# design 1

**Design 1: signal wires on met1**

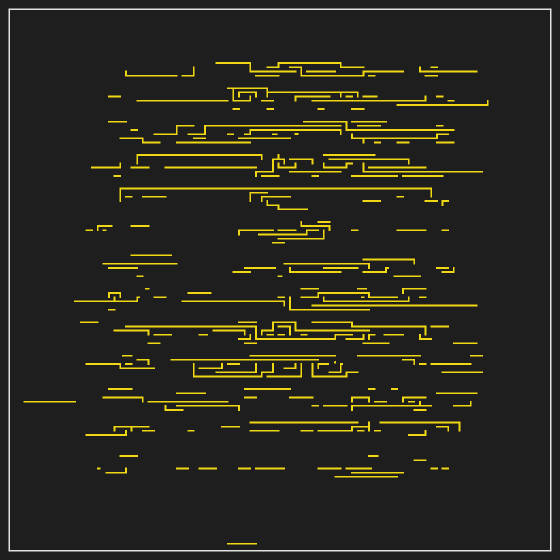
**Design 1: routed metal per tile**

Scale bar: 10 um. The die is cut into 9 by 9 equal tiles; dark blue is low, red is high, scaled to the fullest tile. Values are wire area over tile area, all layers added.
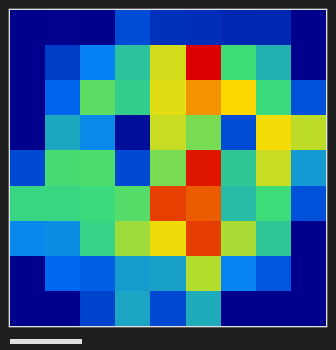
--- config.mk ---
export PLATFORM = sky130hd
export DESIGN_NAME = hazard_ctrl
export DESIGN_NICKNAME = d
export VERILOG_FILES = /design/src/rtl/hazard_ctrl.sv
export SDC_FILE = /design/constraint.sdc
export NUM_CORES = 1
export LEC_CHECK = 0
export ABC_AREA = 1
export CORE_MARGIN = 3
export CORE_UTILIZATION = 40
export CTS_CLUSTER_SIZE = 28
export DETAILED_ROUTE_END_ITERATION = 8
export PLACE_DENSITY = 0.82
export SLEW_MARGIN = 20
export SYNTH_ARGS = -nofsm -noshare
export SYNTH_HDL_FRONTEND = slang
export SYNTH_SLANG_ARGS = --single-unit
export TNS_END_PERCENT = 5
--- constraint.sdc ---
create_clock -name clk -period 2.45 [get_ports clk]
set_clock_uncertainty 0.1 [all_clocks]
set_input_delay 0.735 -clock clk [delete_from_list [all_inputs] [get_ports clk]]
set_output_delay 0.735 -clock clk [all_outputs]
set_load 0.01 [all_outputs]
--- src/rtl/hazard_ctrl.sv ---
// -----------------------------------------------------------------------------
// hazard_ctrl
//
// Hazard control for the decode/execute boundary of the RV32 core. It compares
// the decode-stage source registers against the destination of the instruction
// in EX. On a data hazard it holds the front end for STALL_CYCLES cycles, plus
// one extra cycle for every cycle mem_wait is high at the exit point. On a
// taken branch it raises a one-cycle flush and then masks hazard and branch
// detection until the FLUSH_CYCLES squash window has drained.
//
// Outputs are Mealy: they respond to the current inputs within the same cycle.
//
// Build option:
//   HAZARD_FWD_EN  defined   -> a forwarding network exists, so only load-use
//                               dependencies (mem_read_ex) stall.
//                  undefined -> any RAW dependency on the EX instruction stalls.
//
// Parameters:
//   STALL_CYCLES  hazard stall length in cycles, 1..7 (default 2)
//   FLUSH_CYCLES  squash window length including the flush cycle, 1..7 (default 3)
//
// Ports:
//   clk              in   core clock
//   reset            in   asynchronous, active-low reset
//   instr_valid_dec  in   decode holds a real instruction
//   rs1_dec/rs2_dec  in   decode source registers [4:0]
//   uses_rs1_dec     in   decode instruction reads rs1
//   uses_rs2_dec     in   decode instruction reads rs2
//   write_reg_ex     in   destination register of the EX instruction [4:0]
//   reg_write_ex     in   EX instruction writes the register file
//   mem_read_ex      in   EX instruction is a load
//   branch_taken_ex  in   EX resolved a taken branch or jump
//   mem_wait         in   data memory not ready; extends an active stall
//   stall            out  hold PC and IF/DEC; DEC/EX injects a bubble
//   cycle_count      out  0-based index of the current stall cycle [2:0]
//   flush            out  single-cycle squash request
//   flush_active     out  high for the whole squash window
// -----------------------------------------------------------------------------

module hazard_ctrl #(
    parameter int STALL_CYCLES = 2,
    parameter int FLUSH_CYCLES = 3
) (
    input  logic       clk,
    input  logic       reset,
    input  logic       instr_valid_dec,
    input  logic [4:0] rs1_dec,
    input  logic [4:0] rs2_dec,
    input  logic       uses_rs1_dec,
    input  logic       uses_rs2_dec,
    input  logic [4:0] write_reg_ex,
    input  logic       reg_write_ex,
    input  logic       mem_read_ex,
    input  logic       branch_taken_ex,
    input  logic       mem_wait,
    output logic       stall,
    output logic [2:0] cycle_count,
    output logic       flush,
    output logic       flush_active
);

    typedef enum logic [1:0] {
        ST_IDLE  = 2'd0,
        ST_STALL = 2'd1,
        ST_FLUSH = 2'd2
    } state_t;

    // Last counter value of a stall / squash window.
    localparam logic [2:0] STALL_LAST = 3'(STALL_CYCLES - 1);
    localparam logic [2:0] FLUSH_LAST = 3'(FLUSH_CYCLES - 1);

    // A decode operand depends on EX only if it is actually read and names
    // the EX destination.
    function automatic logic src_match(
        input logic       uses,
        input logic [4:0] src,
        input logic [4:0] dst
    );
        return uses && (src == dst);
    endfunction

    // Counter that saturates at its maximum so long memory waits cannot wrap
    // cycle_count back to zero.
    function automatic logic [2:0] sat_inc(input logic [2:0] value);
        return (value == 3'd7) ? 3'd7 : value + 3'd1;
    endfunction

    state_t     state_r;
    state_t     state_nxt_s;
    logic [2:0] cnt_r;
    logic [2:0] cnt_nxt_s;

    logic       dep_qual_s;
    logic       haz_s;

    logic       stall_s;
    logic [2:0] cycle_count_s;
    logic       flush_s;
    logic       flush_active_s;

`ifdef HAZARD_FWD_EN
    // Forwarding covers ALU results; only a load still in EX forces a stall.
    assign dep_qual_s = mem_read_ex;
`else
    // Without forwarding every RAW dependency on EX stalls; the load flag is
    // not needed in this build.
    logic unused_mem_read_s;
    assign unused_mem_read_s = mem_read_ex;
    assign dep_qual_s        = 1'b1;
`endif

    // x0 is hard-wired to zero, so a write to it never creates a dependency.
    assign haz_s = instr_valid_dec
                 & reg_write_ex
                 & (write_reg_ex != 5'd0)
                 & (src_match(uses_rs1_dec, rs1_dec, write_reg_ex)
                  | src_match(uses_rs2_dec, rs2_dec, write_reg_ex))
                 & dep_qual_s;

    // State and shared stall/flush counter.
    always_ff @(posedge clk or negedge reset) begin
        if (!reset) begin
            state_r <= ST_IDLE;
            cnt_r   <= 3'd0;
        end else begin
            state_r <= state_nxt_s;
            cnt_r   <= cnt_nxt_s;
        end
    end

    // Next-state logic and pre-reset Mealy outputs.
    always_comb begin
        state_nxt_s    = state_r;
        cnt_nxt_s      = cnt_r;
        stall_s        = 1'b0;
        cycle_count_s  = 3'd0;
        flush_s        = 1'b0;
        flush_active_s = 1'b0;

        case (state_r)
            ST_IDLE: begin
                if (branch_taken_ex) begin
                    // Branch wins over a simultaneous hazard.
                    flush_s        = 1'b1;
                    flush_active_s = 1'b1;
                    if (FLUSH_CYCLES == 1) begin
                        state_nxt_s = ST_IDLE;
                        cnt_nxt_s   = 3'd0;
                    end else begin
                        state_nxt_s = ST_FLUSH;
                        cnt_nxt_s   = 3'd1;
                    end
                end else if (haz_s) begin
                    stall_s       = 1'b1;
                    cycle_count_s = 3'd0;
                    if ((STALL_CYCLES == 1) && !mem_wait) begin
                        state_nxt_s = ST_IDLE;
                        cnt_nxt_s   = 3'd0;
                    end else begin
                        state_nxt_s = ST_STALL;
                        cnt_nxt_s   = 3'd1;
                    end
                end else begin
                    state_nxt_s = ST_IDLE;
                    cnt_nxt_s   = 3'd0;
                end
            end

            ST_STALL: begin
                if (branch_taken_ex) begin
                    // A taken branch abandons the stall; the stalled decode
                    // instruction is on the wrong path anyway.
                    flush_s        = 1'b1;
                    flush_active_s = 1'b1;
                    if (FLUSH_CYCLES == 1) begin
                        state_nxt_s = ST_IDLE;
                        cnt_nxt_s   = 3'd0;
                    end else begin
                        state_nxt_s = ST_FLUSH;
                        cnt_nxt_s   = 3'd1;
                    end
                end else begin
                    // haz is not consulted: EX holds the bubble we injected.
                    stall_s       = 1'b1;
                    cycle_count_s = cnt_r;
                    if ((cnt_r >= STALL_LAST) && !mem_wait) begin
                        state_nxt_s = ST_IDLE;
                        cnt_nxt_s   = 3'd0;
                    end else begin
                        state_nxt_s = ST_STALL;
                        cnt_nxt_s   = sat_inc(cnt_r);
                    end
                end
            end

            ST_FLUSH: begin
                // Decode contents are being squashed: hazards and branches
                // seen here are not real.
                flush_active_s = 1'b1;
                if (cnt_r >= FLUSH_LAST) begin
                    state_nxt_s = ST_IDLE;
                    cnt_nxt_s   = 3'd0;
                end else begin
                    state_nxt_s = ST_FLUSH;
                    cnt_nxt_s   = sat_inc(cnt_r);
                end
            end

            default: begin
                state_nxt_s = ST_IDLE;
                cnt_nxt_s   = 3'd0;
            end
        endcase
    end

    // Outputs are forced quiet while reset is held, even though the inputs may
    // still present a hazard or branch.
    always_comb begin
        if (!reset) begin
            stall        = 1'b0;
            cycle_count  = 3'd0;
            flush        = 1'b0;
            flush_active = 1'b0;
        end else begin
            stall        = stall_s;
            cycle_count  = cycle_count_s;
            flush        = flush_s;
            flush_active = flush_active_s;
        end
    end

    hazard_ctrl_checker #(
        .STALL_CYCLES (STALL_CYCLES),
        .FLUSH_CYCLES (FLUSH_CYCLES)
    ) u_checker (
        .clk          (clk),
        .reset        (reset),
        .stall        (stall),
        .cycle_count  (cycle_count),
        .flush        (flush),
        .flush_active (flush_active)
    );

endmodule

// -----------------------------------------------------------------------------
// hazard_ctrl_checker
//
// Output invariants of hazard_ctrl. Pure observer; drives nothing.
//
// Ports:
//   clk, reset     clock and asynchronous active-low reset of the observed block
//   stall, cycle_count, flush, flush_active   observed outputs
// -----------------------------------------------------------------------------
module hazard_ctrl_checker #(
    parameter int STALL_CYCLES = 2,
    parameter int FLUSH_CYCLES = 3
) (
    input logic       clk,
    input logic       reset,
    input logic       stall,
    input logic [2:0] cycle_count,
    input logic       flush,
    input logic       flush_active
);

    a_stall_range: assert property (@(posedge clk)
        (STALL_CYCLES >= 1) && (STALL_CYCLES <= 7));

    a_flush_range: assert property (@(posedge clk)
        (FLUSH_CYCLES >= 1) && (FLUSH_CYCLES <= 7));

    a_stall_flush_excl: assert property (@(posedge clk) disable iff (!reset)
        !(stall && flush));

    a_flush_in_window: assert property (@(posedge clk) disable iff (!reset)
        flush |-> flush_active);

    a_count_only_in_stall: assert property (@(posedge clk) disable iff (!reset)
        !stall |-> (cycle_count == 3'd0));

endmodule
==> impl_report.txt <==
FLOW METRICS REPORT
----------------------------------------------------
[Pwr]
  Sequential share of power ........................ 29.4%
  Power in combinational cells ........................ 233 uW
  Net switching component of the power ........................ 186 uW

[Yosys]
  Distinct lib cells ........................ 18
  Syn nets ........................ 134
  Most frequently used flop master after synthesis ........................ dfrtp_1
  Chip area estimate from yosys synthesis ........................ 576 um^2
  Dominant non-sequential cell family after synthesis ........................ simple AND/OR/NAND/NOR gates
  Post-synth top area share ........................ 28.0%

[Cells and area]
  Cell kind with the greatest summed area ........................ combinational gates
  Top reg by flops ........................ cnt_r
  Clock buffer cells ........................ 4
  Number of flip-flops and latches ........................ 5
  Most numerous logic cells after layout ........................ 42 x nand2_1, 13 x inv_1, 11 x nor2_1
  Max reg flops ........................ 3
  Highest-count logic cell in the final layout ........................ nand2_1

[Placement]
  IO Port Bufs ........................ 28
  Post-placement cell area ........................ 912 um^2
  Place WS ........................ -835 ps

[Clocking]
  CTS root buf ........................ clkbuf_4
  Clock tree buffer depth ........................ 2
  TritonCTS clock tree ........................ built

[Global routing]
  Vias in the first global route ........................ 713
  Total global routing track utilization ........................ 18.0%

[Critical path]
  Peak fanout along the critical path ........................ 3
  Crit path launch type ........................ input pin

[Final timing]
  Min Clock Period, post-route ........................ 2470 ps
  Final Worst Setup Slack ........................ -23.7 ps
  Setup violation total in the final timing report ........................ 2

[Floorplan]
  Die Width ........................ 43.9 um

[Outcome]
  Run status ........................ finished with violations
  Violations in the final reports ........................ setup timing

[Routing]
  Total routed wire length on the met1 layer ........................ 665 um
  Routed length per placed instance ........................ 9.60 um
  Met3 WL post-DR ........................ 89 um

[Min path]
  Origin of the worst min-delay path ........................ state_r[1]

----------------------------------------------------
About 'signal wires on met1' of design 1:
The layer holds 43% of the routed length. 144 nets have wire on it. The longest straight run is 25.3 um.
met1 routing resource usage after global routing: 21.9%
Via Count: 738

About 'routed metal per tile' of design 1:
31% of the tiles are over half the peak. The emptiest ninth of the die: top left. The fullest tile reaches 0.36.

==> path summary, 6_finish.rpt <==
path / to / slack (ps) / cells after the start
min in group asynchronous: state_r[1] / 840 / 3
worst min register to register: cnt_r[0] / 430 / 3
max in group asynchronous: cnt_r[1] / 1310 / 3
worst min-delay path: cnt_r[0] / 430 / 3
worst max register to register: cnt_r[1] / 1020 / 8
worst max-delay path: cycle_count[2] / -20 / 5
==> repair_timing <==
action | CTS | global route
setup endpoints to repair | 6 | 6
gates cloned | 0 | 0
setup buffers | 3 | 1
gates resized | 65 | 34
pin swaps | 17 | 20

# design 2

**Design 2: the clock network**

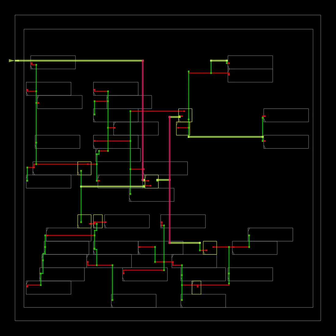
**Design 2: routed metal per tile**

Scale bar: 20 um. The die is cut into 13 by 13 equal tiles; dark blue is low, red is high, scaled to the fullest tile. Values are wire area over tile area, all layers added.
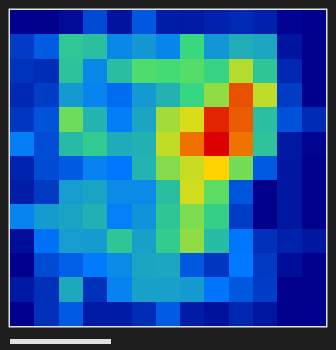
### src/rtl/spi_pkg.sv
// Shared types and command encodings for the SPI slave front end.
package spi_pkg;

    typedef enum logic [2:0] {
        IDLE,
        CHK_CMD,
        WRITE,
        READ_ADD,
        READ_DATA
    } spi_state_e;

    localparam logic [1:0] CMD_WR_ADDR = 2'b00;
    localparam logic [1:0] CMD_WR_DATA = 2'b01;
    localparam logic [1:0] CMD_RD_ADDR = 2'b10;
    localparam logic [1:0] CMD_RD_DATA = 2'b11;

endpackage

### src/rtl/spi_slave.sv
// SPI slave: deserialises MOSI frames into {cmd, payload} words for the RAM and
// serialises the RAM read reply onto MISO, MSB first.
module spi_slave
    import spi_pkg::*;
#(
    parameter int MEM_DEPTH = 256,
    localparam int ADDR_SIZE = $clog2(MEM_DEPTH)
) (
    input  logic                 clk,
    input  logic                 rst_n,
    input  logic                 SS_n,
    input  logic                 MOSI,
    output logic                 MISO,
    output logic [ADDR_SIZE+1:0] rx_data,
    output logic                 rx_valid,
    input  logic [ADDR_SIZE-1:0] tx_data,
    input  logic                 tx_valid
);

    localparam int CNT_W = $clog2(ADDR_SIZE + 2);
    localparam logic [CNT_W-1:0] CNT_LAST = CNT_W'(ADDR_SIZE + 1);
    localparam logic [CNT_W-1:0] CNT_TX   = CNT_W'(ADDR_SIZE);

    spi_state_e state, state_next;

    logic [CNT_W-1:0]     cnt;
    logic                 fwd;
    logic                 rd_addr_done;
    logic [ADDR_SIZE:0]   shift_in;
    logic [ADDR_SIZE-1:0] tx_shift;
    logic [1:0]           frame_cmd;

    assign frame_cmd = shift_in[ADDR_SIZE -: 2];

    always_ff @(posedge clk or negedge rst_n) begin
        if (!rst_n) begin
            state <= IDLE;
        end else begin
            state <= state_next;
        end
    end

    always_comb begin
        state_next = state;
        if (SS_n) begin
            state_next = IDLE;
        end else begin
            case (state)
                IDLE:    state_next = CHK_CMD;
                CHK_CMD: begin
                    if (!MOSI)             state_next = WRITE;
                    else if (rd_addr_done) state_next = READ_DATA;
                    else                   state_next = READ_ADD;
                end
                default: state_next = state;
            endcase
        end
    end

    // cnt counts received bits until the frame is forwarded; afterwards CNT_LAST
    // means "awaiting reply" and CNT_TX..1 are the reply bits still to drive.
    always_ff @(posedge clk or negedge rst_n) begin
        if (!rst_n) begin
            cnt          <= '0;
            fwd          <= 1'b0;
            rd_addr_done <= 1'b0;
            shift_in     <= '0;
            tx_shift     <= '0;
            rx_data      <= '0;
            rx_valid     <= 1'b0;
        end else begin
            rx_valid <= 1'b0;
            if (SS_n || state == IDLE) begin
                cnt      <= '0;
                fwd      <= 1'b0;
                tx_shift <= '0;
            end else begin
                case (state)
                    CHK_CMD: begin
                        shift_in <= {shift_in[ADDR_SIZE-1:0], MOSI};
                        cnt      <= CNT_W'(1);
                    end
                    WRITE, READ_ADD, READ_DATA: begin
                        if (!fwd) begin
                            shift_in <= {shift_in[ADDR_SIZE-1:0], MOSI};
                            if (cnt == CNT_LAST) begin
                                rx_data  <= {shift_in, MOSI};
                                rx_valid <= 1'b1;
                                fwd      <= 1'b1;
                                if (frame_cmd == CMD_RD_ADDR) begin
                                    rd_addr_done <= 1'b1;
                                end else if (frame_cmd == CMD_RD_DATA) begin
                                    rd_addr_done <= 1'b0;
                                end
                            end else begin
                                cnt <= cnt + 1'b1;
                            end
                        end else if (state == READ_DATA) begin
                            if (cnt == CNT_LAST) begin
                                if (tx_valid) begin
                                    tx_shift <= tx_data;
                                    cnt      <= CNT_TX;
                                end
                            end else if (cnt != '0) begin
                                tx_shift <= tx_shift << 1;
                                cnt      <= cnt - 1'b1;
                            end
                        end
                    end
                    default: begin
                    end
                endcase
            end
        end
    end

    assign MISO = (state == READ_DATA && fwd && cnt != '0 && cnt != CNT_LAST)
                  ? tx_shift[ADDR_SIZE-1] : 1'b0;

endmodule

### config.mk
export PLATFORM = sky130hd
export DESIGN_NAME = spi_slave
export DESIGN_NICKNAME = d
export VERILOG_FILES = /design/src/rtl/spi_pkg.sv /design/src/rtl/spi_slave.sv
export SDC_FILE = /design/constraint.sdc
export NUM_CORES = 1
export LEC_CHECK = 0
export CAP_MARGIN = 40
export CORE_MARGIN = 1.5
export CORE_UTILIZATION = 54
export CTS_CLUSTER_SIZE = 16
export DETAILED_ROUTE_END_ITERATION = 12
export PLACE_DENSITY = 0.85
export SETUP_SLACK_MARGIN = 0.3
export SLEW_MARGIN = 5
export SYNTH_ARGS = -nofsm -noshare
export SYNTH_HDL_FRONTEND = slang
export SYNTH_SLANG_ARGS = --single-unit
### constraint.sdc
create_clock -name clk -period 2.6 [get_ports clk]
set_clock_uncertainty 0.1 [all_clocks]
set_input_delay 0.39 -clock clk [delete_from_list [all_inputs] [get_ports clk]]
set_output_delay 0.39 -clock clk [all_outputs]
set_load 0.02 [all_outputs]
==> impl_report.txt <==
FLOW METRICS REPORT
----------------------------------------------------
[Final timing]
  Sum of negative setup slack ........................ 0 ps
  Final count of pins violating max slew ........................ 0
  Final-layout worst hold slack ........................ 346 ps
  Min Clock Period, post-route ........................ 2230 ps

[Routing]
  Uppermost layer routed ........................ met4
  Overall routed net length ........................ 4130 um
  Total routed wire length on the met1 layer ........................ 1760 um
  Number of remaining DRC errors ........................ 0
  Count of routing violations after the opening detailed-route iteration ........................ 112

[Yosys]
  Most numerous cell in the Yosys netlist ........................ dfrtp_1
  Number of synthesized register bits ........................ 37
  Most instantiated cells after synthesis ........................ 37 x dfrtp_1, 22 x mux2_2, 19 x nand2_1, 11 x nor2_1, 10 x a21oi_1
  Post-synthesis cell type with the largest combined area ........................ dfrtp_1
  Distinct lib cells ........................ 41

[Global routing]
  Most congested layer reported by global routing ........................ met2
  Vias in the first global route ........................ 1,509
  Met1 routing resource usage after global routing ........................ 26.6%
  Antenna violations before repair ........................ 0

[Cells and area]
  Area growth from synthesis to final layout ........................ 22.6%
  Layout cells sized above 1 ........................ 28.8%
  Non-Clock Inverter Count ........................ 6
  Final core utilization ........................ 69.8%
  Fraction of area in multi-input gates ........................ 40.3%
  Final-layout non-clock buffer area share ........................ 14.9%

[Floorplan]
  Die Width ........................ 62.8 um
  Full die area ........................ 3940 um^2
  Top-Level Pins ........................ 25
  Core area ........................ 3390 um^2

[Pwr]
  Power in combinational cells ........................ 207 uW
  VDD IR max ........................ 375 uV
  Power consumed by sequential cells ........................ 706 uW

[Clocking]
  Clock transition at the registers of the reported paths ........................ 120 ps

[Critical path]
  Master of the slowest instance on the critical path ........................ dfrtp_1
  CP cell instances ........................ inv_1, ha_2, nand4bb_4, a2111oi_4, clkbuf_4, mux2_4
  Bufs and invs on worst path ........................ 2
  Worst setup path startpoint ........................ cnt[1]

[Placement]
  Place WS ........................ 243 ps
  Cell total after placement ........................ 245

[Min path]
  Class of the tightest hold or removal check ........................ input pin to async pin

[Run]
  Max-cap viol count ........................ 0

[Outcome]
  Run status ........................ finished, final reports clean

----------------------------------------------------
Notes on 'the clock network' of design 2 above:
Clock buffer cells: 5
Latency at later pin: 340 ps
clock group total power: 291 uW
CTS buffer count: 5

Notes on 'routed metal per tile' of design 2 above:
The densest ninth of the die: middle. The fullest tile reaches 0.61. 14% of the tiles are over half the peak. The mean over all tiles is 0.17. 12% of the tiles are nearly empty. The emptiest ninth of the die: bottom right.
total global routing track utilization: 22.1%
Via Count: 1,493
routed length per placed instance: 16.0 um

## logic make-up (layout without fill, tap and decap cells)
group,count (synthesis),after routing,share of synthesized area (%)
compound gates,35,35,13.5
xor+xnor,1,1,0.454
fa+ha+maj,3,3,1.95
mux,28,28,17.3
flops,37,37,48.0
simple gates,55,55,14.7
buf+inv,15,53,4.15
## registers in the layout, indices dropped and copies added, names as in the netlist
| register | flops |
|---|---|
| cnt | 4 |
| fwd | 1 |
| shift_in | 9 |
| tx_shift | 8 |
| rd_addr_done | 1 |
| state | 3 |
| rx_data | 10 |
| rx_valid | 1 |

# design 3

**Design 3: cell classes on the final placement**

Fill, decap, tap and diode cells in grey.
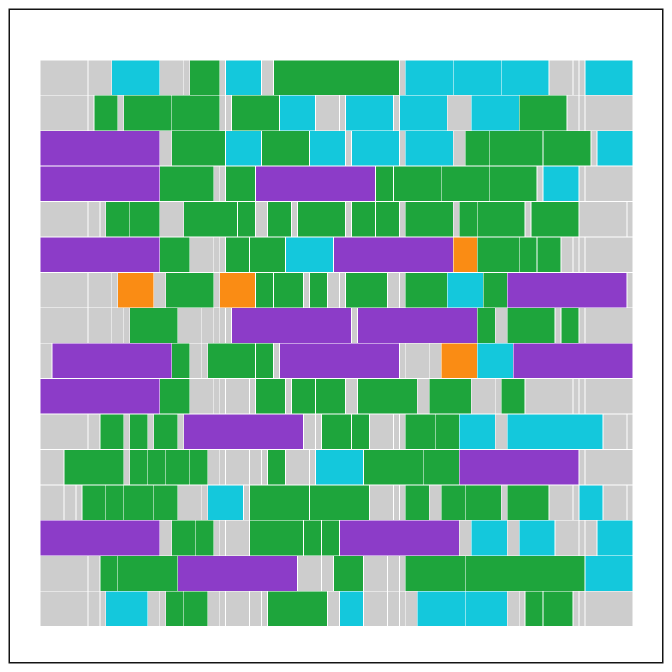
**Design 3: the metal 3 layer**

Scale bar: 20 um.
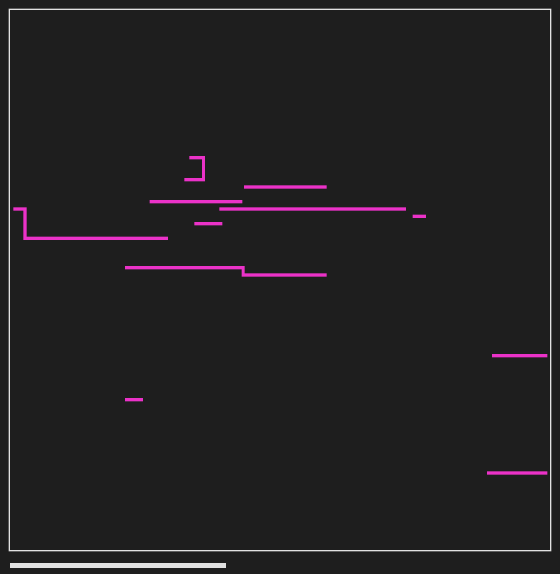
`src/rtl/fsm_pkg.sv`:
```
// Shared FSM definitions: state encodings and gap counter sizing for the
// serial transmitter family.
package fsm_pkg;

   localparam int GAP_CW = 4;

   typedef logic [GAP_CW-1:0] gap_cnt_t;

   typedef enum logic [2:0] {
      ST_IDLE  = 3'd0,
      ST_SHIFT = 3'd1,
      ST_GAP   = 3'd2,
      ST_DONE  = 3'd3
   } state_t;

   // The counter counts down to zero, so it is preloaded with one less than the gap.
   function automatic gap_cnt_t gap_load(input int gap);
      if (gap > 0) begin
         return gap_cnt_t'(gap - 1);
      end else begin
         return gap_cnt_t'(1'b0);
      end
   endfunction

endpackage

```
`src/rtl/tx_shift_reg.sv`:
```
// Payload shifter: left-aligns the selected len+1 bits so the MSB of the
// frame is always at the top, and counts the bits still to send.
module tx_shift_reg #(
   parameter int WIDTH = 8
) (
   input  logic                     clk,
   input  logic                     arstn,
   input  logic                     load,
   input  logic                     shift_en,
   input  logic [WIDTH-1:0]         word,
   input  logic [$clog2(WIDTH)-1:0] len,
   output logic                     cur_bit,
   output logic                     last
);
   localparam int LW = $clog2(WIDTH);
   localparam logic [LW-1:0] LEN_MAX = LW'(WIDTH - 1);

   logic [WIDTH-1:0] shreg_r;
   logic [LW-1:0]    cnt_r;
   logic [LW-1:0]    len_c_s;

   // Lengths beyond the word are clamped at capture.
   always_comb begin
      len_c_s = len;
      if (len > LEN_MAX) begin
         len_c_s = LEN_MAX;
      end else begin
         len_c_s = len;
      end
   end

   // Shift register and remaining-bit counter.
   always_ff @(posedge clk or negedge arstn) begin
      if (!arstn) begin
         shreg_r <= {WIDTH{1'b0}};
         cnt_r   <= {LW{1'b0}};
      end else if (load) begin
         shreg_r <= word << (LEN_MAX - len_c_s);
         cnt_r   <= len_c_s;
      end else if (shift_en) begin
         shreg_r <= {shreg_r[WIDTH-2:0], 1'b0};
         cnt_r   <= cnt_r - LW'(1);
      end else begin
         shreg_r <= shreg_r;
         cnt_r   <= cnt_r;
      end
   end

   assign cur_bit = shreg_r[WIDTH-1];
   assign last    = (cnt_r == {LW{1'b0}});

endmodule

```
`src/rtl/serial_pattern_tx.sv`:
```
// Serial pattern transmitter: Moore FSM sending len+1 payload bits MSB first,
// then GAP forced-low cycles and a one-cycle done pulse.
module serial_pattern_tx
   import fsm_pkg::*;
#(
   parameter int WIDTH = 8,
   parameter int GAP   = 2
) (
   input  logic                     clk,
   input  logic                     arstn,
   input  logic                     start,
   input  logic [WIDTH-1:0]         word,
   input  logic [$clog2(WIDTH)-1:0] len,
   input  logic                     hold,
   output logic                     data,
   output logic                     valid,
   output logic                     ready,
   output logic                     done
);
   localparam gap_cnt_t GAP_INIT = gap_load(GAP);

   state_t   state_r;
   state_t   state_s;
   gap_cnt_t gap_cnt_r;
   logic     load_s;
   logic     shift_en_s;
   logic     cur_bit_s;
   logic     last_s;

   tx_shift_reg #(.WIDTH(WIDTH)) u_shift (
      .clk      (clk),
      .arstn    (arstn),
      .load     (load_s),
      .shift_en (shift_en_s),
      .word     (word),
      .len      (len),
      .cur_bit  (cur_bit_s),
      .last     (last_s)
   );

   // State register.
   always_ff @(posedge clk or negedge arstn) begin
      if (!arstn) begin
         state_r <= ST_IDLE;
      end else begin
         state_r <= state_s;
      end
   end

   // Gap counter is kept preloaded while shifting so GAP starts from a known value.
   always_ff @(posedge clk or negedge arstn) begin
      if (!arstn) begin
         gap_cnt_r <= gap_cnt_t'(1'b0);
      end else if (state_r == ST_SHIFT) begin
         gap_cnt_r <= GAP_INIT;
      end else if (state_r == ST_GAP) begin
         gap_cnt_r <= gap_cnt_r - gap_cnt_t'(1'b1);
      end else begin
         gap_cnt_r <= gap_cnt_r;
      end
   end

   // Next-state logic and shifter controls.
   always_comb begin
      state_s    = state_r;
      load_s     = 1'b0;
      shift_en_s = 1'b0;
      case (state_r)
         ST_IDLE: begin
            if (start) begin
               state_s = ST_SHIFT;
               load_s  = 1'b1;
            end else begin
               state_s = ST_IDLE;
            end
         end
         ST_SHIFT: begin
            if (hold) begin
               state_s = ST_SHIFT;
            end else if (last_s) begin
               state_s = (GAP == 0) ? ST_DONE : ST_GAP;
            end else begin
               state_s    = ST_SHIFT;
               shift_en_s = 1'b1;
            end
         end
         ST_GAP: begin
            if (gap_cnt_r == gap_cnt_t'(1'b0)) begin
               state_s = ST_DONE;
            end else begin
               state_s = ST_GAP;
            end
         end
         ST_DONE: state_s = ST_IDLE;
         default: state_s = ST_IDLE;
      endcase
   end

   // Moore output decode from the registered state.
   always_comb begin
      data  = 1'b0;
      valid = 1'b0;
      ready = 1'b0;
      done  = 1'b0;
      case (state_r)
         ST_IDLE:  ready = 1'b1;
         ST_SHIFT: begin
            data  = cur_bit_s;
            valid = 1'b1;
         end
         ST_GAP:   data = 1'b0;
         ST_DONE:  done = 1'b1;
         default:  ready = 1'b0;
      endcase
   end

endmodule

```
`config.mk`:
```
export PLATFORM = sky130hd
export DESIGN_NAME = serial_pattern_tx
export DESIGN_NICKNAME = d
export VERILOG_FILES = /design/src/rtl/fsm_pkg.sv /design/src/rtl/tx_shift_reg.sv /design/src/rtl/serial_pattern_tx.sv
export SDC_FILE = /design/constraint.sdc
export NUM_CORES = 1
export LEC_CHECK = 0
export CORE_MARGIN = 2
export CORE_UTILIZATION = 55
export CTS_BUF_LIST = sky130_fd_sc_hd__clkbuf_4
export CTS_CLUSTER_DIAMETER = 30
export DETAILED_ROUTE_END_ITERATION = 8
export PLACE_DENSITY = 0.78
export SYNTH_ARGS = -nofsm -noshare
export SYNTH_HDL_FRONTEND = slang
export SYNTH_SLANG_ARGS = --single-unit
```
`constraint.sdc`:
```
create_clock -name clk -period 1.75 [get_ports clk]
set_input_delay 0.35 -clock clk [delete_from_list [all_inputs] [get_ports clk]]
set_output_delay 0.35 -clock clk [all_outputs]
set_load 0.02 [all_outputs]
```
==> impl_report.txt <==
FLOW METRICS REPORT
----------------------------------------------------
[Outcome]
  Run status ........................ finished, final reports clean

[Cells and area]
  Count of fill cells added during filler insertion ........................ 145
  Fraction of area in multi-input gates ........................ 46.4%

[Critical path]
  Crit Reg-Reg Startpoint ........................ state_r[1]
  Worst endpoint data arrival time ........................ 1300 ps
  Worst reg2reg path endpoint ........................ u_shift.shreg_r[3]
  Slowest stage delay, CP ........................ 390 ps

[Routing]
  Length of the first detailed-routing pass in iterations ........................ 4
  Tally of nets with antenna violations remaining after routing ........................ 0
  Routed length per placed instance ........................ 14.6 um
  Count of routing violations after the opening detailed-route iteration ........................ 7

[Yosys]
  Flip-flops with a built-in enable ........................ 0
  Fraction of the mapped netlist area in compound gates ........................ 12.4%
  Multiplexer share of the synthesized area ........................ 19.8%
  Area share of fa/ha/maj cells after synthesis ........................ 9.65%
  Most instantiated cells after synthesis ........................ 17 x dfrtp_1, 16 x mux2i_1, 13 x nand2_1, 11 x o21ai_0, 9 x ha_1
  Number of cells in the yosys synthesis report ........................ 119
  Register share after synthesis ........................ 36.4%
  Post-synthesis cell type with the largest combined area ........................ dfrtp_1

[Clocking]
  CTS hold repair buffers ........................ 0
  Latency at later pin ........................ 300 ps
  H-Tree Depth ........................ 1

[Min path]
  Class of the tightest hold or removal check ........................ input pin to async pin

[Pwr]
  Clock group total power ........................ 216 uW

[Floorplan]
  Height of the die ........................ 50.1 um
  Full die area ........................ 2510 um^2

[Final timing]
  Maximum frequency from static timing analysis ........................ 605 MHz
  Final-layout worst hold slack ........................ 369 ps
  Min Clock Period, post-route ........................ 1650 ps
  Final Worst Setup Slack ........................ 96.3 ps

[Global routing]
  Maximum number of pins on one net before global-route repair ........................ 18
  Antenna violations before repair ........................ 0

[Placement]
  IO Port Bufs ........................ 18

----------------------------------------------------
Notes on 'cell classes on the final placement' of design 3 above:
Key: registers = purple [cells 17, share of their area 29%]; clock drivers and dummy loads = orange [cells 4, share of their area 1.9%]; remaining logic cells = green [cells 97, share of their area 49%]; remaining buffers and delay cells = cyan [cells 32, share of their area 20%]

Notes on 'the metal 3 layer' of design 3 above:
The layer holds 3.4% of the routed length. The longest straight run is 17.0 um. The layer carries 88.0 um of wire. The wires run mostly horizontal.
overall routed net length: 2590 um
Via Count: 996
met3 usage: 4.55%

[registers in the layout, indices dropped and copies added (netlist names)]
signal,flops
gap_cnt_r,4
u_shift.shreg_r,8
u_shift.cnt_r,3
state_r,2
[layer usage]
layer | GRT usage, % | vias to the layer above
met1 | 31.7 | 487
met2 | 38.6 | 20
li1 | - | 489
met3 | 4.55 | 0
met4 | 1.39 | 0
met5 | 0 | -
[timing repair]
action                     CTS  global route
setup endpoints to repair    4             2
resized                      7             4
pin swaps                    0             0

# design 4

**src/rtl/ibex_xif_rf_wb_arbiter.sv**
```systemverilog
// Register-file write-port arbiter between core writeback and XIF results, with an
// outstanding-destination scoreboard. Starvation guard: IBEX_XIF_RF_ARB_STARVE_GUARD_EN.
module ibex_xif_rf_wb_arbiter #(
  parameter bit          RV32E     = 1'b0,
  parameter int unsigned DataWidth = 32,
  parameter int unsigned MaxWait   = 4
) (
  input  logic                 clk_i,
  input  logic                 rst_i,
  input  logic                 core_we_i,
  input  logic [4:0]           core_waddr_i,
  input  logic [DataWidth-1:0] core_wdata_i,
  output logic                 core_stall_o,
  input  logic                 xif_issue_valid_i,
  input  logic [4:0]           xif_issue_rd_i,
  input  logic                 xif_result_valid_i,
  output logic                 xif_result_ready_o,
  input  logic [4:0]           xif_result_rd_i,
  input  logic [DataWidth-1:0] xif_result_data_i,
  input  logic                 xif_result_we_i,
  input  logic [4:0]           raddr_a_i,
  input  logic [4:0]           raddr_b_i,
  output logic                 hazard_o,
  output logic [(RV32E ? 16 : 32)-1:0] pending_o,
  output logic                 rf_we_o,
  output logic [4:0]           rf_waddr_o,
  output logic [DataWidth-1:0] rf_wdata_o,
  output logic                 err_o
);

  localparam int unsigned AW   = RV32E ? 4 : 5;
  localparam int unsigned NREG = 1 << AW;

  // Under RV32E, any address with bit 4 set names a register that does not exist.
  function automatic logic rd_ok(input logic [4:0] rd);
    return !RV32E || !rd[4];
  endfunction

  logic core_req;
  logic stall, ready;
  logic xif_hs, core_wr, xif_wr, res_ok;

  assign core_req = core_we_i & (core_waddr_i != 5'd0);

`ifdef IBEX_XIF_RF_ARB_STARVE_GUARD_EN
  typedef enum logic [1:0] {ARB, WAIT, FORCE} state_e;

  localparam logic [3:0] MW = 4'(MaxWait);

  state_e     state_q, state_d;
  logic [3:0] cnt_q, cnt_d;

  always_ff @(posedge clk_i) begin
    if (rst_i) begin
      state_q <= ARB;
      cnt_q   <= 4'd0;
    end else begin
      state_q <= state_d;
      cnt_q   <= cnt_d;
    end
  end

  always_comb begin
    state_d = state_q;
    cnt_d   = cnt_q;
    ready   = !core_req;
    stall   = 1'b0;
    case (state_q)
      ARB, WAIT: begin
        // A blocked cycle is a pending result with the core holding the port.
        if (xif_result_valid_i && core_req) begin
          cnt_d   = cnt_q + 4'd1;
          state_d = (cnt_d == MW) ? FORCE : WAIT;
        end else begin
          cnt_d   = 4'd0;
          state_d = ARB;
        end
      end
      FORCE: begin
        ready   = 1'b1;
        stall   = 1'b1;
        cnt_d   = 4'd0;
        state_d = ARB;
      end
      default: begin
        cnt_d   = 4'd0;
        state_d = ARB;
      end
    endcase
  end
`else
  assign ready = !core_req;
  assign stall = 1'b0;
`endif

  assign core_stall_o       = stall;
  assign xif_result_ready_o = ready;

  assign xif_hs  = xif_result_valid_i & ready;
  assign res_ok  = rd_ok(xif_result_rd_i);
  assign core_wr = core_req & !stall;
  assign xif_wr  = xif_hs & res_ok & xif_result_we_i & (xif_result_rd_i != 5'd0);

  logic src_xif_q;

  always_ff @(posedge clk_i) begin
    if (rst_i) begin
      rf_we_o    <= 1'b0;
      rf_waddr_o <= 5'd0;
      rf_wdata_o <= '0;
      src_xif_q  <= 1'b0;
    end else begin
      rf_we_o   <= core_wr | xif_wr;
      src_xif_q <= !core_wr & xif_wr;
      if (core_wr) begin
        rf_waddr_o <= core_waddr_i;
        rf_wdata_o <= core_wdata_i;
      end else if (xif_wr) begin
        rf_waddr_o <= xif_result_rd_i;
        rf_wdata_o <= xif_result_data_i;
      end
    end
  end

  // Scoreboard
  logic [NREG-1:0] pending_q, pending_d, set_mask, clr_mask;
  logic [AW-1:0]   iss_idx, res_idx;
  logic            iss_ok, clr, err_d;

  assign iss_idx = xif_issue_rd_i[AW-1:0];
  assign res_idx = xif_result_rd_i[AW-1:0];
  assign iss_ok  = xif_issue_valid_i & rd_ok(xif_issue_rd_i) & (xif_issue_rd_i != 5'd0);
  assign clr     = xif_hs & res_ok & (xif_result_rd_i != 5'd0);

  always_comb begin
    set_mask = '0;
    clr_mask = '0;
    if (iss_ok) set_mask[iss_idx] = 1'b1;
    if (clr)    clr_mask[res_idx] = 1'b1;
    // Set wins over clear so a same-cycle reissue of rd keeps it pending.
    pending_d = (pending_q & ~clr_mask) | set_mask;
  end

  always_comb begin
    err_d = 1'b0;
    if (iss_ok && pending_q[iss_idx] && !(clr && res_idx == iss_idx)) err_d = 1'b1;
    if (clr && !pending_q[res_idx])                                   err_d = 1'b1;
    if (xif_issue_valid_i && !rd_ok(xif_issue_rd_i))                  err_d = 1'b1;
    if (xif_hs && !res_ok)                                            err_d = 1'b1;
  end

  always_ff @(posedge clk_i) begin
    if (rst_i) begin
      pending_q <= '0;
      err_o     <= 1'b0;
    end else begin
      pending_q <= pending_d;
      err_o     <= err_d;
    end
  end

  assign pending_o = pending_q;

  // An XIF result sitting in the output register is not yet visible to RF reads.
  logic fwd_xif, hz_a, hz_b;

  assign fwd_xif = rf_we_o & src_xif_q;
  assign hz_a = (raddr_a_i != 5'd0) &
                ((rd_ok(raddr_a_i) & pending_q[raddr_a_i[AW-1:0]]) |
                 (fwd_xif & (rf_waddr_o == raddr_a_i)));
  assign hz_b = (raddr_b_i != 5'd0) &
                ((rd_ok(raddr_b_i) & pending_q[raddr_b_i[AW-1:0]]) |
                 (fwd_xif & (rf_waddr_o == raddr_b_i)));
  assign hazard_o = hz_a | hz_b;

endmodule
```
**config.mk**
```make
export PLATFORM = sky130hd
export DESIGN_NAME = ibex_xif_rf_wb_arbiter
export DESIGN_NICKNAME = d
export VERILOG_FILES = /design/src/rtl/ibex_xif_rf_wb_arbiter.sv
export SDC_FILE = /design/constraint.sdc
export NUM_CORES = 1
export LEC_CHECK = 0
export CELL_PAD_IN_SITES_DETAIL_PLACEMENT = 0
export CELL_PAD_IN_SITES_GLOBAL_PLACEMENT = 1
export CORE_MARGIN = 10
export CORE_UTILIZATION = 29
export CTS_BUF_LIST = sky130_fd_sc_hd__clkbuf_4 sky130_fd_sc_hd__clkbuf_8
export DETAILED_ROUTE_END_ITERATION = 12
export GPL_TIMING_DRIVEN = 0
export PLACE_DENSITY = 0.81
export SLEW_MARGIN = 20
export SYNTH_ARGS = -nofsm -noshare
export SYNTH_HDL_FRONTEND = slang
export SYNTH_SLANG_ARGS = --single-unit
```
**constraint.sdc**
```tcl
create_clock -name clk_i -period 2.22 [get_ports clk_i]
set_input_delay 0.333 -clock clk_i [delete_from_list [all_inputs] [get_ports clk_i]]
set_output_delay 0.333 -clock clk_i [all_outputs]
set_load 0.02 [all_outputs]
```
**Design 4: routed metal per tile**

Scale bar: 50 um. The die is cut into 28 by 28 equal tiles; dark blue is low, red is high, scaled to the fullest tile. Values are wire area over tile area, all layers added.
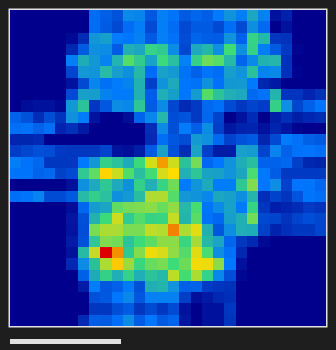
The mean over all tiles is 0.15. The densest ninth of the die: bottom middle. The emptiest ninth of the die: bottom right. 28% of the tiles are nearly empty. 9.2% of the tiles are over half the peak. The fullest tile reaches 0.73.

**Design 4: cell classes on the final placement**

Fill, decap, tap and diode cells in grey.
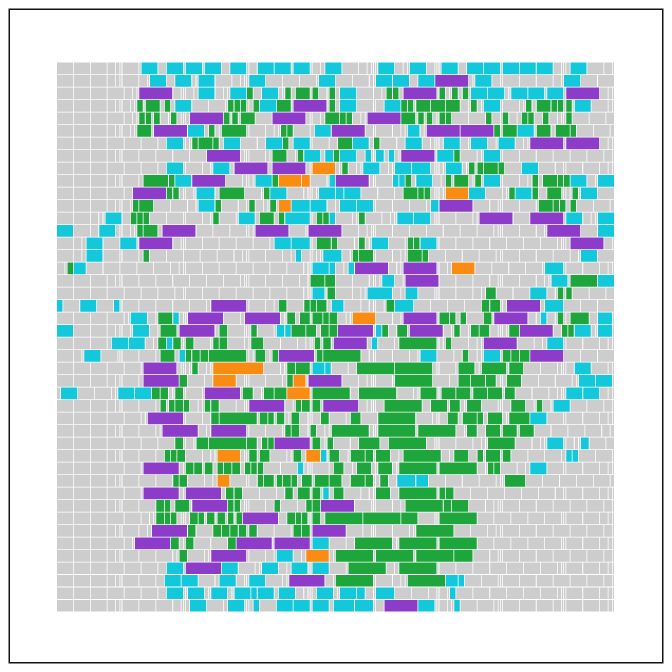
Key: clock drivers and dummy loads = orange [cells 15, share of their area 3.0%]; registers = purple [cells 72, share of their area 24%]; remaining logic cells = green [cells 379, share of their area 43%]; remaining buffers and delay cells = cyan [cells 210, share of their area 30%]

==> impl_report.txt <==
FLOW METRICS REPORT
----------------------------------------------------
[Critical path]
  R2r setup slk ........................ 500 ps
  Worst setup path startpoint ........................ pending_o[31]

[Pwr]
  Clock network fraction of design power ........................ 32.6%
  Net switching fraction of the power ........................ 30.3%
  Power in combinational cells ........................ 791 uW
  Group with the largest share of power ........................ sequential cells

[Outcome]
  Violations in the final reports ........................ setup timing
  Run status ........................ finished with violations

[Final timing]
  Setup violation total in the final timing report ........................ 1
  Final Worst Setup Slack ........................ -377 ps

[Yosys]
  Dominant non-sequential cell family after synthesis ........................ simple AND/OR/NAND/NOR gates
  XOR/XNOR Area Share ........................ 2.84%
  Warnings, synthesis ........................ 0
  Number of synthesized register bits ........................ 72

[Cells and area]
  Final core utilization ........................ 44.7%

[Clocking]
  TritonCTS clock tree ........................ built

[Floorplan]
  Full die area ........................ 20,100 um^2

----------------------------------------------------
[stage by stage]
step                      setup TNS, ps  power, uW  hold slack (ps)  worst slack [ps]
after floorplan                       0       1790              483              12.8
after global placement           -23090       2180              465             -1170
after detailed placement         -24870       2190              470             -1200
after CTS                          -357       3260              383              -347
after global routing               -455       3380              391              -448
final                              -377       3260              388              -377
[per-layer routing]
layer / vias up / track usage [%]
met5: - / 0
met4: 0 / 5.43
met3: 20 / 4.27
met2: 217 / 28.4
met1: 2327 / 23.0
li1: 2167 / -

# design 5

File: config.mk
export PLATFORM = sky130hd
export DESIGN_NAME = fdiv
export DESIGN_NICKNAME = d
export VERILOG_FILES = /design/src/rtl/fpu_pkg.sv /design/src/rtl/fdiv_step.sv /design/src/rtl/fdiv.sv
export SDC_FILE = /design/constraint.sdc
export NUM_CORES = 1
export LEC_CHECK = 0
export CAP_MARGIN = 20
export CORE_MARGIN = 1
export CORE_UTILIZATION = 47
export CTS_CLUSTER_SIZE = 28
export DETAILED_ROUTE_END_ITERATION = 8
export PLACE_DENSITY = 0.78
export SETUP_SLACK_MARGIN = 0.2
export SLEW_MARGIN = 15
export SYNTH_ARGS = -nofsm -noshare
export SYNTH_HDL_FRONTEND = slang
export SYNTH_SLANG_ARGS = --single-unit
File: constraint.sdc
create_clock -name clk -period 7.35 [get_ports clk]
set_clock_uncertainty 0.15 [all_clocks]
set_input_delay 0.735 -clock clk [delete_from_list [all_inputs] [get_ports clk]]
set_output_delay 0.735 -clock clk [all_outputs]
set_load 0.03 [all_outputs]
File: src/rtl/fpu_pkg.sv
// Shared FPU types and constants for the iterative divider.
// Special-case precedence for packing a quotient lives here.
package fpu_pkg;

    typedef enum logic [1:0] {
        IDLE = 2'd0,
        DIV  = 2'd1,
        NORM = 2'd2,
        DONE = 2'd3
    } fdiv_state_t;

    localparam int BIAS   = 127;
    localparam int EXP_W  = 8;
    localparam int FRAC_W = 23;

    localparam logic [30:0] FP_ZERO = 31'b0;
    localparam logic [30:0] FP_INF  = {{EXP_W{1'b1}}, {FRAC_W{1'b0}}};

    function automatic logic [31:0] pack_result(
        input logic              s,
        input logic              z1,
        input logic              z2,
        input logic signed [9:0] e,
        input logic [22:0]       frac
    );
        logic [31:0] r;
        if (z1)
            r = {s, FP_ZERO};
        else if (z2)
            r = {s, FP_INF};
        else if (e <= 10'sd0)
            r = {s, FP_ZERO};
        else if (e >= 10'sd255)
            r = {s, FP_INF};
        else
            r = {s, e[7:0], frac};
        return r;
    endfunction

endpackage

File: src/rtl/fdiv_step.sv
// One restoring division step: doubles the partial remainder
// (except on the first step) and subtracts the divisor if it fits.
import fpu_pkg::*;

module fdiv_step (
    input  logic [24:0] rem,
    input  logic [23:0] m2,
    input  logic        shift,
    output logic [24:0] rem_nxt,
    output logic        qbit
);

    logic [25:0] dvd;
    logic [24:0] diff;

    // first step compares m1 to m2 directly so q has 2^25 scaling
    assign dvd     = shift ? {rem, 1'b0} : {1'b0, rem};
    assign qbit    = dvd >= {2'b0, m2};
    assign diff    = dvd[24:0] - {1'b0, m2};
    assign rem_nxt = qbit ? diff : dvd[24:0];

endmodule

File: src/rtl/fdiv.sv
// Iterative single-precision divider, y = x1 / x2, one
// quotient bit per cycle, flush-to-zero, round-half-up.
import fpu_pkg::*;

module fdiv #(
    parameter int QBITS = 26
) (
    input  logic        clk,
    input  logic        rstn,
    input  logic [31:0] x1,
    input  logic [31:0] x2,
    input  logic        ready,
    output logic        valid,
    output logic [31:0] y
);

    fdiv_state_t state, state_nxt;

    logic [4:0]  count;
    logic        s;
    logic [7:0]  e1, e2;
    logic [23:0] m2;
    logic [24:0] rem, rem_nxt;
    logic [25:0] q;
    logic        qbit;

    logic [22:0]       frac_raw;
    logic              rbit;
    logic signed [9:0] e_raw, e_adj;
    logic [23:0]       fr_sum;
    logic [31:0]       y_nxt;

    fdiv_step u_step (
        .rem     (rem),
        .m2      (m2),
        .shift   (count != 5'd0),
        .rem_nxt (rem_nxt),
        .qbit    (qbit)
    );

    always_comb begin
        state_nxt = state;
        unique case (state)
            IDLE: if (ready) state_nxt = DIV;
            DIV:  if (count == 5'(QBITS - 1)) state_nxt = NORM;
            NORM: state_nxt = DONE;
            DONE: state_nxt = IDLE;
            default: state_nxt = IDLE;
        endcase
    end

    always_comb begin
        if (q[25]) begin
            frac_raw = q[24:2];
            rbit     = q[1];
            e_raw    = $signed({2'b0, e1}) - $signed({2'b0, e2})
                     + 10'(BIAS);
        end else begin
            frac_raw = q[23:1];
            rbit     = q[0];
            e_raw    = $signed({2'b0, e1}) - $signed({2'b0, e2})
                     + 10'(BIAS - 1);
        end
        fr_sum = {1'b0, frac_raw} + {23'b0, rbit};
        // a carry leaves frac at zero and bumps the exponent
        e_adj  = e_raw + (fr_sum[23] ? 10'sd1 : 10'sd0);
        y_nxt  = pack_result(s, e1 == 8'd0, e2 == 8'd0,
                             e_adj, fr_sum[22:0]);
    end

    always_ff @(posedge clk) begin
        if (!rstn) begin
            state <= IDLE;
            valid <= 1'b0;
            y     <= 32'b0;
            count <= 5'd0;
            s     <= 1'b0;
            e1    <= 8'd0;
            e2    <= 8'd0;
            m2    <= 24'd0;
            rem   <= 25'd0;
            q     <= 26'd0;
        end else begin
            state <= state_nxt;
            valid <= (state == DONE);
            unique case (state)
                IDLE: if (ready) begin
                    s     <= x1[31] ^ x2[31];
                    e1    <= x1[30:23];
                    e2    <= x2[30:23];
                    m2    <= {1'b1, x2[22:0]};
                    rem   <= {2'b01, x1[22:0]};
                    q     <= 26'd0;
                    count <= 5'd0;
                end
                DIV: begin
                    rem   <= rem_nxt;
                    q     <= {q[24:0], qbit};
                    count <= count + 5'd1;
                end
                NORM: y <= y_nxt;
                default: ;
            endcase
        end
    end

endmodule

**Design 5: signal wires on met1**

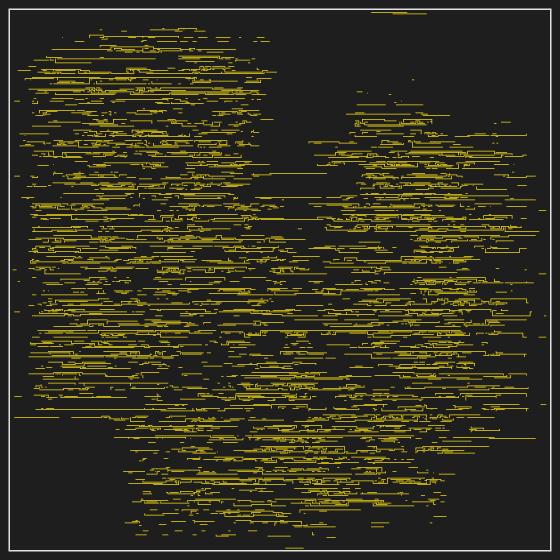
1,153 nets have wire on it. The layer carries 10,000 um of wire. The wires run mostly horizontal. The layer holds 48% of the routed length. The longest straight run is 51.5 um.

**Design 5: the clock network**

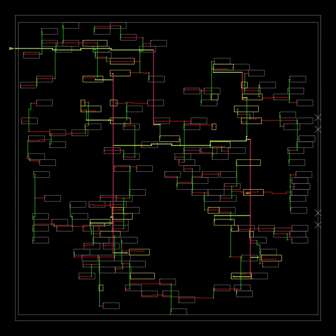
number of flip-flops and latches: 132
Clock buffer cells: 19
clock group total power: 943 uW

**Design 5: routed metal per tile**

Scale bar: 50 um. The die is cut into 28 by 28 equal tiles; dark blue is low, red is high, scaled to the fullest tile. Values are wire area over tile area, all layers added.
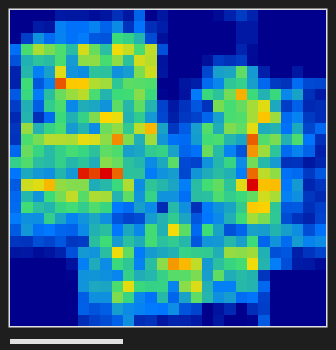
18% of the tiles are nearly empty. The densest ninth of the die: left middle. The mean over all tiles is 0.17. The fullest tile reaches 0.57. 20% of the tiles are over half the peak.
routed length per placed instance: 15.1 um
overall routed net length: 20,800 um

==> impl_report.txt <==
FLOW METRICS REPORT
----------------------------------------------------
[Cells and area]
  Layout cells sized above 1 ........................ 8.57%
  Antenna cell count ........................ 0
  Highest-count logic cell in the final layout ........................ nand2_1
  Area growth from synthesis to final layout ........................ 19.5%
  Top flop regs ........................ y x32, q x26, rem x25

[Critical path]
  Path depth of the worst reg2reg path ........................ 20
  Peak fanout along the critical path ........................ 37
  Crit path kind ........................ register to register
  Crit path depth ........................ 20

[Placement]
  IO Port Bufs ........................ 99

[Yosys]
  Top post-synthesis cells by area ........................ dfxtp_1 30%, ha_1 6.6%, nand2_1 6.5%
  Register share after synthesis ........................ 29.9%
  Number of instances in the synthesized netlist ........................ 1,074
  Async set or reset register ratio after synthesis ........................ 0%
  Area of the mapped netlist ........................ 8850 um^2

[Routing]
  Count of routing violations after the opening detailed-route iteration ........................ 641
  Number of remaining DRC errors ........................ 4

[Floorplan]
  Top-Level Pins ........................ 100

[Outcome]
  Violations in the final reports ........................ DRC
  Run status ........................ finished with violations

----------------------------------------------------
==> stage by stage <==
step	utilization [%]	power (uW)	instances	hold WS (ps)
4_1_cts	58.0	4820	1370	320
6_report	58.1	4830	1372	316
3_3_place_gp	54.4	3800	1338	303
2_1_floorplan	-	3310	1074	293
3_5_place_dp	54.4	3850	1338	311
5_1_grt	58.1	5200	1372	337
==> routing by layer <==
metal / vias up / wire [um]
met4: 2 / 232
met2: 170 / 9730
li1: 3987 / -
met3: 22 / 760
met1: 3675 / 10000
met5: - / 15
==> where the power goes <==
group	internal (uW)	total (uW)	switching, uW
registers	847	938	90.8
clock network	619	943	324
logic	1270	2950	1680

# design 6

<file path="config.mk">
export PLATFORM = sky130hd
export DESIGN_NAME = gb_cpu_int_ctrl
export DESIGN_NICKNAME = d
export VERILOG_FILES = /design/src/rtl/gb_cpu_common_pkg.sv /design/src/rtl/gb_cpu_int_prio.sv /design/src/rtl/gb_cpu_int_ctrl.sv
export SDC_FILE = /design/constraint.sdc
export NUM_CORES = 1
export LEC_CHECK = 0
export ABC_AREA = 1
export CORE_ASPECT_RATIO = 1.75
export CORE_MARGIN = 10
export CORE_UTILIZATION = 37
export DETAILED_ROUTE_END_ITERATION = 10
export GPL_TIMING_DRIVEN = 0
export PLACE_DENSITY_LB_ADDON = 0.3
export SYNTH_ARGS = -nofsm -noshare
export SYNTH_HDL_FRONTEND = slang
export SYNTH_HIERARCHICAL = 1
export SYNTH_SLANG_ARGS = --single-unit
</file>
<file path="constraint.sdc">
create_clock -name clk -period 2.2 [get_ports clk]
set_input_delay 0.22 -clock clk [delete_from_list [all_inputs] [get_ports clk]]
set_output_delay 0.22 -clock clk [all_outputs]
set_load 0.005 [all_outputs]
</file>
<file path="src/rtl/gb_cpu_common_pkg.sv">
// Shared types for the Game Boy CPU core.
// Register file targets, interrupt FSM states and vector constants.
package gb_cpu_common_pkg;

   typedef enum logic [2:0] {
      REG_NONE = 3'd0,
      REG_AF   = 3'd1,
      REG_BC   = 3'd2,
      REG_DE   = 3'd3,
      REG_HL   = 3'd4,
      REG_SP   = 3'd5,
      REG_PC   = 3'd6
   } regfile_r16_t;

   typedef enum logic [2:0] {
      INT_IDLE    = 3'd0,
      INT_WAIT    = 3'd1,
      INT_DEC_SP  = 3'd2,
      INT_PUSH_HI = 3'd3,
      INT_PUSH_LO = 3'd4,
      INT_JUMP    = 3'd5
   } int_state_t;

   typedef enum logic [2:0] {
      INT_VBLANK = 3'd0,
      INT_STAT   = 3'd1,
      INT_TIMER  = 3'd2,
      INT_SERIAL = 3'd3,
      INT_JOYPAD = 3'd4
   } int_src_t;

   localparam logic [15:0] INT_VEC_BASE   = 16'h0040;
   localparam logic [15:0] INT_VEC_STRIDE = 16'd8;

   function automatic logic [15:0] int_vector(int_src_t s);
      return INT_VEC_BASE + INT_VEC_STRIDE * 16'(s);
   endfunction

endpackage

</file>
<file path="src/rtl/gb_cpu_int_prio.sv">
// Interrupt priority encoder: lowest pending bit wins.
// Produces index, one-hot and vector address for the winner.
module gb_cpu_int_prio
   import gb_cpu_common_pkg::*;
(
   input  logic [4:0]  p_i,
   output logic        any_o,
   output logic [2:0]  idx_o,
   output logic [4:0]  onehot_o,
   output logic [15:0] vec_o
);

   always_comb begin
      idx_o = 3'd0;
      for (int i = 4; i >= 0; i--) begin
         if (p_i[i]) idx_o = 3'(i);
      end
      any_o    = |p_i;
      onehot_o = any_o ? (5'd1 << idx_o) : 5'd0;
      vec_o    = any_o ? int_vector(int_src_t'(idx_o)) : 16'h0000;
   end

endmodule

</file>
<file path="src/rtl/gb_cpu_int_ctrl.sv">
// Interrupt dispatch controller: IME, EI delay, HALT wake and
// the 5 M-cycle push/jump sequence into regfile and memory.
module gb_cpu_int_ctrl
   import gb_cpu_common_pkg::*;
(
   input  logic         clk,
   input  logic         reset,
   input  logic         fetch_boundary,
   input  logic [4:0]   ie,
   input  logic [4:0]   iflag,
   input  logic         ei,
   input  logic         di,
   input  logic         reti,
   input  logic         halt_req,
   input  logic [15:0]  sp,
   input  logic [15:0]  pc,
   output logic         dispatch_busy,
   output logic         ime,
   output logic         halted,
   output regfile_r16_t idu_req,
   output logic [15:0]  idu_data,
   output logic         idu_wren,
   output logic [15:0]  mem_addr,
   output logic [7:0]   mem_wdata,
   output logic         mem_wr,
   output logic [4:0]   if_ack
);

   int_state_t  state_q, state_d;
   logic        ime_q, ime_d;
   logic        eip_q, eip_d;
   logic        halted_q, halted_d;
   logic [4:0]  pq_q, pq_d;

   logic [4:0]  p;
   logic [4:0]  prio_p;
   logic        pr_any;
   logic [2:0]  unused_idx;
   logic [4:0]  pr_oh;
   logic [15:0] pr_vec;
   logic [15:0] sp_m1;

   assign p      = ie & iflag;
   assign sp_m1  = sp - 16'd1;
   // JUMP decodes the latched pending set, every other state the live one
   assign prio_p = (state_q == INT_JUMP) ? pq_q : p;

   gb_cpu_int_prio u_prio (
      .p_i      (prio_p),
      .any_o    (pr_any),
      .idx_o    (unused_idx),
      .onehot_o (pr_oh),
      .vec_o    (pr_vec)
   );

   always_comb begin
      state_d  = state_q;
      ime_d    = ime_q;
      eip_d    = eip_q;
      halted_d = halted_q;
      pq_d     = pq_q;
      unique case (state_q)
         INT_IDLE: begin
            if (halted_q) begin
               if (pr_any) begin
                  halted_d = 1'b0;
                  if (ime_q) begin
                     state_d = INT_WAIT;
                     ime_d   = 1'b0;
                     pq_d    = p;
                  end
               end
            end else begin
               if (reti) ime_d = 1'b1;
               if (fetch_boundary && eip_q) begin
                  ime_d = 1'b1;
                  eip_d = 1'b0;
               end
               if (ei) eip_d = 1'b1;
               if (di) begin
                  ime_d = 1'b0;
                  eip_d = 1'b0;
               end
               if (fetch_boundary && halt_req && !pr_any)
                  halted_d = 1'b1;
               // dispatch test sees the pre-update IME
               if (fetch_boundary && ime_q && pr_any) begin
                  state_d = INT_WAIT;
                  ime_d   = 1'b0;
                  pq_d    = p;
               end
            end
         end
         INT_WAIT:    state_d = INT_DEC_SP;
         INT_DEC_SP:  state_d = INT_PUSH_HI;
         INT_PUSH_HI: state_d = INT_PUSH_LO;
         INT_PUSH_LO: begin
            // PC_H push may have rewritten IE at 0xFFFF
            state_d = INT_JUMP;
            pq_d    = p;
         end
         INT_JUMP:    state_d = INT_IDLE;
         default:     state_d = INT_IDLE;
      endcase
   end

   always_ff @(posedge clk or negedge reset) begin
      if (!reset) begin
         state_q  <= INT_IDLE;
         ime_q    <= 1'b0;
         eip_q    <= 1'b0;
         halted_q <= 1'b0;
         pq_q     <= 5'd0;
      end else begin
         state_q  <= state_d;
         ime_q    <= ime_d;
         eip_q    <= eip_d;
         halted_q <= halted_d;
         pq_q     <= pq_d;
      end
   end

   always_comb begin
      idu_req   = REG_NONE;
      idu_data  = 16'h0000;
      idu_wren  = 1'b0;
      mem_addr  = 16'h0000;
      mem_wdata = 8'h00;
      mem_wr    = 1'b0;
      if_ack    = 5'd0;
      unique case (state_q)
         INT_DEC_SP: begin
            idu_req  = REG_SP;
            idu_data = sp_m1;
            idu_wren = 1'b1;
         end
         INT_PUSH_HI: begin
            mem_addr  = sp;
            mem_wdata = pc[15:8];
            mem_wr    = 1'b1;
            idu_req   = REG_SP;
            idu_data  = sp_m1;
            idu_wren  = 1'b1;
         end
         INT_PUSH_LO: begin
            mem_addr  = sp;
            mem_wdata = pc[7:0];
            mem_wr    = 1'b1;
         end
         INT_JUMP: begin
            idu_req  = REG_PC;
            idu_data = pr_vec;
            idu_wren = 1'b1;
            if_ack   = pr_oh;
         end
         default: ;
      endcase
   end

   assign dispatch_busy = (state_q != INT_IDLE);
   assign ime           = ime_q;
   assign halted        = halted_q;

endmodule
</file>
**Design 6: the metal 3 layer**

Scale bar: 20 um.
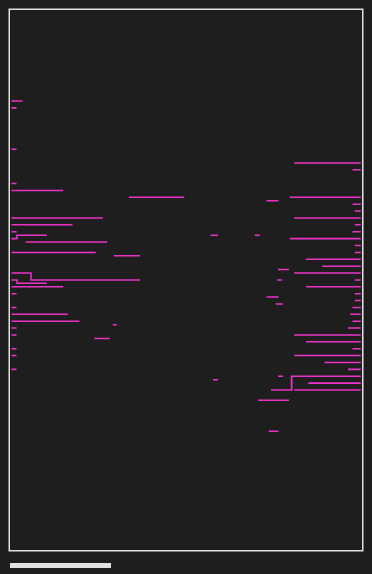
The wires run mostly horizontal. The longest straight run is 21.4 um. The layer carries 393 um of wire.

**Design 6: cell classes on the final placement**

Fill, decap, tap and diode cells in grey.
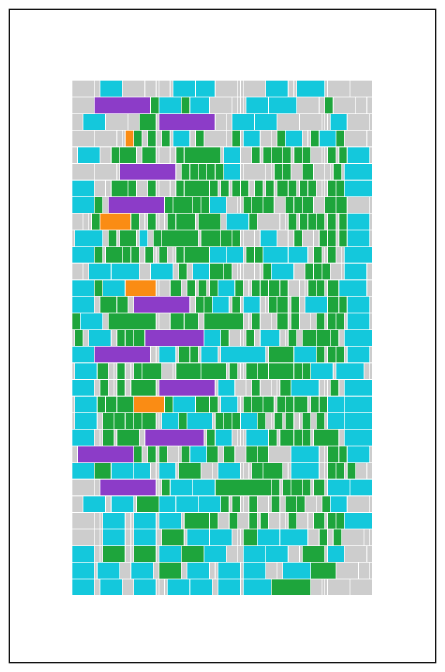
Key: registers = purple [cells 11, share of their area 9.2%]; clock drivers and dummy loads = orange [cells 4, share of their area 1.5%]; remaining buffers and delay cells = cyan [cells 136, share of their area 44%]; remaining logic cells = green [cells 263, share of their area 45%]

**Design 6: signal wires on met1**

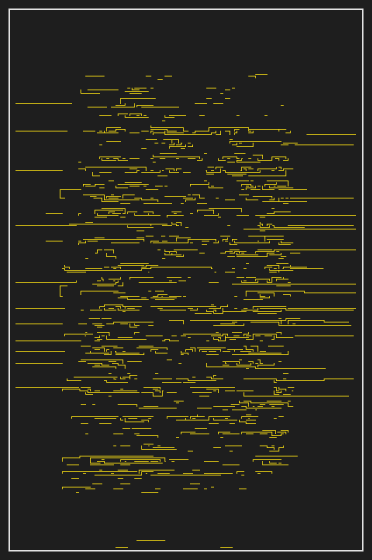
The wires run mostly horizontal. The layer holds 34% of the routed length. 411 nets have wire on it.

==> impl_report.txt <==
FLOW METRICS REPORT
----------------------------------------------------
[Critical path]
  Critical Path Sink ........................ idu_data[10]
  Crit path kind ........................ input pin to primary output
  Worst endpoint data arrival time ........................ 1960 ps
  Worst setup path startpoint ........................ sp[0]
  R2r setup slk ........................ 220 ps
  Crit path launch type ........................ input pin

[Cells and area]
  Logic area ........................ 1190 um^2
  Number of flip-flops and latches ........................ 11
  Sequential portion of the cell area ........................ 9.05%
  Final core utilization ........................ 73.9%
  Layout cells sized above 1 ........................ 19.1%
  Final-layout non-clock buffer area share ........................ 43.6%

[Pwr]
  Group with the largest share of power ........................ combinational cells
  Total power density per cell area ........................ 843 nW/um^2
  Leakage dissipation ........................ 0.00173 uW

[Floorplan]
  Core area ........................ 4150 um^2
  Site row count ........................ 31
  Effective utilization at floorplan ........................ 38.3%

[Global routing]
  Total global routing track utilization ........................ 16.7%
  First-pass GRT wire length ........................ 10,500 um

[Routing]
  Via Count ........................ 2,193
  Overall routed net length ........................ 6670 um
  Length of the first detailed-routing pass in iterations ........................ 5
  Total routed wire length on the met1 layer ........................ 2300 um
  Uppermost layer routed ........................ met4
  Number of remaining DRC errors ........................ 0

[Placement]
  Post-placement cell area ........................ 2700 um^2
  Place WS ........................ -368 ps
  IO Port Bufs ........................ 101

[Outcome]
  Run status ........................ finished, final reports clean

[Clocking]
  Clock sink count ........................ 11
  CTS buffer count ........................ 3
  CTS hold repair buffers ........................ 0

[Final timing]
  Worst-Margin Slew ........................ 530 ps
  Setup violation total in the final timing report ........................ 0

[Min path]
  Class of the tightest hold or removal check ........................ input pin to async pin

----------------------------------------------------
worst reg2reg max path, stage by stage (launching register included):
cell and delay [ps]:
dfrtp_2 440, nand3_4 120, inv_6 50, buf_4 130, nand2_1 90, o21ai_4 80
nor2_4 120, nand3_2 110, buf_4 150, nor2_1 200, o21ai_2 160, nand2_2 140
nand2_1 60, nand2_1 50
state kept, by name (all words and copies together) (netlist names):
| signal | count |
|---|---|
| eip_q | 1 |
| halted | 1 |
| ime | 1 |
| pq_q | 5 |
| state_q | 3 |

# design 7

**Design 7: the metal 3 layer**

Scale bar: 50 um.
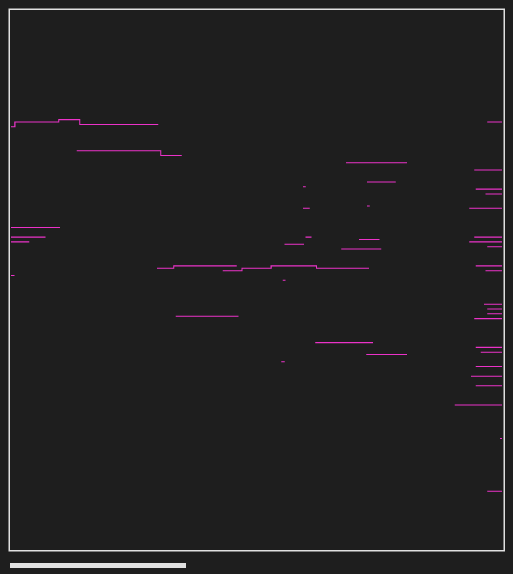
**Design 7: routed metal per tile**

Scale bar: 50 um. The die is cut into 28 by 31 equal tiles; dark blue is low, red is high, scaled to the fullest tile. Values are wire area over tile area, all layers added.
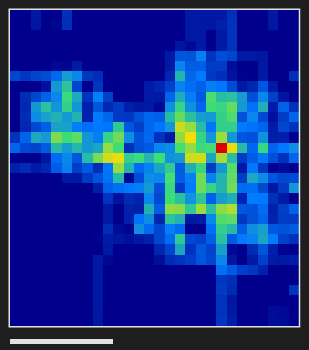
**Design 7: the clock network**

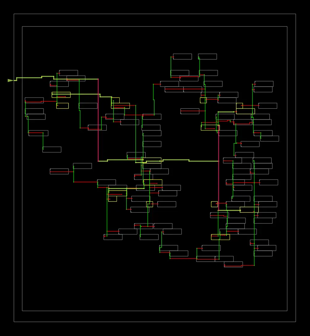
--- src/rtl/audio_adc_scanner_if.sv ---
// Sample-pair handshake between the ADC scanner and the HDMI audio sample consumer.
interface audio_adc_scanner_if #(
  parameter int OUT_WIDTH = 16
) ();
  logic [OUT_WIDTH-1:0] sample_l;
  logic [OUT_WIDTH-1:0] sample_r;
  logic                 sample_valid;
  logic                 sample_ready;

  modport master (
    output sample_l,
    output sample_r,
    output sample_valid,
    input  sample_ready
  );

  modport slave (
    input  sample_l,
    input  sample_r,
    input  sample_valid,
    output sample_ready
  );
endinterface

--- src/rtl/audio_adc_scanner.sv ---
// SPI MCP320x audio front end: scans 1 or 2 channels round-robin, averages
// 2^DECIM_LOG2 conversions per channel and presents an L/R pair on a
// valid/ready handshake. One clock drives the SCK generator, FSM and outputs.
module audio_adc_scanner #(
  parameter int CHANNELS   = 2,
  parameter int SGL        = 1,
  parameter int SCK_DIV    = 34,
  parameter int CS_IDLE    = 68,
  parameter int DECIM_LOG2 = 2,
  parameter int OUT_WIDTH  = 16,
  parameter int SIGNED_OUT = 1
) (
  input  logic                clk,
  input  logic                reset_n,
  input  logic                enable,
  output logic                adc_sck,
  output logic                adc_cs_n,
  output logic                adc_mosi,
  input  logic                adc_miso,
  audio_adc_scanner_if.master smp,
  output logic                overrun
);

  localparam int AW   = 12 + DECIM_LOG2;
  localparam int CMAX = (SCK_DIV > CS_IDLE) ? SCK_DIV : CS_IDLE;
  localparam int CW   = $clog2(CMAX + 1);
  localparam int DW   = DECIM_LOG2 + 1;

  localparam logic [CW-1:0] SCK_LAST  = CW'(SCK_DIV - 1);
  localparam logic [CW-1:0] IDLE_LAST = CW'(CS_IDLE - 1);
  localparam logic [DW-1:0] DEC_LAST  = DW'((1 << DECIM_LOG2) - 1);
  localparam logic [4:0]    LAST_BIT  = 5'd16;
  localparam logic [4:0]    FIRST_CAP = 5'd5;

  typedef enum logic [1:0] {
    S_IDLE,
    S_CS_SETUP,
    S_SHIFT,
    S_CS_HOLD
  } state_t;

  state_t          state;
  logic [CW-1:0]   div_cnt;
  logic [4:0]      bit_cnt;
  logic [11:0]     shreg;
  logic            ch;
  logic [AW-1:0]   acc [2];
  logic [DW-1:0]   dcnt;
  logic            pair_pend;
  logic            miso_meta;
  logic            miso_sync;

  logic [OUT_WIDTH-1:0] out_l;
  logic [OUT_WIDTH-1:0] out_r;
  logic                 valid_q;

  assign smp.sample_l     = out_l;
  assign smp.sample_r     = out_r;
  assign smp.sample_valid = valid_q;

  // Command bit driven while SCK n (1-based) is low: start, SGL/DIFF, ODD, MSBF.
  function automatic logic cmd_bit(input logic [4:0] n, input logic odd);
    case (n)
      5'd1:    cmd_bit = 1'b1;
      5'd2:    cmd_bit = (SGL != 0);
      5'd3:    cmd_bit = odd;
      5'd4:    cmd_bit = 1'b1;
      default: cmd_bit = 1'b0;
    endcase
  endfunction

  // Keep the 12 MSBs of the average, left-justified; optional offset-binary to two's complement.
  function automatic logic [OUT_WIDTH-1:0] to_out(input logic [AW-1:0] a);
    logic [OUT_WIDTH-1:0] o;
    o = '0;
    o[OUT_WIDTH-1 -: 12] = a[AW-1 -: 12];
    if (SIGNED_OUT != 0) o[OUT_WIDTH-1] = ~o[OUT_WIDTH-1];
    return o;
  endfunction

  // Two-flop synchroniser for the asynchronous ADC data line.
  always_ff @(posedge clk or negedge reset_n) begin
    if (!reset_n) begin
      miso_meta <= 1'b0;
      miso_sync <= 1'b0;
    end else begin
      miso_meta <= adc_miso;
      miso_sync <= miso_meta;
    end
  end

  // Conversion FSM: chip select framing, SCK generation, capture and accumulation.
  always_ff @(posedge clk or negedge reset_n) begin
    if (!reset_n) begin
      state     <= S_IDLE;
      div_cnt   <= '0;
      bit_cnt   <= '0;
      shreg     <= '0;
      ch        <= 1'b0;
      dcnt      <= '0;
      pair_pend <= 1'b0;
      adc_sck   <= 1'b0;
      adc_cs_n  <= 1'b1;
      adc_mosi  <= 1'b0;
      for (int unsigned i = 0; i < 2; i++) acc[i] <= '0;
    end else begin
      // The pair is formed one clock after the final accumulate; clearing
      // here cannot collide with the next accumulate (CS_HOLD >= 1 clk).
      if (pair_pend) begin
        pair_pend <= 1'b0;
        dcnt      <= '0;
        for (int unsigned i = 0; i < 2; i++) acc[i] <= '0;
      end

      case (state)
        S_IDLE: begin
          adc_sck  <= 1'b0;
          adc_cs_n <= 1'b1;
          adc_mosi <= 1'b0;
          if (enable) begin
            state    <= S_CS_SETUP;
            adc_cs_n <= 1'b0;
            div_cnt  <= '0;
          end
        end

        S_CS_SETUP: begin
          if (div_cnt == SCK_LAST) begin
            state    <= S_SHIFT;
            div_cnt  <= '0;
            bit_cnt  <= '0;
            adc_mosi <= cmd_bit(5'd1, ch);
          end else begin
            div_cnt <= div_cnt + CW'(1);
          end
        end

        S_SHIFT: begin
          if (div_cnt == SCK_LAST) begin
            div_cnt <= '0;
            if (!adc_sck) begin
              adc_sck <= 1'b1;
              if (bit_cnt >= FIRST_CAP) shreg <= {shreg[10:0], miso_sync};
            end else begin
              adc_sck <= 1'b0;
              if (bit_cnt == LAST_BIT) begin
                state    <= S_CS_HOLD;
                adc_cs_n <= 1'b1;
                adc_mosi <= 1'b0;
                acc[ch]  <= acc[ch] + AW'(shreg);
                if (CHANNELS == 1 || ch) begin
                  ch   <= 1'b0;
                  dcnt <= dcnt + DW'(1);
                  if (dcnt == DEC_LAST) pair_pend <= 1'b1;
                end else begin
                  ch <= 1'b1;
                end
              end else begin
                bit_cnt  <= bit_cnt + 5'd1;
                adc_mosi <= cmd_bit(bit_cnt + 5'd2, ch);
              end
            end
          end else begin
            div_cnt <= div_cnt + CW'(1);
          end
        end

        S_CS_HOLD: begin
          if (div_cnt == IDLE_LAST) begin
            div_cnt <= '0;
            if (enable) begin
              state    <= S_CS_SETUP;
              adc_cs_n <= 1'b0;
            end else begin
              state <= S_IDLE;
            end
          end else begin
            div_cnt <= div_cnt + CW'(1);
          end
        end

        default: state <= S_IDLE;
      endcase
    end
  end

  // Output pair register with valid/ready handshake and sticky overrun.
  always_ff @(posedge clk or negedge reset_n) begin
    if (!reset_n) begin
      out_l   <= '0;
      out_r   <= '0;
      valid_q <= 1'b0;
      overrun <= 1'b0;
    end else if (pair_pend) begin
      if (!valid_q || smp.sample_ready) begin
        out_l   <= to_out(acc[0]);
        out_r   <= (CHANNELS == 1) ? to_out(acc[0]) : to_out(acc[1]);
        valid_q <= 1'b1;
      end else begin
        overrun <= 1'b1;
      end
    end else if (valid_q && smp.sample_ready) begin
      valid_q <= 1'b0;
    end
  end

endmodule
--- src/flat_wrapper.sv ---
// flat-port wrapper written by rule: the top's interface ports become plain ports
module audio_adc_scanner_flat 
#(
  parameter int CHANNELS   = 2,
  parameter int SGL        = 1,
  parameter int SCK_DIV    = 34,
  parameter int CS_IDLE    = 68,
  parameter int DECIM_LOG2 = 2,
  parameter int OUT_WIDTH  = 16,
  parameter int SIGNED_OUT = 1
)
  (clk, reset_n, enable, adc_sck, adc_cs_n, adc_mosi, adc_miso, overrun, smp_sample_l, smp_sample_r, smp_sample_valid, smp_sample_ready);
  audio_adc_scanner_if #(.OUT_WIDTH(OUT_WIDTH)) smp_i ();
  input  logic clk;
  input  logic reset_n;
  input  logic enable;
  output logic adc_sck;
  output logic adc_cs_n;
  output logic adc_mosi;
  input  logic adc_miso;
  output logic overrun;
  output wire logic [$bits(smp_i.sample_l)-1:0] smp_sample_l;
  output wire logic [$bits(smp_i.sample_r)-1:0] smp_sample_r;
  output wire logic [$bits(smp_i.sample_valid)-1:0] smp_sample_valid;
  input wire logic [$bits(smp_i.sample_ready)-1:0] smp_sample_ready;
  assign smp_sample_l = smp_i.sample_l;
  assign smp_sample_r = smp_i.sample_r;
  assign smp_sample_valid = smp_i.sample_valid;
  assign smp_i.sample_ready = smp_sample_ready;
  audio_adc_scanner #(.CHANNELS(CHANNELS), .SGL(SGL), .SCK_DIV(SCK_DIV), .CS_IDLE(CS_IDLE), .DECIM_LOG2(DECIM_LOG2), .OUT_WIDTH(OUT_WIDTH), .SIGNED_OUT(SIGNED_OUT)) u_core (.clk(clk), .reset_n(reset_n), .enable(enable), .adc_sck(adc_sck), .adc_cs_n(adc_cs_n), .adc_mosi(adc_mosi), .adc_miso(adc_miso), .smp(smp_i), .overrun(overrun));
endmodule
--- config.mk ---
export PLATFORM = sky130hd
export DESIGN_NAME = audio_adc_scanner_flat
export DESIGN_NICKNAME = d
export VERILOG_FILES = /design/src/rtl/audio_adc_scanner_if.sv /design/src/rtl/audio_adc_scanner.sv /design/src/flat_wrapper.sv
export SDC_FILE = /design/constraint.sdc
export NUM_CORES = 1
export LEC_CHECK = 0
export ABC_CLOCK_PERIOD_IN_PS = 2900
export CORE_ASPECT_RATIO = 1.1
export CORE_MARGIN = 4
export CORE_UTILIZATION = 25
export DETAILED_ROUTE_END_ITERATION = 12
export SYNTH_ARGS = -nofsm -noshare
export SYNTH_HDL_FRONTEND = slang
export SYNTH_SLANG_ARGS = --single-unit
--- constraint.sdc ---
create_clock -name clk -period 2.9 [get_ports clk]
set_input_delay 0.435 -clock clk [delete_from_list [all_inputs] [get_ports clk]]
set_output_delay 0.435 -clock clk [all_outputs]
set_load 0.005 [all_outputs]
==> impl_report.txt <==
FLOW METRICS REPORT
----------------------------------------------------
[Yosys]
  Number of synthesized register bits ........................ 90
  Post-synthesis cell type with the largest combined area ........................ dfrtp_1
  Top post-synthesis cells by area ........................ dfrtp_1 47%, mux2_2 11%, ha_1 7.1%
  Most numerous cell in the Yosys netlist ........................ dfrtp_1
  Post-synth top area share ........................ 46.5%
  Warnings, synthesis ........................ 0
  Register share after synthesis ........................ 47.1%

[Cells and area]
  Area growth from synthesis to final layout ........................ 19.1%
  Most numerous logic cells after layout ........................ 89 x dfrtp_1, 48 x mux2_2, 43 x nand2_1
  Fraction of area in multi-input gates ........................ 42.2%

[Final timing]
  Min Clock Period, post-route ........................ 2700 ps
  Setup violation total in the final timing report ........................ 0

[Critical path]
  Crit path depth ........................ 9

[Outcome]
  Run status ........................ finished, final reports clean

[Clocking]
  H-Tree Depth ........................ 3
  Setup Fix Bufs, Post-CTS ........................ 0
  CTS buffer count ........................ 9

[Routing]
  Length of the first detailed-routing pass in iterations ........................ 4
  Number of remaining DRC errors ........................ 0
  Uppermost layer routed ........................ met4
  Met3 WL post-DR ........................ 403 um

[Floorplan]
  Die Width ........................ 140 um

[Run]
  Log Warnings ........................ 35

[Pwr]
  Power consumed by sequential cells ........................ 1260 uW
  Power in combinational cells ........................ 34.9 uW

[Min path]
  Class of the tightest hold or removal check ........................ input pin to async pin

[Global routing]
  Vias in the first global route ........................ 3,440
  First-pass GRT wire length ........................ 16,500 um
  Met1 routing resource usage after global routing ........................ 11.8%

----------------------------------------------------
About 'the metal 3 layer' of design 7:
The longest straight run is 23.7 um. The layer holds 4.3% of the routed length. 35 nets have wire on it. The wires run mostly horizontal.
Via Count: 3,302
met3 usage: 3.34%
overall routed net length: 9460 um

About 'routed metal per tile' of design 7:
The fullest tile reaches 0.54. The mean over all tiles is 0.069. 4.8% of the tiles are over half the peak. 46% of the tiles are nearly empty.
total global routing track utilization: 9.34%
routed length per placed instance: 13.1 um

About 'the clock network' of design 7:
Clock buffer cells: 9
Latency at later pin: 350 ps
clock skew: 4.50 ps
clock sink count: 90
number of flip-flops and latches: 90

-- repair_timing --
| action | 4_1_cts | 5_1_grt |
|---|---|---|
| resized | 0 | 4 |
| hold buffers | 0 | 0 |
| endpoints found under the setup margin | 0 | 8 |
-- logic make-up after synthesis --
logic type | share of synthesized area [%]
compound gates | 9.93
xor+xnor | 3.29
fa+ha+maj | 7.47
buf+inv | 3.63
flops | 47.1
mux | 12.3
other cells | 0.0783
simple gates | 16.2

# design 8

**Design 8: routed metal per tile**

Scale bar: 20 um. The die is cut into 18 by 18 equal tiles; dark blue is low, red is high, scaled to the fullest tile. Values are wire area over tile area, all layers added.
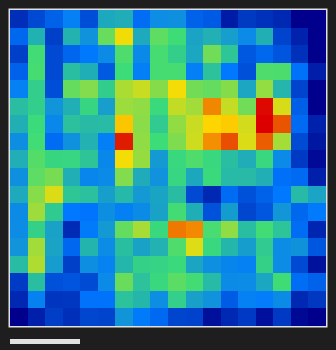
[config.mk]
export PLATFORM = sky130hd
export DESIGN_NAME = netlist_vector_engine_flat
export DESIGN_NICKNAME = d
export VERILOG_FILES = /design/src/rtl/netlist_vector_engine_pkg.sv /design/src/rtl/netlist_vector_engine_if.sv /design/src/rtl/nve_misr.sv /design/src/rtl/netlist_vector_engine.sv /design/src/flat_wrapper.sv
export SDC_FILE = /design/constraint.sdc
export NUM_CORES = 1
export LEC_CHECK = 0
export CAP_MARGIN = 0
export CORE_UTILIZATION = 55
export CTS_CLUSTER_SIZE = 12
export DETAILED_ROUTE_END_ITERATION = 10
export GPL_TIMING_DRIVEN = 0
export PLACE_DENSITY_LB_ADDON = 0.1
export SYNTH_ARGS = -nofsm -noshare
export SYNTH_HDL_FRONTEND = slang
export SYNTH_HIERARCHICAL = 1
export SYNTH_SLANG_ARGS = --single-unit
[constraint.sdc]
create_clock -name clk -period 4.1 [get_ports clk]
set_input_delay 0.82 -clock clk [delete_from_list [all_inputs] [get_ports clk]]
set_output_delay 0.82 -clock clk [all_outputs]
set_load 0.02 [all_outputs]
[src/rtl/netlist_vector_engine_pkg.sv]
// Shared types and tap constants for the netlist vector engine:
// FSM states, LFSR/MISR feedback taps and the zero-seed substitute.
package nve_pkg;

  typedef enum logic [1:0] {
    IDLE,
    RUN,
    DONE
  } state_e;

  localparam int unsigned LFSR_TAP0 = 13;
  localparam int unsigned LFSR_TAP1 = 12;
  localparam int unsigned LFSR_TAP2 = 11;
  localparam int unsigned LFSR_TAP3 = 1;
  localparam logic [13:0] LFSR_ZERO_SUB = 14'h0001;

  localparam int unsigned MISR_TAP0 = 15;
  localparam int unsigned MISR_TAP1 = 13;
  localparam int unsigned MISR_TAP2 = 12;
  localparam int unsigned MISR_TAP3 = 10;

endpackage

[src/rtl/netlist_vector_engine_if.sv]
// Control, status and netlist-facing signals of the vector engine.
// The engine takes the slave side; board control and the netlist sit on master.
interface netlist_vector_engine_if #(
  parameter int unsigned NUM_IN  = 14,
  parameter int unsigned NUM_OUT = 8,
  parameter int unsigned SIG_W   = 16,
  parameter int unsigned CNT_W   = 16
);
  logic               start;
  logic               pause;
  logic [CNT_W-1:0]   num_vec;
  logic [NUM_IN-1:0]  seed;
  logic [SIG_W-1:0]   golden_sig;
  logic [NUM_IN-1:0]  dut_in;
  logic [NUM_OUT-1:0] dut_out;
  logic               busy;
  logic               done;
  logic               pass;
  logic [SIG_W-1:0]   sig;

  modport master (
    output start, pause, num_vec, seed, golden_sig, dut_out,
    input  dut_in, busy, done, pass, sig
  );

  modport slave (
    input  start, pause, num_vec, seed, golden_sig, dut_out,
    output dut_in, busy, done, pass, sig
  );
endinterface

[src/rtl/nve_misr.sv]
// Multiple-input signature register: shifts left with tap feedback and
// XORs the data word in on every enabled cycle.
module nve_misr
  import nve_pkg::*;
#(
  parameter int unsigned SIG_W = 16
) (
  input  logic             clk,
  input  logic             rst_n,
  input  logic             clr_i,
  input  logic             en_i,
  input  logic [SIG_W-1:0] din_i,
  output logic [SIG_W-1:0] sig_o
);

  logic [SIG_W-1:0] sig_q;
  logic             fb;

  assign fb    = sig_q[MISR_TAP0] ^ sig_q[MISR_TAP1] ^ sig_q[MISR_TAP2] ^ sig_q[MISR_TAP3];
  assign sig_o = sig_q;

  always_ff @(posedge clk or negedge rst_n) begin
    if (!rst_n) begin
      sig_q <= '0;
    end else if (clr_i) begin
      sig_q <= '0;
    end else if (en_i) begin
      sig_q <= {sig_q[SIG_W-2:0], fb} ^ din_i;
    end
  end

endmodule

[src/rtl/netlist_vector_engine.sv]
// LFSR stimulus / MISR response engine for checking a mapped netlist
// against a golden signature.
module netlist_vector_engine
  import nve_pkg::*;
#(
  parameter int unsigned NUM_IN  = 14,
  parameter int unsigned NUM_OUT = 8,
  parameter int unsigned SIG_W   = 16,
  parameter int unsigned CNT_W   = 16
) (
  input  logic                    clk,
  input  logic                    rst_n,
  netlist_vector_engine_if.slave  bus
);

  state_e             state_q, state_d;
  logic [NUM_IN-1:0]  lfsr_q, lfsr_d;
  logic [CNT_W-1:0]   cnt_q, cnt_d;
  logic [CNT_W-1:0]   nvec_q, nvec_d;
  logic [SIG_W-1:0]   gold_q, gold_d;
  logic               pass_q, pass_d;
  logic               lfsr_fb;
  logic               misr_clr, misr_en;
  logic               done_c;
  logic               sig_match;
  logic [NUM_OUT-1:0] resp;
  logic [SIG_W-1:0]   sig;

  assign lfsr_fb   = lfsr_q[LFSR_TAP0] ^ lfsr_q[LFSR_TAP1] ^ lfsr_q[LFSR_TAP2] ^ lfsr_q[LFSR_TAP3];
  assign resp      = bus.dut_out;
  assign sig_match = (sig == gold_q);

  nve_misr #(.SIG_W(SIG_W)) u_misr (
    .clk   (clk),
    .rst_n (rst_n),
    .clr_i (misr_clr),
    .en_i  (misr_en),
    .din_i (SIG_W'(resp)),
    .sig_o (sig)
  );

  always_comb begin
    state_d  = state_q;
    lfsr_d   = lfsr_q;
    cnt_d    = cnt_q;
    nvec_d   = nvec_q;
    gold_d   = gold_q;
    pass_d   = pass_q;
    misr_clr = 1'b0;
    misr_en  = 1'b0;
    done_c   = 1'b0;
    unique case (state_q)
      IDLE: begin
        if (bus.start) begin
          nvec_d   = bus.num_vec;
          gold_d   = bus.golden_sig;
          lfsr_d   = (bus.seed == '0) ? NUM_IN'(LFSR_ZERO_SUB) : bus.seed;
          cnt_d    = '0;
          pass_d   = 1'b0;
          misr_clr = 1'b1;
          state_d  = (bus.num_vec == '0) ? DONE : RUN;
        end
      end
      RUN: begin
        if (!bus.pause) begin
          misr_en = 1'b1;
          lfsr_d  = {lfsr_q[NUM_IN-2:0], lfsr_fb};
          cnt_d   = cnt_q + 1'b1;
          // cnt_d reaches nvec_q on the edge that absorbs the last vector
          if (cnt_d == nvec_q) begin
            state_d = DONE;
          end
        end
      end
      DONE: begin
        done_c  = 1'b1;
        pass_d  = sig_match;
        state_d = IDLE;
      end
      default: state_d = IDLE;
    endcase
  end

  always_ff @(posedge clk or negedge rst_n) begin
    if (!rst_n) begin
      state_q <= IDLE;
      lfsr_q  <= '0;
      cnt_q   <= '0;
      nvec_q  <= '0;
      gold_q  <= '0;
      pass_q  <= 1'b0;
    end else begin
      state_q <= state_d;
      lfsr_q  <= lfsr_d;
      cnt_q   <= cnt_d;
      nvec_q  <= nvec_d;
      gold_q  <= gold_d;
      pass_q  <= pass_d;
    end
  end

  assign bus.dut_in = lfsr_q;
  assign bus.busy   = (state_q != IDLE);
  assign bus.done   = done_c;
  // pass is already valid during the done cycle, then held from pass_q
  assign bus.pass   = (state_q == DONE) ? sig_match : pass_q;
  assign bus.sig    = sig;

endmodule

[src/flat_wrapper.sv]
// flat-port wrapper written by rule: the top's interface ports become plain ports
module netlist_vector_engine_flat import nve_pkg::*;
#(
  parameter int unsigned NUM_IN  = 14,
  parameter int unsigned NUM_OUT = 8,
  parameter int unsigned SIG_W   = 16,
  parameter int unsigned CNT_W   = 16
)
  (clk, rst_n, bus_start, bus_pause, bus_num_vec, bus_seed, bus_golden_sig, bus_dut_out, bus_dut_in, bus_busy, bus_done, bus_pass, bus_sig);
  netlist_vector_engine_if #(.NUM_IN(NUM_IN), .NUM_OUT(NUM_OUT), .SIG_W(SIG_W), .CNT_W(CNT_W)) bus_i ();
  input  logic clk;
  input  logic rst_n;
  input wire logic [$bits(bus_i.start)-1:0] bus_start;
  input wire logic [$bits(bus_i.pause)-1:0] bus_pause;
  input wire logic [$bits(bus_i.num_vec)-1:0] bus_num_vec;
  input wire logic [$bits(bus_i.seed)-1:0] bus_seed;
  input wire logic [$bits(bus_i.golden_sig)-1:0] bus_golden_sig;
  input wire logic [$bits(bus_i.dut_out)-1:0] bus_dut_out;
  output wire logic [$bits(bus_i.dut_in)-1:0] bus_dut_in;
  output wire logic [$bits(bus_i.busy)-1:0] bus_busy;
  output wire logic [$bits(bus_i.done)-1:0] bus_done;
  output wire logic [$bits(bus_i.pass)-1:0] bus_pass;
  output wire logic [$bits(bus_i.sig)-1:0] bus_sig;
  assign bus_i.start = bus_start;
  assign bus_i.pause = bus_pause;
  assign bus_i.num_vec = bus_num_vec;
  assign bus_i.seed = bus_seed;
  assign bus_i.golden_sig = bus_golden_sig;
  assign bus_i.dut_out = bus_dut_out;
  assign bus_dut_in = bus_i.dut_in;
  assign bus_busy = bus_i.busy;
  assign bus_done = bus_i.done;
  assign bus_pass = bus_i.pass;
  assign bus_sig = bus_i.sig;
  netlist_vector_engine #(.NUM_IN(NUM_IN), .NUM_OUT(NUM_OUT), .SIG_W(SIG_W), .CNT_W(CNT_W)) u_core (.clk(clk), .rst_n(rst_n), .bus(bus_i));
endmodule
==> impl_report.txt <==
FLOW METRICS REPORT
----------------------------------------------------
[Cells and area]
  Final core utilization ........................ 73.3%
  Non-filler instance count after layout ........................ 630
  Highest-count logic cell in the final layout ........................ clkdlybuf4s50_1
  Register Area ........................ 2030 um^2

[Routing]
  Via Count ........................ 3,628
  Met2 routed WL ........................ 5380 um

[Final timing]
  Min Clock Period, post-route ........................ 3200 ps
  RSZ-0062 raised after global routing ........................ false

[Pwr]
  Clock group total power ........................ 655 uW
  Power consumed by sequential cells ........................ 1360 uW
  Clock network fraction of design power ........................ 19.7%

[Yosys]
  Multiplexer share of the synthesized area ........................ 10.2%

[Placement]
  Half-perimeter wire length after placement ........................ 8140 um
  Place WS ........................ 870 ps

[Global routing]
  Overflow after GRT ........................ 0

[Clocking]
  CTS root buf ........................ clkbuf_8

[Outcome]
  Run status ........................ finished, final reports clean

[Run]
  Log Warnings ........................ 26

----------------------------------------------------
Notes on 'routed metal per tile' of design 8 above:
The fullest tile reaches 0.59. 2.8% of the tiles are nearly empty. 24% of the tiles are over half the peak. The mean over all tiles is 0.22.

-- state kept, by name, indices dropped and copies added (netlist names) --
register	cells
u_core/cnt_q	16
u_core/gold_q	16
u_core/nvec_q	16
u_core/u_misr/sig_o	16
u_core/bus.dut_in	14
u_core/state_q	2
u_core/pass_q	1
-- critical path, stage by stage, from the launching register on --
cell and delay [ps]:
dfrtp_1 480, xnor2_1 210, nand4_1 170, nor4_1 330, mux2_2 220, clkdlybuf4s50_1 620

# design 9

<file path="src/rtl/turn_signal_pkg.sv">
// turn_signal_pkg: shared state type and lamp mask helper for the turn-signal sequencer.
package turn_signal_pkg;
    localparam int MAX_LAMPS = 32;
    typedef enum logic [2:0] {IDLE, LEFT, RIGHT, HAZ_ON, HAZ_OFF} state_t;
    // Thermometer mask: the s innermost lamps lit, clipped to the lamp count.
    function automatic logic [MAX_LAMPS-1:0] lamp_mask(input int s, input int lamps);
        logic [MAX_LAMPS-1:0] m;
        for (int i = 0; i < MAX_LAMPS; i++) m[i] = (i < s) && (i < lamps);
        return m;
    endfunction
endpackage

</file>
<file path="src/rtl/step_prescaler.sv">
// step_prescaler: wrapping 0..TICK_DIV-1 counter producing one tick per sequence step.
module step_prescaler #(
    parameter int TICK_DIV = 1
) (
    input  logic clk,
    input  logic reset,
    output logic tick
);
    localparam int CW = TICK_DIV > 1 ? $clog2(TICK_DIV) : 1;
    localparam logic [CW-1:0] LAST = CW'(TICK_DIV - 1);
    logic [CW-1:0] cnt_q, cnt_d;
    assign tick  = (TICK_DIV == 1) || (cnt_q == LAST);
    assign cnt_d = tick ? '0 : cnt_q + 1'b1;
    always_ff @(posedge clk or posedge reset) begin
        if (reset) cnt_q <= '0;
        else       cnt_q <= cnt_d;
    end
endmodule

</file>
<file path="src/rtl/turn_signal_seq.sv">
// turn_signal_seq: sweeping turn-signal and hazard lamp sequencer with built-in step prescaler.
module turn_signal_seq
    import turn_signal_pkg::*;
#(
    parameter int LAMPS    = 3,
    parameter int TICK_DIV = 1
) (
    input  logic             clk,
    input  logic             reset,
    input  logic             left,
    input  logic             right,
    input  logic             hazard,
    output logic [LAMPS-1:0] la,
    output logic [LAMPS-1:0] ra,
    output logic             active
);
    localparam int SW = $clog2(LAMPS + 1);
    state_t           state_q, state_d;
    logic [SW-1:0]    s_q, s_d;
    logic [LAMPS-1:0] la_q, ra_q, la_d, ra_d, mask;
    logic             active_q, active_d, tick;
    step_prescaler #(.TICK_DIV(TICK_DIV)) u_presc (
        .clk  (clk),
        .reset(reset),
        .tick (tick)
    );
    always_comb begin
        state_d = state_q;
        s_d     = s_q;
        if (tick) begin
            case (state_q)
                LEFT, RIGHT: begin
                    if (hazard) begin
                        state_d = HAZ_ON;
                        s_d     = '0;
                    end else if (s_q < SW'(LAMPS)) begin
                        s_d = s_q + 1'b1;
                    end else begin
                        state_d = IDLE;
                        s_d     = '0;
                    end
                end
                HAZ_ON: state_d = HAZ_OFF;
                default: begin
                    state_d = hazard || (left && right) ? HAZ_ON :
                              left ? LEFT : right ? RIGHT : IDLE;
                    s_d     = !hazard && (left ^ right) ? SW'(1) : '0;
                end
            endcase
        end
    end
    // Outputs are decoded from the next state so lamps change on the same edge as the state.
    assign mask     = LAMPS'(lamp_mask(int'(s_d), LAMPS));
    assign la_d     = state_d == LEFT ? mask : state_d == HAZ_ON ? '1 : '0;
    assign ra_d     = state_d == RIGHT ? mask : state_d == HAZ_ON ? '1 : '0;
    assign active_d = state_d != IDLE;
    always_ff @(posedge clk or posedge reset) begin
        if (reset) begin
            state_q  <= IDLE;
            s_q      <= '0;
            la_q     <= '0;
            ra_q     <= '0;
            active_q <= 1'b0;
        end else begin
            state_q  <= state_d;
            s_q      <= s_d;
            la_q     <= la_d;
            ra_q     <= ra_d;
            active_q <= active_d;
        end
    end
    assign la     = la_q;
    assign ra     = ra_q;
    assign active = active_q;
endmodule

</file>
<file path="config.mk">
export PLATFORM = sky130hd
export DESIGN_NAME = turn_signal_seq
export DESIGN_NICKNAME = d
export VERILOG_FILES = /design/src/rtl/turn_signal_pkg.sv /design/src/rtl/step_prescaler.sv /design/src/rtl/turn_signal_seq.sv
export SDC_FILE = /design/constraint.sdc
export NUM_CORES = 1
export LEC_CHECK = 0
export CORE_UTILIZATION = 55
export DETAILED_ROUTE_END_ITERATION = 10
export PLACE_DENSITY = 0.78
export SYNTH_ARGS = -nofsm -noshare
export SYNTH_HDL_FRONTEND = slang
export SYNTH_HIERARCHICAL = 1
export SYNTH_SLANG_ARGS = --single-unit
</file>
<file path="constraint.sdc">
create_clock -name clk -period 4.1 [get_ports clk]
set_clock_uncertainty 0.15 [all_clocks]
set_input_delay 0.41 -clock clk [delete_from_list [all_inputs] [get_ports clk]]
set_output_delay 0.41 -clock clk [all_outputs]
set_load 0.01 [all_outputs]
</file>
**Design 9: the metal 3 layer**

Scale bar: 10 um.
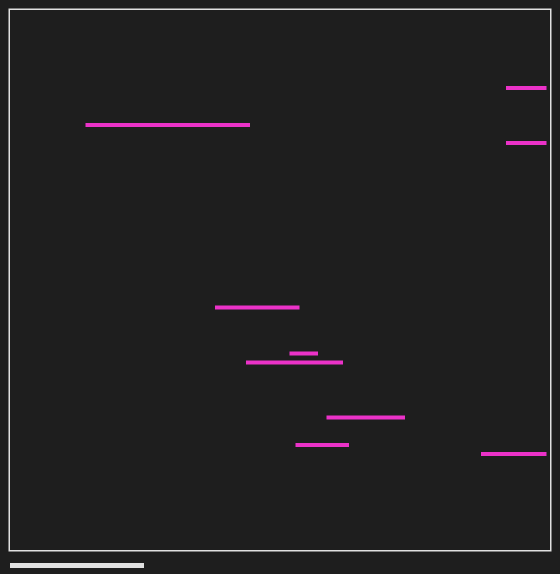
9 nets have wire on it. The longest straight run is 12.0 um. The wires run mostly horizontal.

==> impl_report.txt <==
FLOW METRICS REPORT
----------------------------------------------------
[Global routing]
  Met1 routing resource usage after global routing ........................ 32.0%
  Met2 track demand over resource in global routing ........................ 31.9%
  Most congested layer reported by global routing ........................ met1

[Clocking]
  TritonCTS clock tree ........................ built

[Yosys]
  Average cell area after synthesis ........................ 10.0 um^2
  Post-synthesis cell type with the largest combined area ........................ dfrtp_1
  Most instantiated cells after synthesis ........................ 12 x dfrtp_1, 8 x a21oi_1, 8 x inv_1, 4 x nand2_1

[Final timing]
  Post-layout period usage ........................ 52.6%
  Min Clock Period, post-route ........................ 2160 ps

[Cells and area]
  Final-layout non-clock buffer area share ........................ 11.9%
  Layout cells sized above 1 ........................ 16.7%
  Bufs w/o clock ........................ 11
  Logic area ........................ 420 um^2
  Register Area ........................ 300 um^2

[Critical path]
  Slowest stage delay, CP ........................ 470 ps
  Worst setup path startpoint ........................ left

[Min path]
  Class of the tightest hold or removal check ........................ input pin to async pin

[Outcome]
  Run status ........................ finished, final reports clean

[Pwr]
  VDD IR max ........................ 496 uV
  Sum of internal, switching and leakage power ........................ 726 uW

[Placement]
  Post-placement cell area ........................ 887 um^2

----------------------------------------------------
==> critical path, delay by kind of cell <==
kind	cells	cell delay, ps
AND/OR/NAND/NOR	1	430
buffers and inverters	2	540
AND-OR/OR-AND	3	550
adder cells (fa/ha/maj)	1	200
==> logic make-up after synthesis <==
logic type / count (synthesis) / share of synthesized area (%)
flip-flops: 12 / 37.5
buffers and inverters: 15 / 10.0
AND/OR/NAND/NOR: 22 / 19.1
other: 1 / 0.468
AND-OR/OR-AND: 27 / 28.3
adder cells (fa/ha/maj): 3 / 4.69

# design 10

**Design 10: the metal 3 layer**

Scale bar: 50 um.
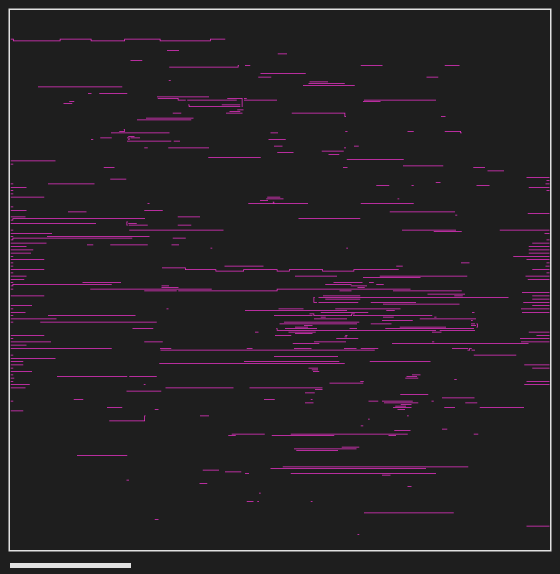
**Design 10: the clock network**

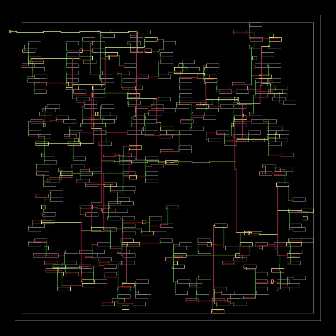
File: config.mk
export PLATFORM = sky130hd
export DESIGN_NAME = store_buffer_flat
export DESIGN_NICKNAME = d
export VERILOG_FILES = /design/src/rtl/store_buffer_if.sv /design/src/rtl/store_buffer.sv /design/src/flat_wrapper.sv
export SDC_FILE = /design/constraint.sdc
export NUM_CORES = 1
export LEC_CHECK = 0
export CAP_MARGIN = 40
export CORE_MARGIN = 5
export CORE_UTILIZATION = 46
export CTS_CLUSTER_DIAMETER = 50
export DETAILED_ROUTE_END_ITERATION = 7
export PLACE_DENSITY_LB_ADDON = 0.1
export SETUP_SLACK_MARGIN = 0.5
export SYNTH_ARGS = -nofsm -noshare
export SYNTH_HDL_FRONTEND = slang
export SYNTH_SLANG_ARGS = --single-unit
File: constraint.sdc
create_clock -name clk -period 7.5 [get_ports clk]
set_clock_uncertainty 0.15 [all_clocks]
set_input_delay 1.125 -clock clk [delete_from_list [all_inputs] [get_ports clk]]
set_output_delay 1.125 -clock clk [all_outputs]
set_load 0.005 [all_outputs]
File: src/rtl/store_buffer_if.sv
// Load/store request bus between datapath and store buffer, plus the data_memory port.
// Signal-only bundle, no latency of its own.
// Backpressure: st_ready from the buffer; loads are never stalled.
interface store_buffer_if #(
    parameter int ADDR_W = 32,
    parameter int DATA_W = 32
);
    logic              st_valid;
    logic [ADDR_W-1:0] st_addr;
    logic [DATA_W-1:0] st_data;
    logic              st_ready;
    logic              ld_valid;
    logic [ADDR_W-1:0] ld_addr;
    logic [DATA_W-1:0] ld_data;
    logic              ld_fwd;
    logic              flush;
    logic              empty;
    logic [ADDR_W-1:0] mem_address;
    logic [DATA_W-1:0] write_data;
    logic              MemWrite;
    logic              MemRead;
    logic [DATA_W-1:0] read_data;

    modport master (
        output st_valid, st_addr, st_data, ld_valid, ld_addr, flush, read_data,
        input  st_ready, ld_data, ld_fwd, empty, mem_address, write_data, MemWrite, MemRead
    );

    modport slave (
        input  st_valid, st_addr, st_data, ld_valid, ld_addr, flush, read_data,
        output st_ready, ld_data, ld_fwd, empty, mem_address, write_data, MemWrite, MemRead
    );
endinterface

File: src/rtl/store_buffer.sv
// Posted-write FIFO in front of data_memory with youngest-match load forwarding.
// Latency: stores accepted in 1 cycle, drained on idle port cycles; loads answer combinationally.
// Backpressure: st_ready low when full or flushing. STORE_BUF_COALESCE_EN merges a store into the youngest entry.
module store_buffer #(
    parameter int DEPTH  = 4,
    parameter int ADDR_W = 32,
    parameter int DATA_W = 32
) (
    input  logic          clk,
    input  logic          rst_n,
    store_buffer_if.slave bus
);
    localparam int PTR_W = $clog2(DEPTH);

    typedef enum logic {RUN, FLUSH} state_t;

    state_t            state_q, state_d;
    logic [ADDR_W-1:0] addr_q [DEPTH];
    logic [DATA_W-1:0] data_q [DEPTH];
    logic [DEPTH-1:0]  vld_q, vld_d;
    logic [PTR_W-1:0]  head_q, head_d;
    logic [PTR_W-1:0]  tail_q, tail_d;
    logic [PTR_W:0]    count_q, count_d;

    logic              empty, full, hit, mem_rd, pop, push, coal, coal_hit, st_rdy;
    logic [PTR_W-1:0]  youngest, idx;
    logic [DATA_W-1:0] fwd_data;

    assign empty    = (count_q == '0);
    assign full     = (count_q == (PTR_W+1)'(DEPTH));
    assign youngest = tail_q - PTR_W'(1);

    // Scan oldest to youngest so the last match seen is the youngest one.
    always_comb begin
        hit      = 1'b0;
        fwd_data = '0;
        idx      = head_q;
        for (int i = 0; i < DEPTH; i++) begin
            idx = head_q + PTR_W'(i);
            if (bus.ld_valid && vld_q[idx] && (addr_q[idx] == bus.ld_addr)) begin
                hit      = 1'b1;
                fwd_data = data_q[idx];
            end
        end
    end

    assign mem_rd = bus.ld_valid && !hit;
    assign pop    = !mem_rd && !empty;

`ifdef STORE_BUF_COALESCE_EN
    // Merging into an entry that is leaving this cycle would lose the store.
    assign coal_hit = !empty && (addr_q[youngest] == bus.st_addr) &&
                      !(pop && (count_q == (PTR_W+1)'(1)));
`else
    assign coal_hit = 1'b0;
`endif

    assign st_rdy = (state_q == RUN) && (!full || coal_hit);
    assign coal   = bus.st_valid && st_rdy && coal_hit;
    assign push   = bus.st_valid && st_rdy && !coal_hit;

    always_comb begin
        bus.MemRead     = mem_rd;
        bus.MemWrite    = pop;
        bus.mem_address = '0;
        bus.write_data  = '0;
        if (mem_rd) begin
            bus.mem_address = bus.ld_addr;
        end else if (pop) begin
            bus.mem_address = addr_q[head_q];
            bus.write_data  = data_q[head_q];
        end
    end

    assign bus.ld_fwd   = hit;
    assign bus.ld_data  = hit ? fwd_data : (mem_rd ? bus.read_data : '0);
    assign bus.st_ready = st_rdy;
    assign bus.empty    = empty;

    always_comb begin
        head_d = head_q;
        tail_d = tail_q;
        vld_d  = vld_q;
        if (pop) begin
            vld_d[head_q] = 1'b0;
            head_d        = head_q + PTR_W'(1);
        end
        if (push) begin
            vld_d[tail_q] = 1'b1;
            tail_d        = tail_q + PTR_W'(1);
        end
        count_d = count_q + {{PTR_W{1'b0}}, push} - {{PTR_W{1'b0}}, pop};
    end

    always_comb begin
        state_d = state_q;
        case (state_q)
            RUN:   if (bus.flush && !empty) state_d = FLUSH;
            FLUSH: if (count_d == '0)       state_d = RUN;
        endcase
    end

    always_ff @(posedge clk or negedge rst_n) begin
        if (!rst_n) begin
            state_q <= RUN;
            head_q  <= '0;
            tail_q  <= '0;
            count_q <= '0;
            vld_q   <= '0;
            for (int i = 0; i < DEPTH; i++) begin
                addr_q[i] <= '0;
                data_q[i] <= '0;
            end
        end else begin
            state_q <= state_d;
            head_q  <= head_d;
            tail_q  <= tail_d;
            count_q <= count_d;
            vld_q   <= vld_d;
            if (push) begin
                addr_q[tail_q] <= bus.st_addr;
                data_q[tail_q] <= bus.st_data;
            end
            if (coal) begin
                data_q[youngest] <= bus.st_data;
            end
        end
    end
endmodule

File: src/flat_wrapper.sv
// flat-port wrapper written by rule: the top's interface ports become plain ports
module store_buffer_flat 
#(
    parameter int DEPTH  = 4,
    parameter int ADDR_W = 32,
    parameter int DATA_W = 32
)
  (clk, rst_n, bus_st_valid, bus_st_addr, bus_st_data, bus_ld_valid, bus_ld_addr, bus_flush, bus_read_data, bus_st_ready, bus_ld_data, bus_ld_fwd, bus_empty, bus_mem_address, bus_write_data, bus_MemWrite, bus_MemRead);
  store_buffer_if #(.ADDR_W(ADDR_W), .DATA_W(DATA_W)) bus_i ();
  input  logic clk;
  input  logic rst_n;
  input wire logic [$bits(bus_i.st_valid)-1:0] bus_st_valid;
  input wire logic [$bits(bus_i.st_addr)-1:0] bus_st_addr;
  input wire logic [$bits(bus_i.st_data)-1:0] bus_st_data;
  input wire logic [$bits(bus_i.ld_valid)-1:0] bus_ld_valid;
  input wire logic [$bits(bus_i.ld_addr)-1:0] bus_ld_addr;
  input wire logic [$bits(bus_i.flush)-1:0] bus_flush;
  input wire logic [$bits(bus_i.read_data)-1:0] bus_read_data;
  output wire logic [$bits(bus_i.st_ready)-1:0] bus_st_ready;
  output wire logic [$bits(bus_i.ld_data)-1:0] bus_ld_data;
  output wire logic [$bits(bus_i.ld_fwd)-1:0] bus_ld_fwd;
  output wire logic [$bits(bus_i.empty)-1:0] bus_empty;
  output wire logic [$bits(bus_i.mem_address)-1:0] bus_mem_address;
  output wire logic [$bits(bus_i.write_data)-1:0] bus_write_data;
  output wire logic [$bits(bus_i.MemWrite)-1:0] bus_MemWrite;
  output wire logic [$bits(bus_i.MemRead)-1:0] bus_MemRead;
  assign bus_i.st_valid = bus_st_valid;
  assign bus_i.st_addr = bus_st_addr;
  assign bus_i.st_data = bus_st_data;
  assign bus_i.ld_valid = bus_ld_valid;
  assign bus_i.ld_addr = bus_ld_addr;
  assign bus_i.flush = bus_flush;
  assign bus_i.read_data = bus_read_data;
  assign bus_st_ready = bus_i.st_ready;
  assign bus_ld_data = bus_i.ld_data;
  assign bus_ld_fwd = bus_i.ld_fwd;
  assign bus_empty = bus_i.empty;
  assign bus_mem_address = bus_i.mem_address;
  assign bus_write_data = bus_i.write_data;
  assign bus_MemWrite = bus_i.MemWrite;
  assign bus_MemRead = bus_i.MemRead;
  store_buffer #(.DEPTH(DEPTH), .ADDR_W(ADDR_W), .DATA_W(DATA_W)) u_core (.clk(clk), .rst_n(rst_n), .bus(bus_i));
endmodule
==> impl_report.txt <==
FLOW METRICS REPORT
----------------------------------------------------
[Routing]
  Uppermost layer routed ........................ met5
  Routed length per placed instance ........................ 27.0 um
  Routed vias/inst ........................ 6.43
  Count of routing violations after the opening detailed-route iteration ........................ 1,427
  Met2 routed WL ........................ 31,700 um
  Overall routed net length ........................ 65,600 um

[Yosys]
  Dominant non-sequential cell family after synthesis ........................ multiplexers
  Area share of fa/ha/maj cells after synthesis ........................ 0.694%
  Async set or reset register ratio after synthesis ........................ 100%
  Chip area estimate from yosys synthesis ........................ 20,900 um^2
  Syn nets ........................ 1,792

[Floorplan]
  Height of the die ........................ 223 um
  Top-Level Pins ........................ 234
  Site row count ........................ 78
  Full die area ........................ 49,800 um^2
  Die Width ........................ 223 um

[Clocking]
  Clock transition at the registers of the reported paths ........................ 60 ps
  Clock tree buffer depth ........................ 3
  TritonCTS clock tree ........................ built
  CTS root buf ........................ clkbuf_16

[Run]
  Log Warnings ........................ 38

[Final timing]
  RSZ-0062 raised after global routing ........................ true

[Global routing]
  Met1 routing resource usage after global routing ........................ 35.7%
  Vias in the first global route ........................ 15,900
  First-pass GRT wire length ........................ 100,000 um
  Antenna violations before repair ........................ 5

[Cells and area]
  Final-layout non-clock buffer area share ........................ 11.3%
  Number of flip-flops and latches ........................ 268
  Highest-count logic cell in the final layout ........................ dfrtp_1
  Most numerous logic cells after layout ........................ 266 x dfrtp_1, 261 x mux2_2, 232 x clkdlybuf4s50_1
  Final core utilization ........................ 55.4%
  Top flop regs ........................ u_core.addr_q x128, u_core.data_q x128, u_core.vld_q x4

[Critical path]
  Master of the slowest instance on the critical path ........................ mux4_2
  CP cell instances ........................ inv_1, ha_4, mux4_2, xnor2_1, nand4_1, nor4_1, a32oi_2, buf_4, nor3b_2, buf_4, a211oi_2, a21o_1, clkdlybuf4s50_1
  R2r setup slk ........................ 1690 ps
  Peak fanout along the critical path ........................ 33

[Pwr]
  VDD IR max ........................ 324 uV
  Sequential share of power ........................ 24.5%
  Clock network fraction of design power ........................ 14.9%
  Group with the largest share of power ........................ combinational cells

[Outcome]
  Run status ........................ finished, final reports clean

[Min path]
  Class of the tightest hold or removal check ........................ input pin to async pin

[Placement]
  Half-perimeter wire length after placement ........................ 43,900 um

----------------------------------------------------
## Picture notes: 'the metal 3 layer' of design 10
245 nets have wire on it. The longest straight run is 88.3 um. The layer carries 4,200 um of wire.

## Picture notes: 'the clock network' of design 10
clock sink count: 268
clock group total power: 1880 uW
Latency at later pin: 570 ps

==> metrics by stage <==
step	hold slack, ps	worst slack [ps]
global placement	342	972
floorplan	308	1890
CTS	364	552
finish	359	610
detailed placement	367	1010
global route	402	484
==> critical path, delay by kind of cell, from the launching register on <==
| family | cells | cell delay (ps) |
|---|---|---|
| mux | 1 | 560 |
| fa+ha+maj | 1 | 410 |
| buf+inv | 4 | 1400 |
| flops | 1 | 480 |
| simple gates | 3 | 950 |
| compound gates | 3 | 630 |
| xor+xnor | 1 | 560 |

# design 11

**Design 11: the clock network**

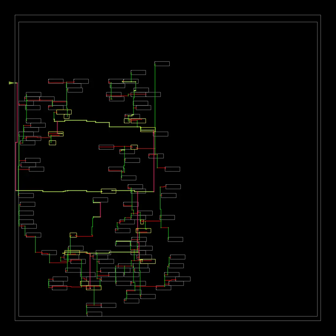
**Design 11: the metal 3 layer**

Scale bar: 50 um.
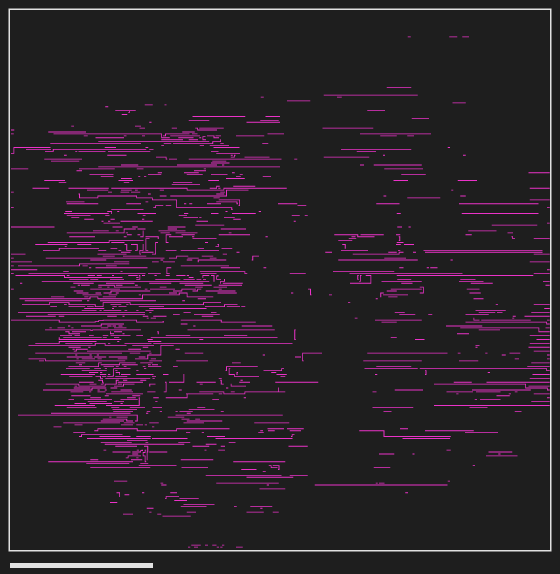
**Design 11: routed metal per tile**

Scale bar: 50 um. The die is cut into 38 by 38 equal tiles; dark blue is low, red is high, scaled to the fullest tile. Values are wire area over tile area, all layers added.
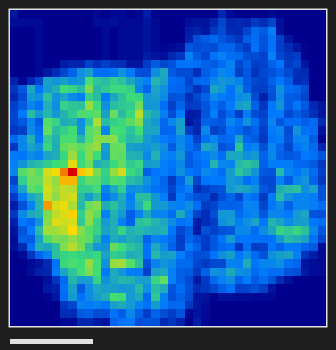
===== src/rtl/dot_product_engine_if.sv =====
// Result handshake between the dot-product engine and the result writer.
// The engine drives the master side; the writer takes the slave side.
interface dot_product_engine_if #(
    parameter int RESULT_BITS = 32
);
    logic                   result_valid;
    logic                   result_ready;
    logic [RESULT_BITS-1:0] result;
    logic                   overflow;

    modport master (
        output result_valid,
        output result,
        output overflow,
        input  result_ready
    );

    modport slave (
        input  result_valid,
        input  result,
        input  overflow,
        output result_ready
    );
endinterface


===== src/rtl/dot_product_engine.sv =====
// Signed dot product of one packed pixel row against a selected weight row.
// Streams ROW_LEN words from one-cycle-latency RAMs; result via handshake.
module dot_product_engine #(
    parameter int LANES             = 2,
    parameter int PIXEL_BITS        = 8,
    parameter int WEIGHT_BITS       = 16,
    parameter int ROW_LEN           = 392,
    parameter int NUM_ROWS          = 10,
    parameter int RESULT_BITS       = 32,
    parameter int ACC_BITS          = 48,
    parameter int PIX_ADDR_BITS     = 10,
    parameter int WT_ADDR_BITS      = 12,
    parameter int PIXEL_ADDR_START  = 0,
    parameter int WEIGHT_ADDR_START = 0
) (
    input  logic                         clk,
    input  logic                         rst,
    input  logic                         start,
    input  logic [$clog2(NUM_ROWS)-1:0]  row_select,
    input  logic                         sat_en,
    input  logic                         relu_en,
    input  logic                         abort,
    input  logic [LANES*PIXEL_BITS-1:0]  pixel_data,
    input  logic [LANES*WEIGHT_BITS-1:0] weight_data,
    output logic [PIX_ADDR_BITS-1:0]     pixel_address,
    output logic [WT_ADDR_BITS-1:0]      weight_address,
    output logic                         busy,
    output logic                         bad_row,
    dot_product_engine_if.master         res
);
    localparam int RS_BITS   = $clog2(NUM_ROWS);
    localparam int IDX_BITS  = $clog2(ROW_LEN);
    localparam int PROD_BITS = PIXEL_BITS + WEIGHT_BITS + 1;

    localparam logic [1:0] IDLE  = 2'd0;
    localparam logic [1:0] FETCH = 2'd1;
    localparam logic [1:0] DRAIN = 2'd2;
    localparam logic [1:0] HOLD  = 2'd3;

    localparam logic [RS_BITS:0]  NROWS = (RS_BITS+1)'(NUM_ROWS);
    localparam logic [IDX_BITS-1:0] LAST = IDX_BITS'(ROW_LEN - 1);
    localparam logic [PIX_ADDR_BITS-1:0] PBASE =
        PIX_ADDR_BITS'(PIXEL_ADDR_START);
    localparam logic [WT_ADDR_BITS-1:0] WBASE =
        WT_ADDR_BITS'(WEIGHT_ADDR_START);
    localparam logic [WT_ADDR_BITS-1:0] WROW = WT_ADDR_BITS'(ROW_LEN);

    localparam logic signed [ACC_BITS-1:0] RMAX =
        {{(ACC_BITS-RESULT_BITS+1){1'b0}}, {(RESULT_BITS-1){1'b1}}};
    localparam logic signed [ACC_BITS-1:0] RMIN =
        {{(ACC_BITS-RESULT_BITS+1){1'b1}}, {(RESULT_BITS-1){1'b0}}};

    logic [1:0]                  state;
    logic [IDX_BITS-1:0]         idx;
    logic [RS_BITS-1:0]          row_q;
    logic                        sat_q;
    logic                        relu_q;
    logic                        rd_vld;
    logic signed [ACC_BITS-1:0]  acc;
    logic [RESULT_BITS-1:0]      result_q;
    logic                        ovf_q;

    logic signed [PROD_BITS-1:0] prod [LANES];
    logic signed [ACC_BITS-1:0]  lane_sum;
    logic signed [ACC_BITS-1:0]  acc_nxt;
    logic                        ovf_nxt;
    logic [RESULT_BITS-1:0]      res_sat;
    logic [RESULT_BITS-1:0]      res_nxt;
    logic                        row_ok;

    // Pixels are unsigned: a zero MSB keeps them positive in the signed product.
    for (genvar l = 0; l < LANES; l++) begin : g_lane
        assign prod[l] =
            $signed({1'b0, pixel_data[l*PIXEL_BITS +: PIXEL_BITS]}) *
            $signed(weight_data[l*WEIGHT_BITS +: WEIGHT_BITS]);
    end

    always_comb begin
        lane_sum = '0;
        for (int l = 0; l < LANES; l++) begin
            lane_sum = lane_sum + ACC_BITS'(prod[l]);
        end
    end

    assign acc_nxt = acc + lane_sum;
    assign ovf_nxt = (acc_nxt > RMAX) || (acc_nxt < RMIN);

    always_comb begin
        res_sat = acc_nxt[RESULT_BITS-1:0];
        if (ovf_nxt && sat_q) begin
            res_sat = acc_nxt[ACC_BITS-1] ? RMIN[RESULT_BITS-1:0]
                                          : RMAX[RESULT_BITS-1:0];
        end
        res_nxt = (relu_q && res_sat[RESULT_BITS-1]) ? '0 : res_sat;
    end

    assign row_ok = {1'b0, row_select} < NROWS;

    assign pixel_address = (state == FETCH)
        ? PBASE + PIX_ADDR_BITS'(idx) : PBASE;
    assign weight_address = (state == FETCH)
        ? WBASE + WT_ADDR_BITS'(row_q) * WROW + WT_ADDR_BITS'(idx) : WBASE;

    assign busy             = (state == FETCH) || (state == DRAIN);
    assign res.result_valid = (state == HOLD);
    assign res.result       = result_q;
    assign res.overflow     = ovf_q;

    always_ff @(posedge clk or posedge rst) begin
        if (rst) begin
            state    <= IDLE;
            idx      <= '0;
            row_q    <= '0;
            sat_q    <= 1'b0;
            relu_q   <= 1'b0;
            rd_vld   <= 1'b0;
            acc      <= '0;
            result_q <= '0;
            ovf_q    <= 1'b0;
            bad_row  <= 1'b0;
        end else begin
            bad_row <= 1'b0;
            if (abort && state != IDLE) begin
                state  <= IDLE;
                idx    <= '0;
                rd_vld <= 1'b0;
                acc    <= '0;
            end else begin
                unique case (state)
                    IDLE: begin
                        if (start && row_ok) begin
                            row_q  <= row_select;
                            sat_q  <= sat_en;
                            relu_q <= relu_en;
                            acc    <= '0;
                            idx    <= '0;
                            state  <= FETCH;
                        end else if (start) begin
                            bad_row <= 1'b1;
                        end
                    end
                    FETCH: begin
                        // Data issued last cycle arrives now.
                        if (rd_vld) acc <= acc_nxt;
                        rd_vld <= 1'b1;
                        if (idx == LAST) state <= DRAIN;
                        else idx <= idx + 1'b1;
                    end
                    DRAIN: begin
                        acc      <= acc_nxt;
                        result_q <= res_nxt;
                        ovf_q    <= ovf_nxt;
                        rd_vld   <= 1'b0;
                        idx      <= '0;
                        state    <= HOLD;
                    end
                    HOLD: begin
                        if (res.result_ready) state <= IDLE;
                    end
                    default: state <= IDLE;
                endcase
            end
        end
    end
endmodule


===== src/flat_wrapper.sv =====
// flat-port wrapper written by rule: the top's interface ports become plain ports
module dot_product_engine_flat 
#(
    parameter int LANES             = 2,
    parameter int PIXEL_BITS        = 8,
    parameter int WEIGHT_BITS       = 16,
    parameter int ROW_LEN           = 392,
    parameter int NUM_ROWS          = 10,
    parameter int RESULT_BITS       = 32,
    parameter int ACC_BITS          = 48,
    parameter int PIX_ADDR_BITS     = 10,
    parameter int WT_ADDR_BITS      = 12,
    parameter int PIXEL_ADDR_START  = 0,
    parameter int WEIGHT_ADDR_START = 0
)
  (clk, rst, start, row_select, sat_en, relu_en, abort, pixel_data, weight_data, pixel_address, weight_address, busy, bad_row, res_result_valid, res_result, res_overflow, res_result_ready);
  dot_product_engine_if #(.RESULT_BITS(RESULT_BITS)) res_i ();
  input  logic clk;
  input  logic rst;
  input  logic start;
  input  logic [$clog2(NUM_ROWS)-1:0] row_select;
  input  logic sat_en;
  input  logic relu_en;
  input  logic abort;
  input  logic [LANES*PIXEL_BITS-1:0] pixel_data;
  input  logic [LANES*WEIGHT_BITS-1:0] weight_data;
  output logic [PIX_ADDR_BITS-1:0] pixel_address;
  output logic [WT_ADDR_BITS-1:0] weight_address;
  output logic busy;
  output logic bad_row;
  output wire logic [$bits(res_i.result_valid)-1:0] res_result_valid;
  output wire logic [$bits(res_i.result)-1:0] res_result;
  output wire logic [$bits(res_i.overflow)-1:0] res_overflow;
  input wire logic [$bits(res_i.result_ready)-1:0] res_result_ready;
  assign res_result_valid = res_i.result_valid;
  assign res_result = res_i.result;
  assign res_overflow = res_i.overflow;
  assign res_i.result_ready = res_result_ready;
  dot_product_engine #(.LANES(LANES), .PIXEL_BITS(PIXEL_BITS), .WEIGHT_BITS(WEIGHT_BITS), .ROW_LEN(ROW_LEN), .NUM_ROWS(NUM_ROWS), .RESULT_BITS(RESULT_BITS), .ACC_BITS(ACC_BITS), .PIX_ADDR_BITS(PIX_ADDR_BITS), .WT_ADDR_BITS(WT_ADDR_BITS), .PIXEL_ADDR_START(PIXEL_ADDR_START), .WEIGHT_ADDR_START(WEIGHT_ADDR_START)) u_core (.clk(clk), .rst(rst), .start(start), .row_select(row_select), .sat_en(sat_en), .relu_en(relu_en), .abort(abort), .pixel_data(pixel_data), .weight_data(weight_data), .pixel_address(pixel_address), .weight_address(weight_address), .busy(busy), .bad_row(bad_row), .res(res_i));
endmodule

===== config.mk =====
export PLATFORM = sky130hd
export DESIGN_NAME = dot_product_engine_flat
export DESIGN_NICKNAME = d
export VERILOG_FILES = /design/src/rtl/dot_product_engine_if.sv /design/src/rtl/dot_product_engine.sv /design/src/flat_wrapper.sv
export SDC_FILE = /design/constraint.sdc
export NUM_CORES = 1
export LEC_CHECK = 0
export CORE_MARGIN = 2
export CORE_UTILIZATION = 50
export CTS_CLUSTER_DIAMETER = 120
export DETAILED_ROUTE_END_ITERATION = 10
export GPL_ROUTABILITY_DRIVEN = 0
export PLACE_DENSITY = 0.81
export SLEW_MARGIN = 20
export SYNTH_ARGS = -nofsm -noshare
export SYNTH_HDL_FRONTEND = slang
export SYNTH_SLANG_ARGS = --single-unit

===== constraint.sdc =====
create_clock -name clk -period 5.88 [get_ports clk]
set_clock_uncertainty 0.1 [all_clocks]
set_input_delay 1.176 -clock clk [delete_from_list [all_inputs] [get_ports clk]]
set_output_delay 1.176 -clock clk [all_outputs]
set_load 0.01 [all_outputs]

==> impl_report.txt <==
FLOW METRICS REPORT
----------------------------------------------------
[Cells and area]
  Register Area ........................ 2500 um^2
  Non-filler instance count after layout ........................ 2,862
  Area growth from synthesis to final layout ........................ 42.7%
  Count of fill cells added during filler insertion ........................ 1,996

[Placement]
  Half-perimeter wire length after placement ........................ 39,900 um
  IO Port Bufs ........................ 115

[Run]
  Log Warnings ........................ 38
  Max-cap viol count ........................ 0

[Critical path]
  Worst setup path startpoint ........................ pixel_data[13]
  R2r setup slk ........................ 850 ps
  Path depth of the worst reg2reg path ........................ 14
  Crit path depth ........................ 36

[Routing]
  Routed length per placed instance ........................ 22.5 um

[Final timing]
  Hold Violations, Final ........................ 0
  Setup violation total in the final timing report ........................ 76
  Final Worst Setup Slack ........................ -5070 ps
  Final-layout worst hold slack ........................ 418 ps

[Clocking]
  Resized Gates After CTS ........................ 321
  CTS hold repair buffers ........................ 0
  Setup Fix Bufs, Post-CTS ........................ 51

[Min path]
  Origin of the worst min-delay path ........................ u_core.res.result[0]
  Class of the tightest hold or removal check ........................ register to register

[Global routing]
  Antenna violations before repair ........................ 3

[Outcome]
  Violations in the final reports ........................ setup timing
  Run status ........................ finished with violations

[Yosys]
  Number of cells in the yosys synthesis report ........................ 1,880
  Fraction of the mapped netlist area in compound gates ........................ 14.7%

[Floorplan]
  Height of the die ........................ 189 um

----------------------------------------------------
## Picture notes: 'the clock network' of design 11
CTS buffer count: 9
number of flip-flops and latches: 100
clock sink count: 100
Clock buffer cells: 10

## Picture notes: 'the metal 3 layer' of design 11
The longest straight run is 63.5 um. The wires run mostly horizontal. 515 nets have wire on it. The layer carries 5,980 um of wire. The layer holds 9.3% of the routed length.
met3 usage: 4.19%
overall routed net length: 64,500 um
Via Count: 17,500

## Picture notes: 'routed metal per tile' of design 11
The fullest tile reaches 1.4. The densest ninth of the die: left middle. 16% of the tiles are nearly empty.

[flip-flops by register name, summed over array words and instances (netlist names)]
name                 cells
u_core.bad_row           1
u_core.sat_q             1
u_core.res.result       32
u_core.res.overflow      1
u_core.acc              48
u_core.state             2
u_core.rd_vld            1
u_core.row_q             4
u_core.idx               9
u_core.relu_q            1
[per-layer routing]
metal	vias to the layer above	wire, um	track usage (%)
li1	7170	-	-
met1	8521	21700	36.9
met2	1253	31300	54.2
met3	532	5980	4.19
met4	4	5430	14.9
met5	-	57	0


==> screenshots <==
The metal 3 layer.
Plate I
Scale bar: 50 um.
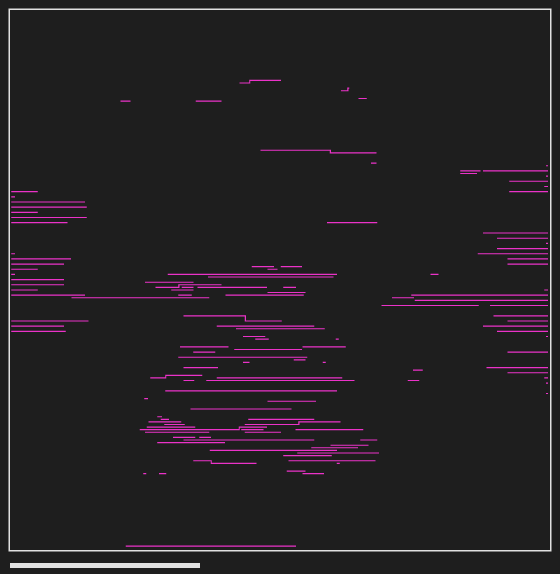
Plate II
Scale bar: 50 um.
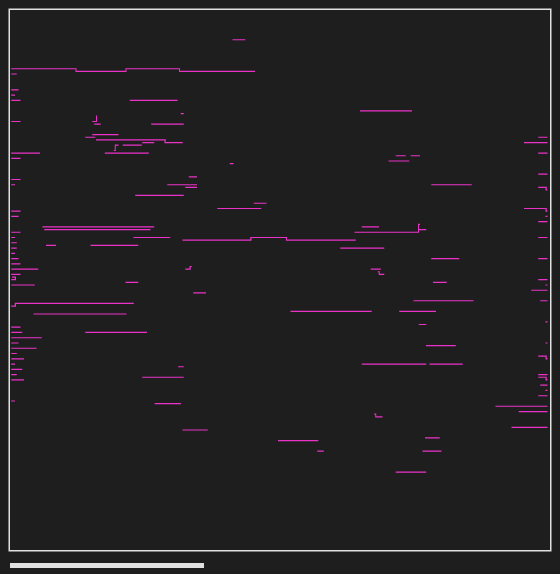
Plate III
Scale bar: 10 um.
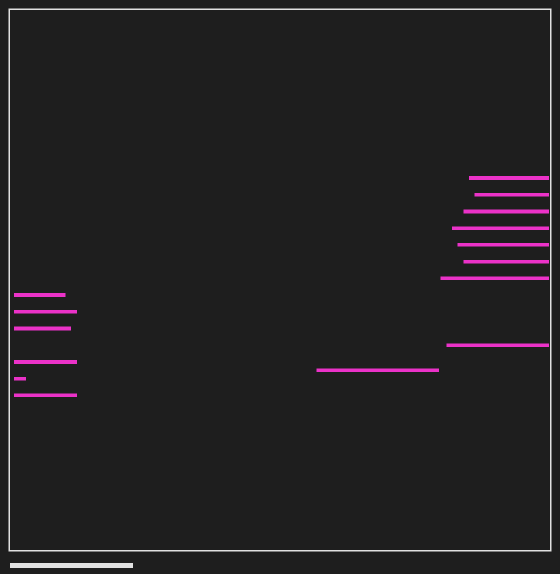
Plate IV
Scale bar: 20 um.
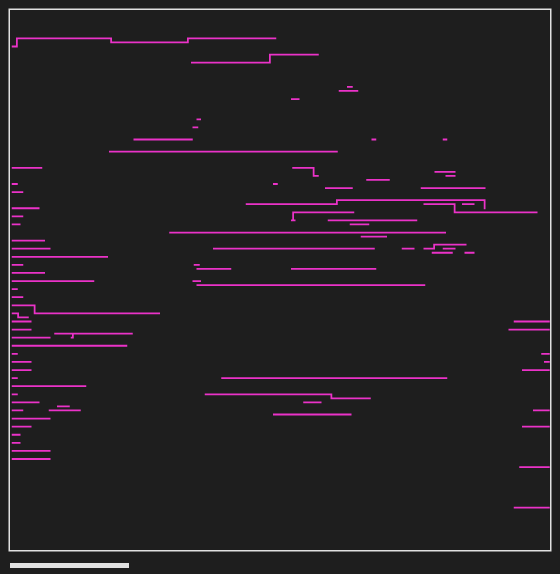
Plate V
Scale bar: 20 um.
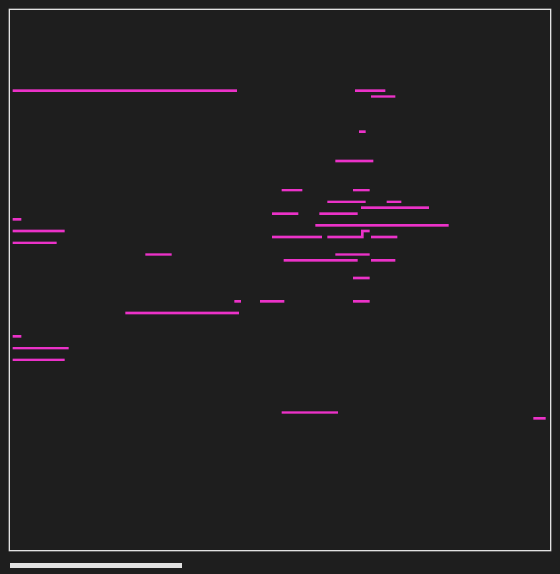
Plate III: design 1
Plate II: design 5
Plate I: design 4
Plate V: design 2
Plate IV: design 8
Of these, smallest die: Plate III


==> layout pictures side by side <==
Routed metal per tile.
shot_01.png
Scale bar: 10 um. The die is cut into 8 by 8 equal tiles; dark blue is low, red is high, scaled to the fullest tile. Values are wire area over tile area, all layers added.
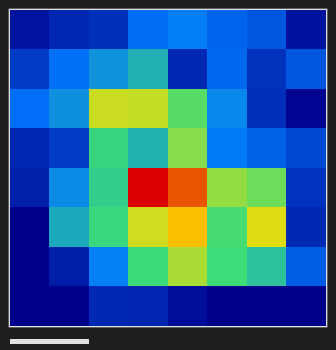
shot_02.png
Scale bar: 20 um. The die is cut into 10 by 10 equal tiles; dark blue is low, red is high, scaled to the fullest tile. Values are wire area over tile area, all layers added.
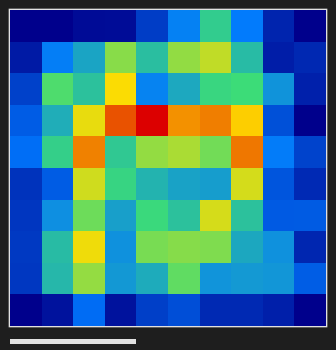
shot_03.png
Scale bar: 20 um. The die is cut into 14 by 21 equal tiles; dark blue is low, red is high, scaled to the fullest tile. Values are wire area over tile area, all layers added.
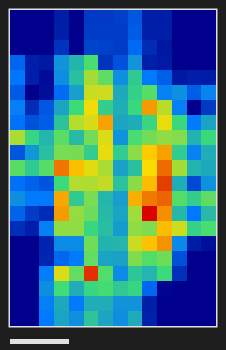
shot_04.png
Scale bar: 50 um. The die is cut into 22 by 22 equal tiles; dark blue is low, red is high, scaled to the fullest tile. Values are wire area over tile area, all layers added.
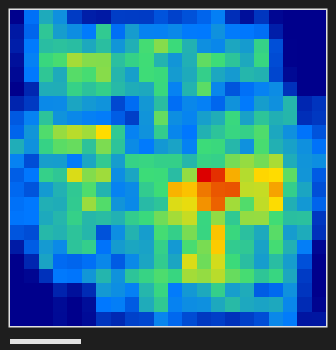
shot_01.png is design 9.
shot_03.png is design 6.
shot_02.png is design 3.
shot_04.png is design 10.

Power is estimated from default activity; no workload was simulated.
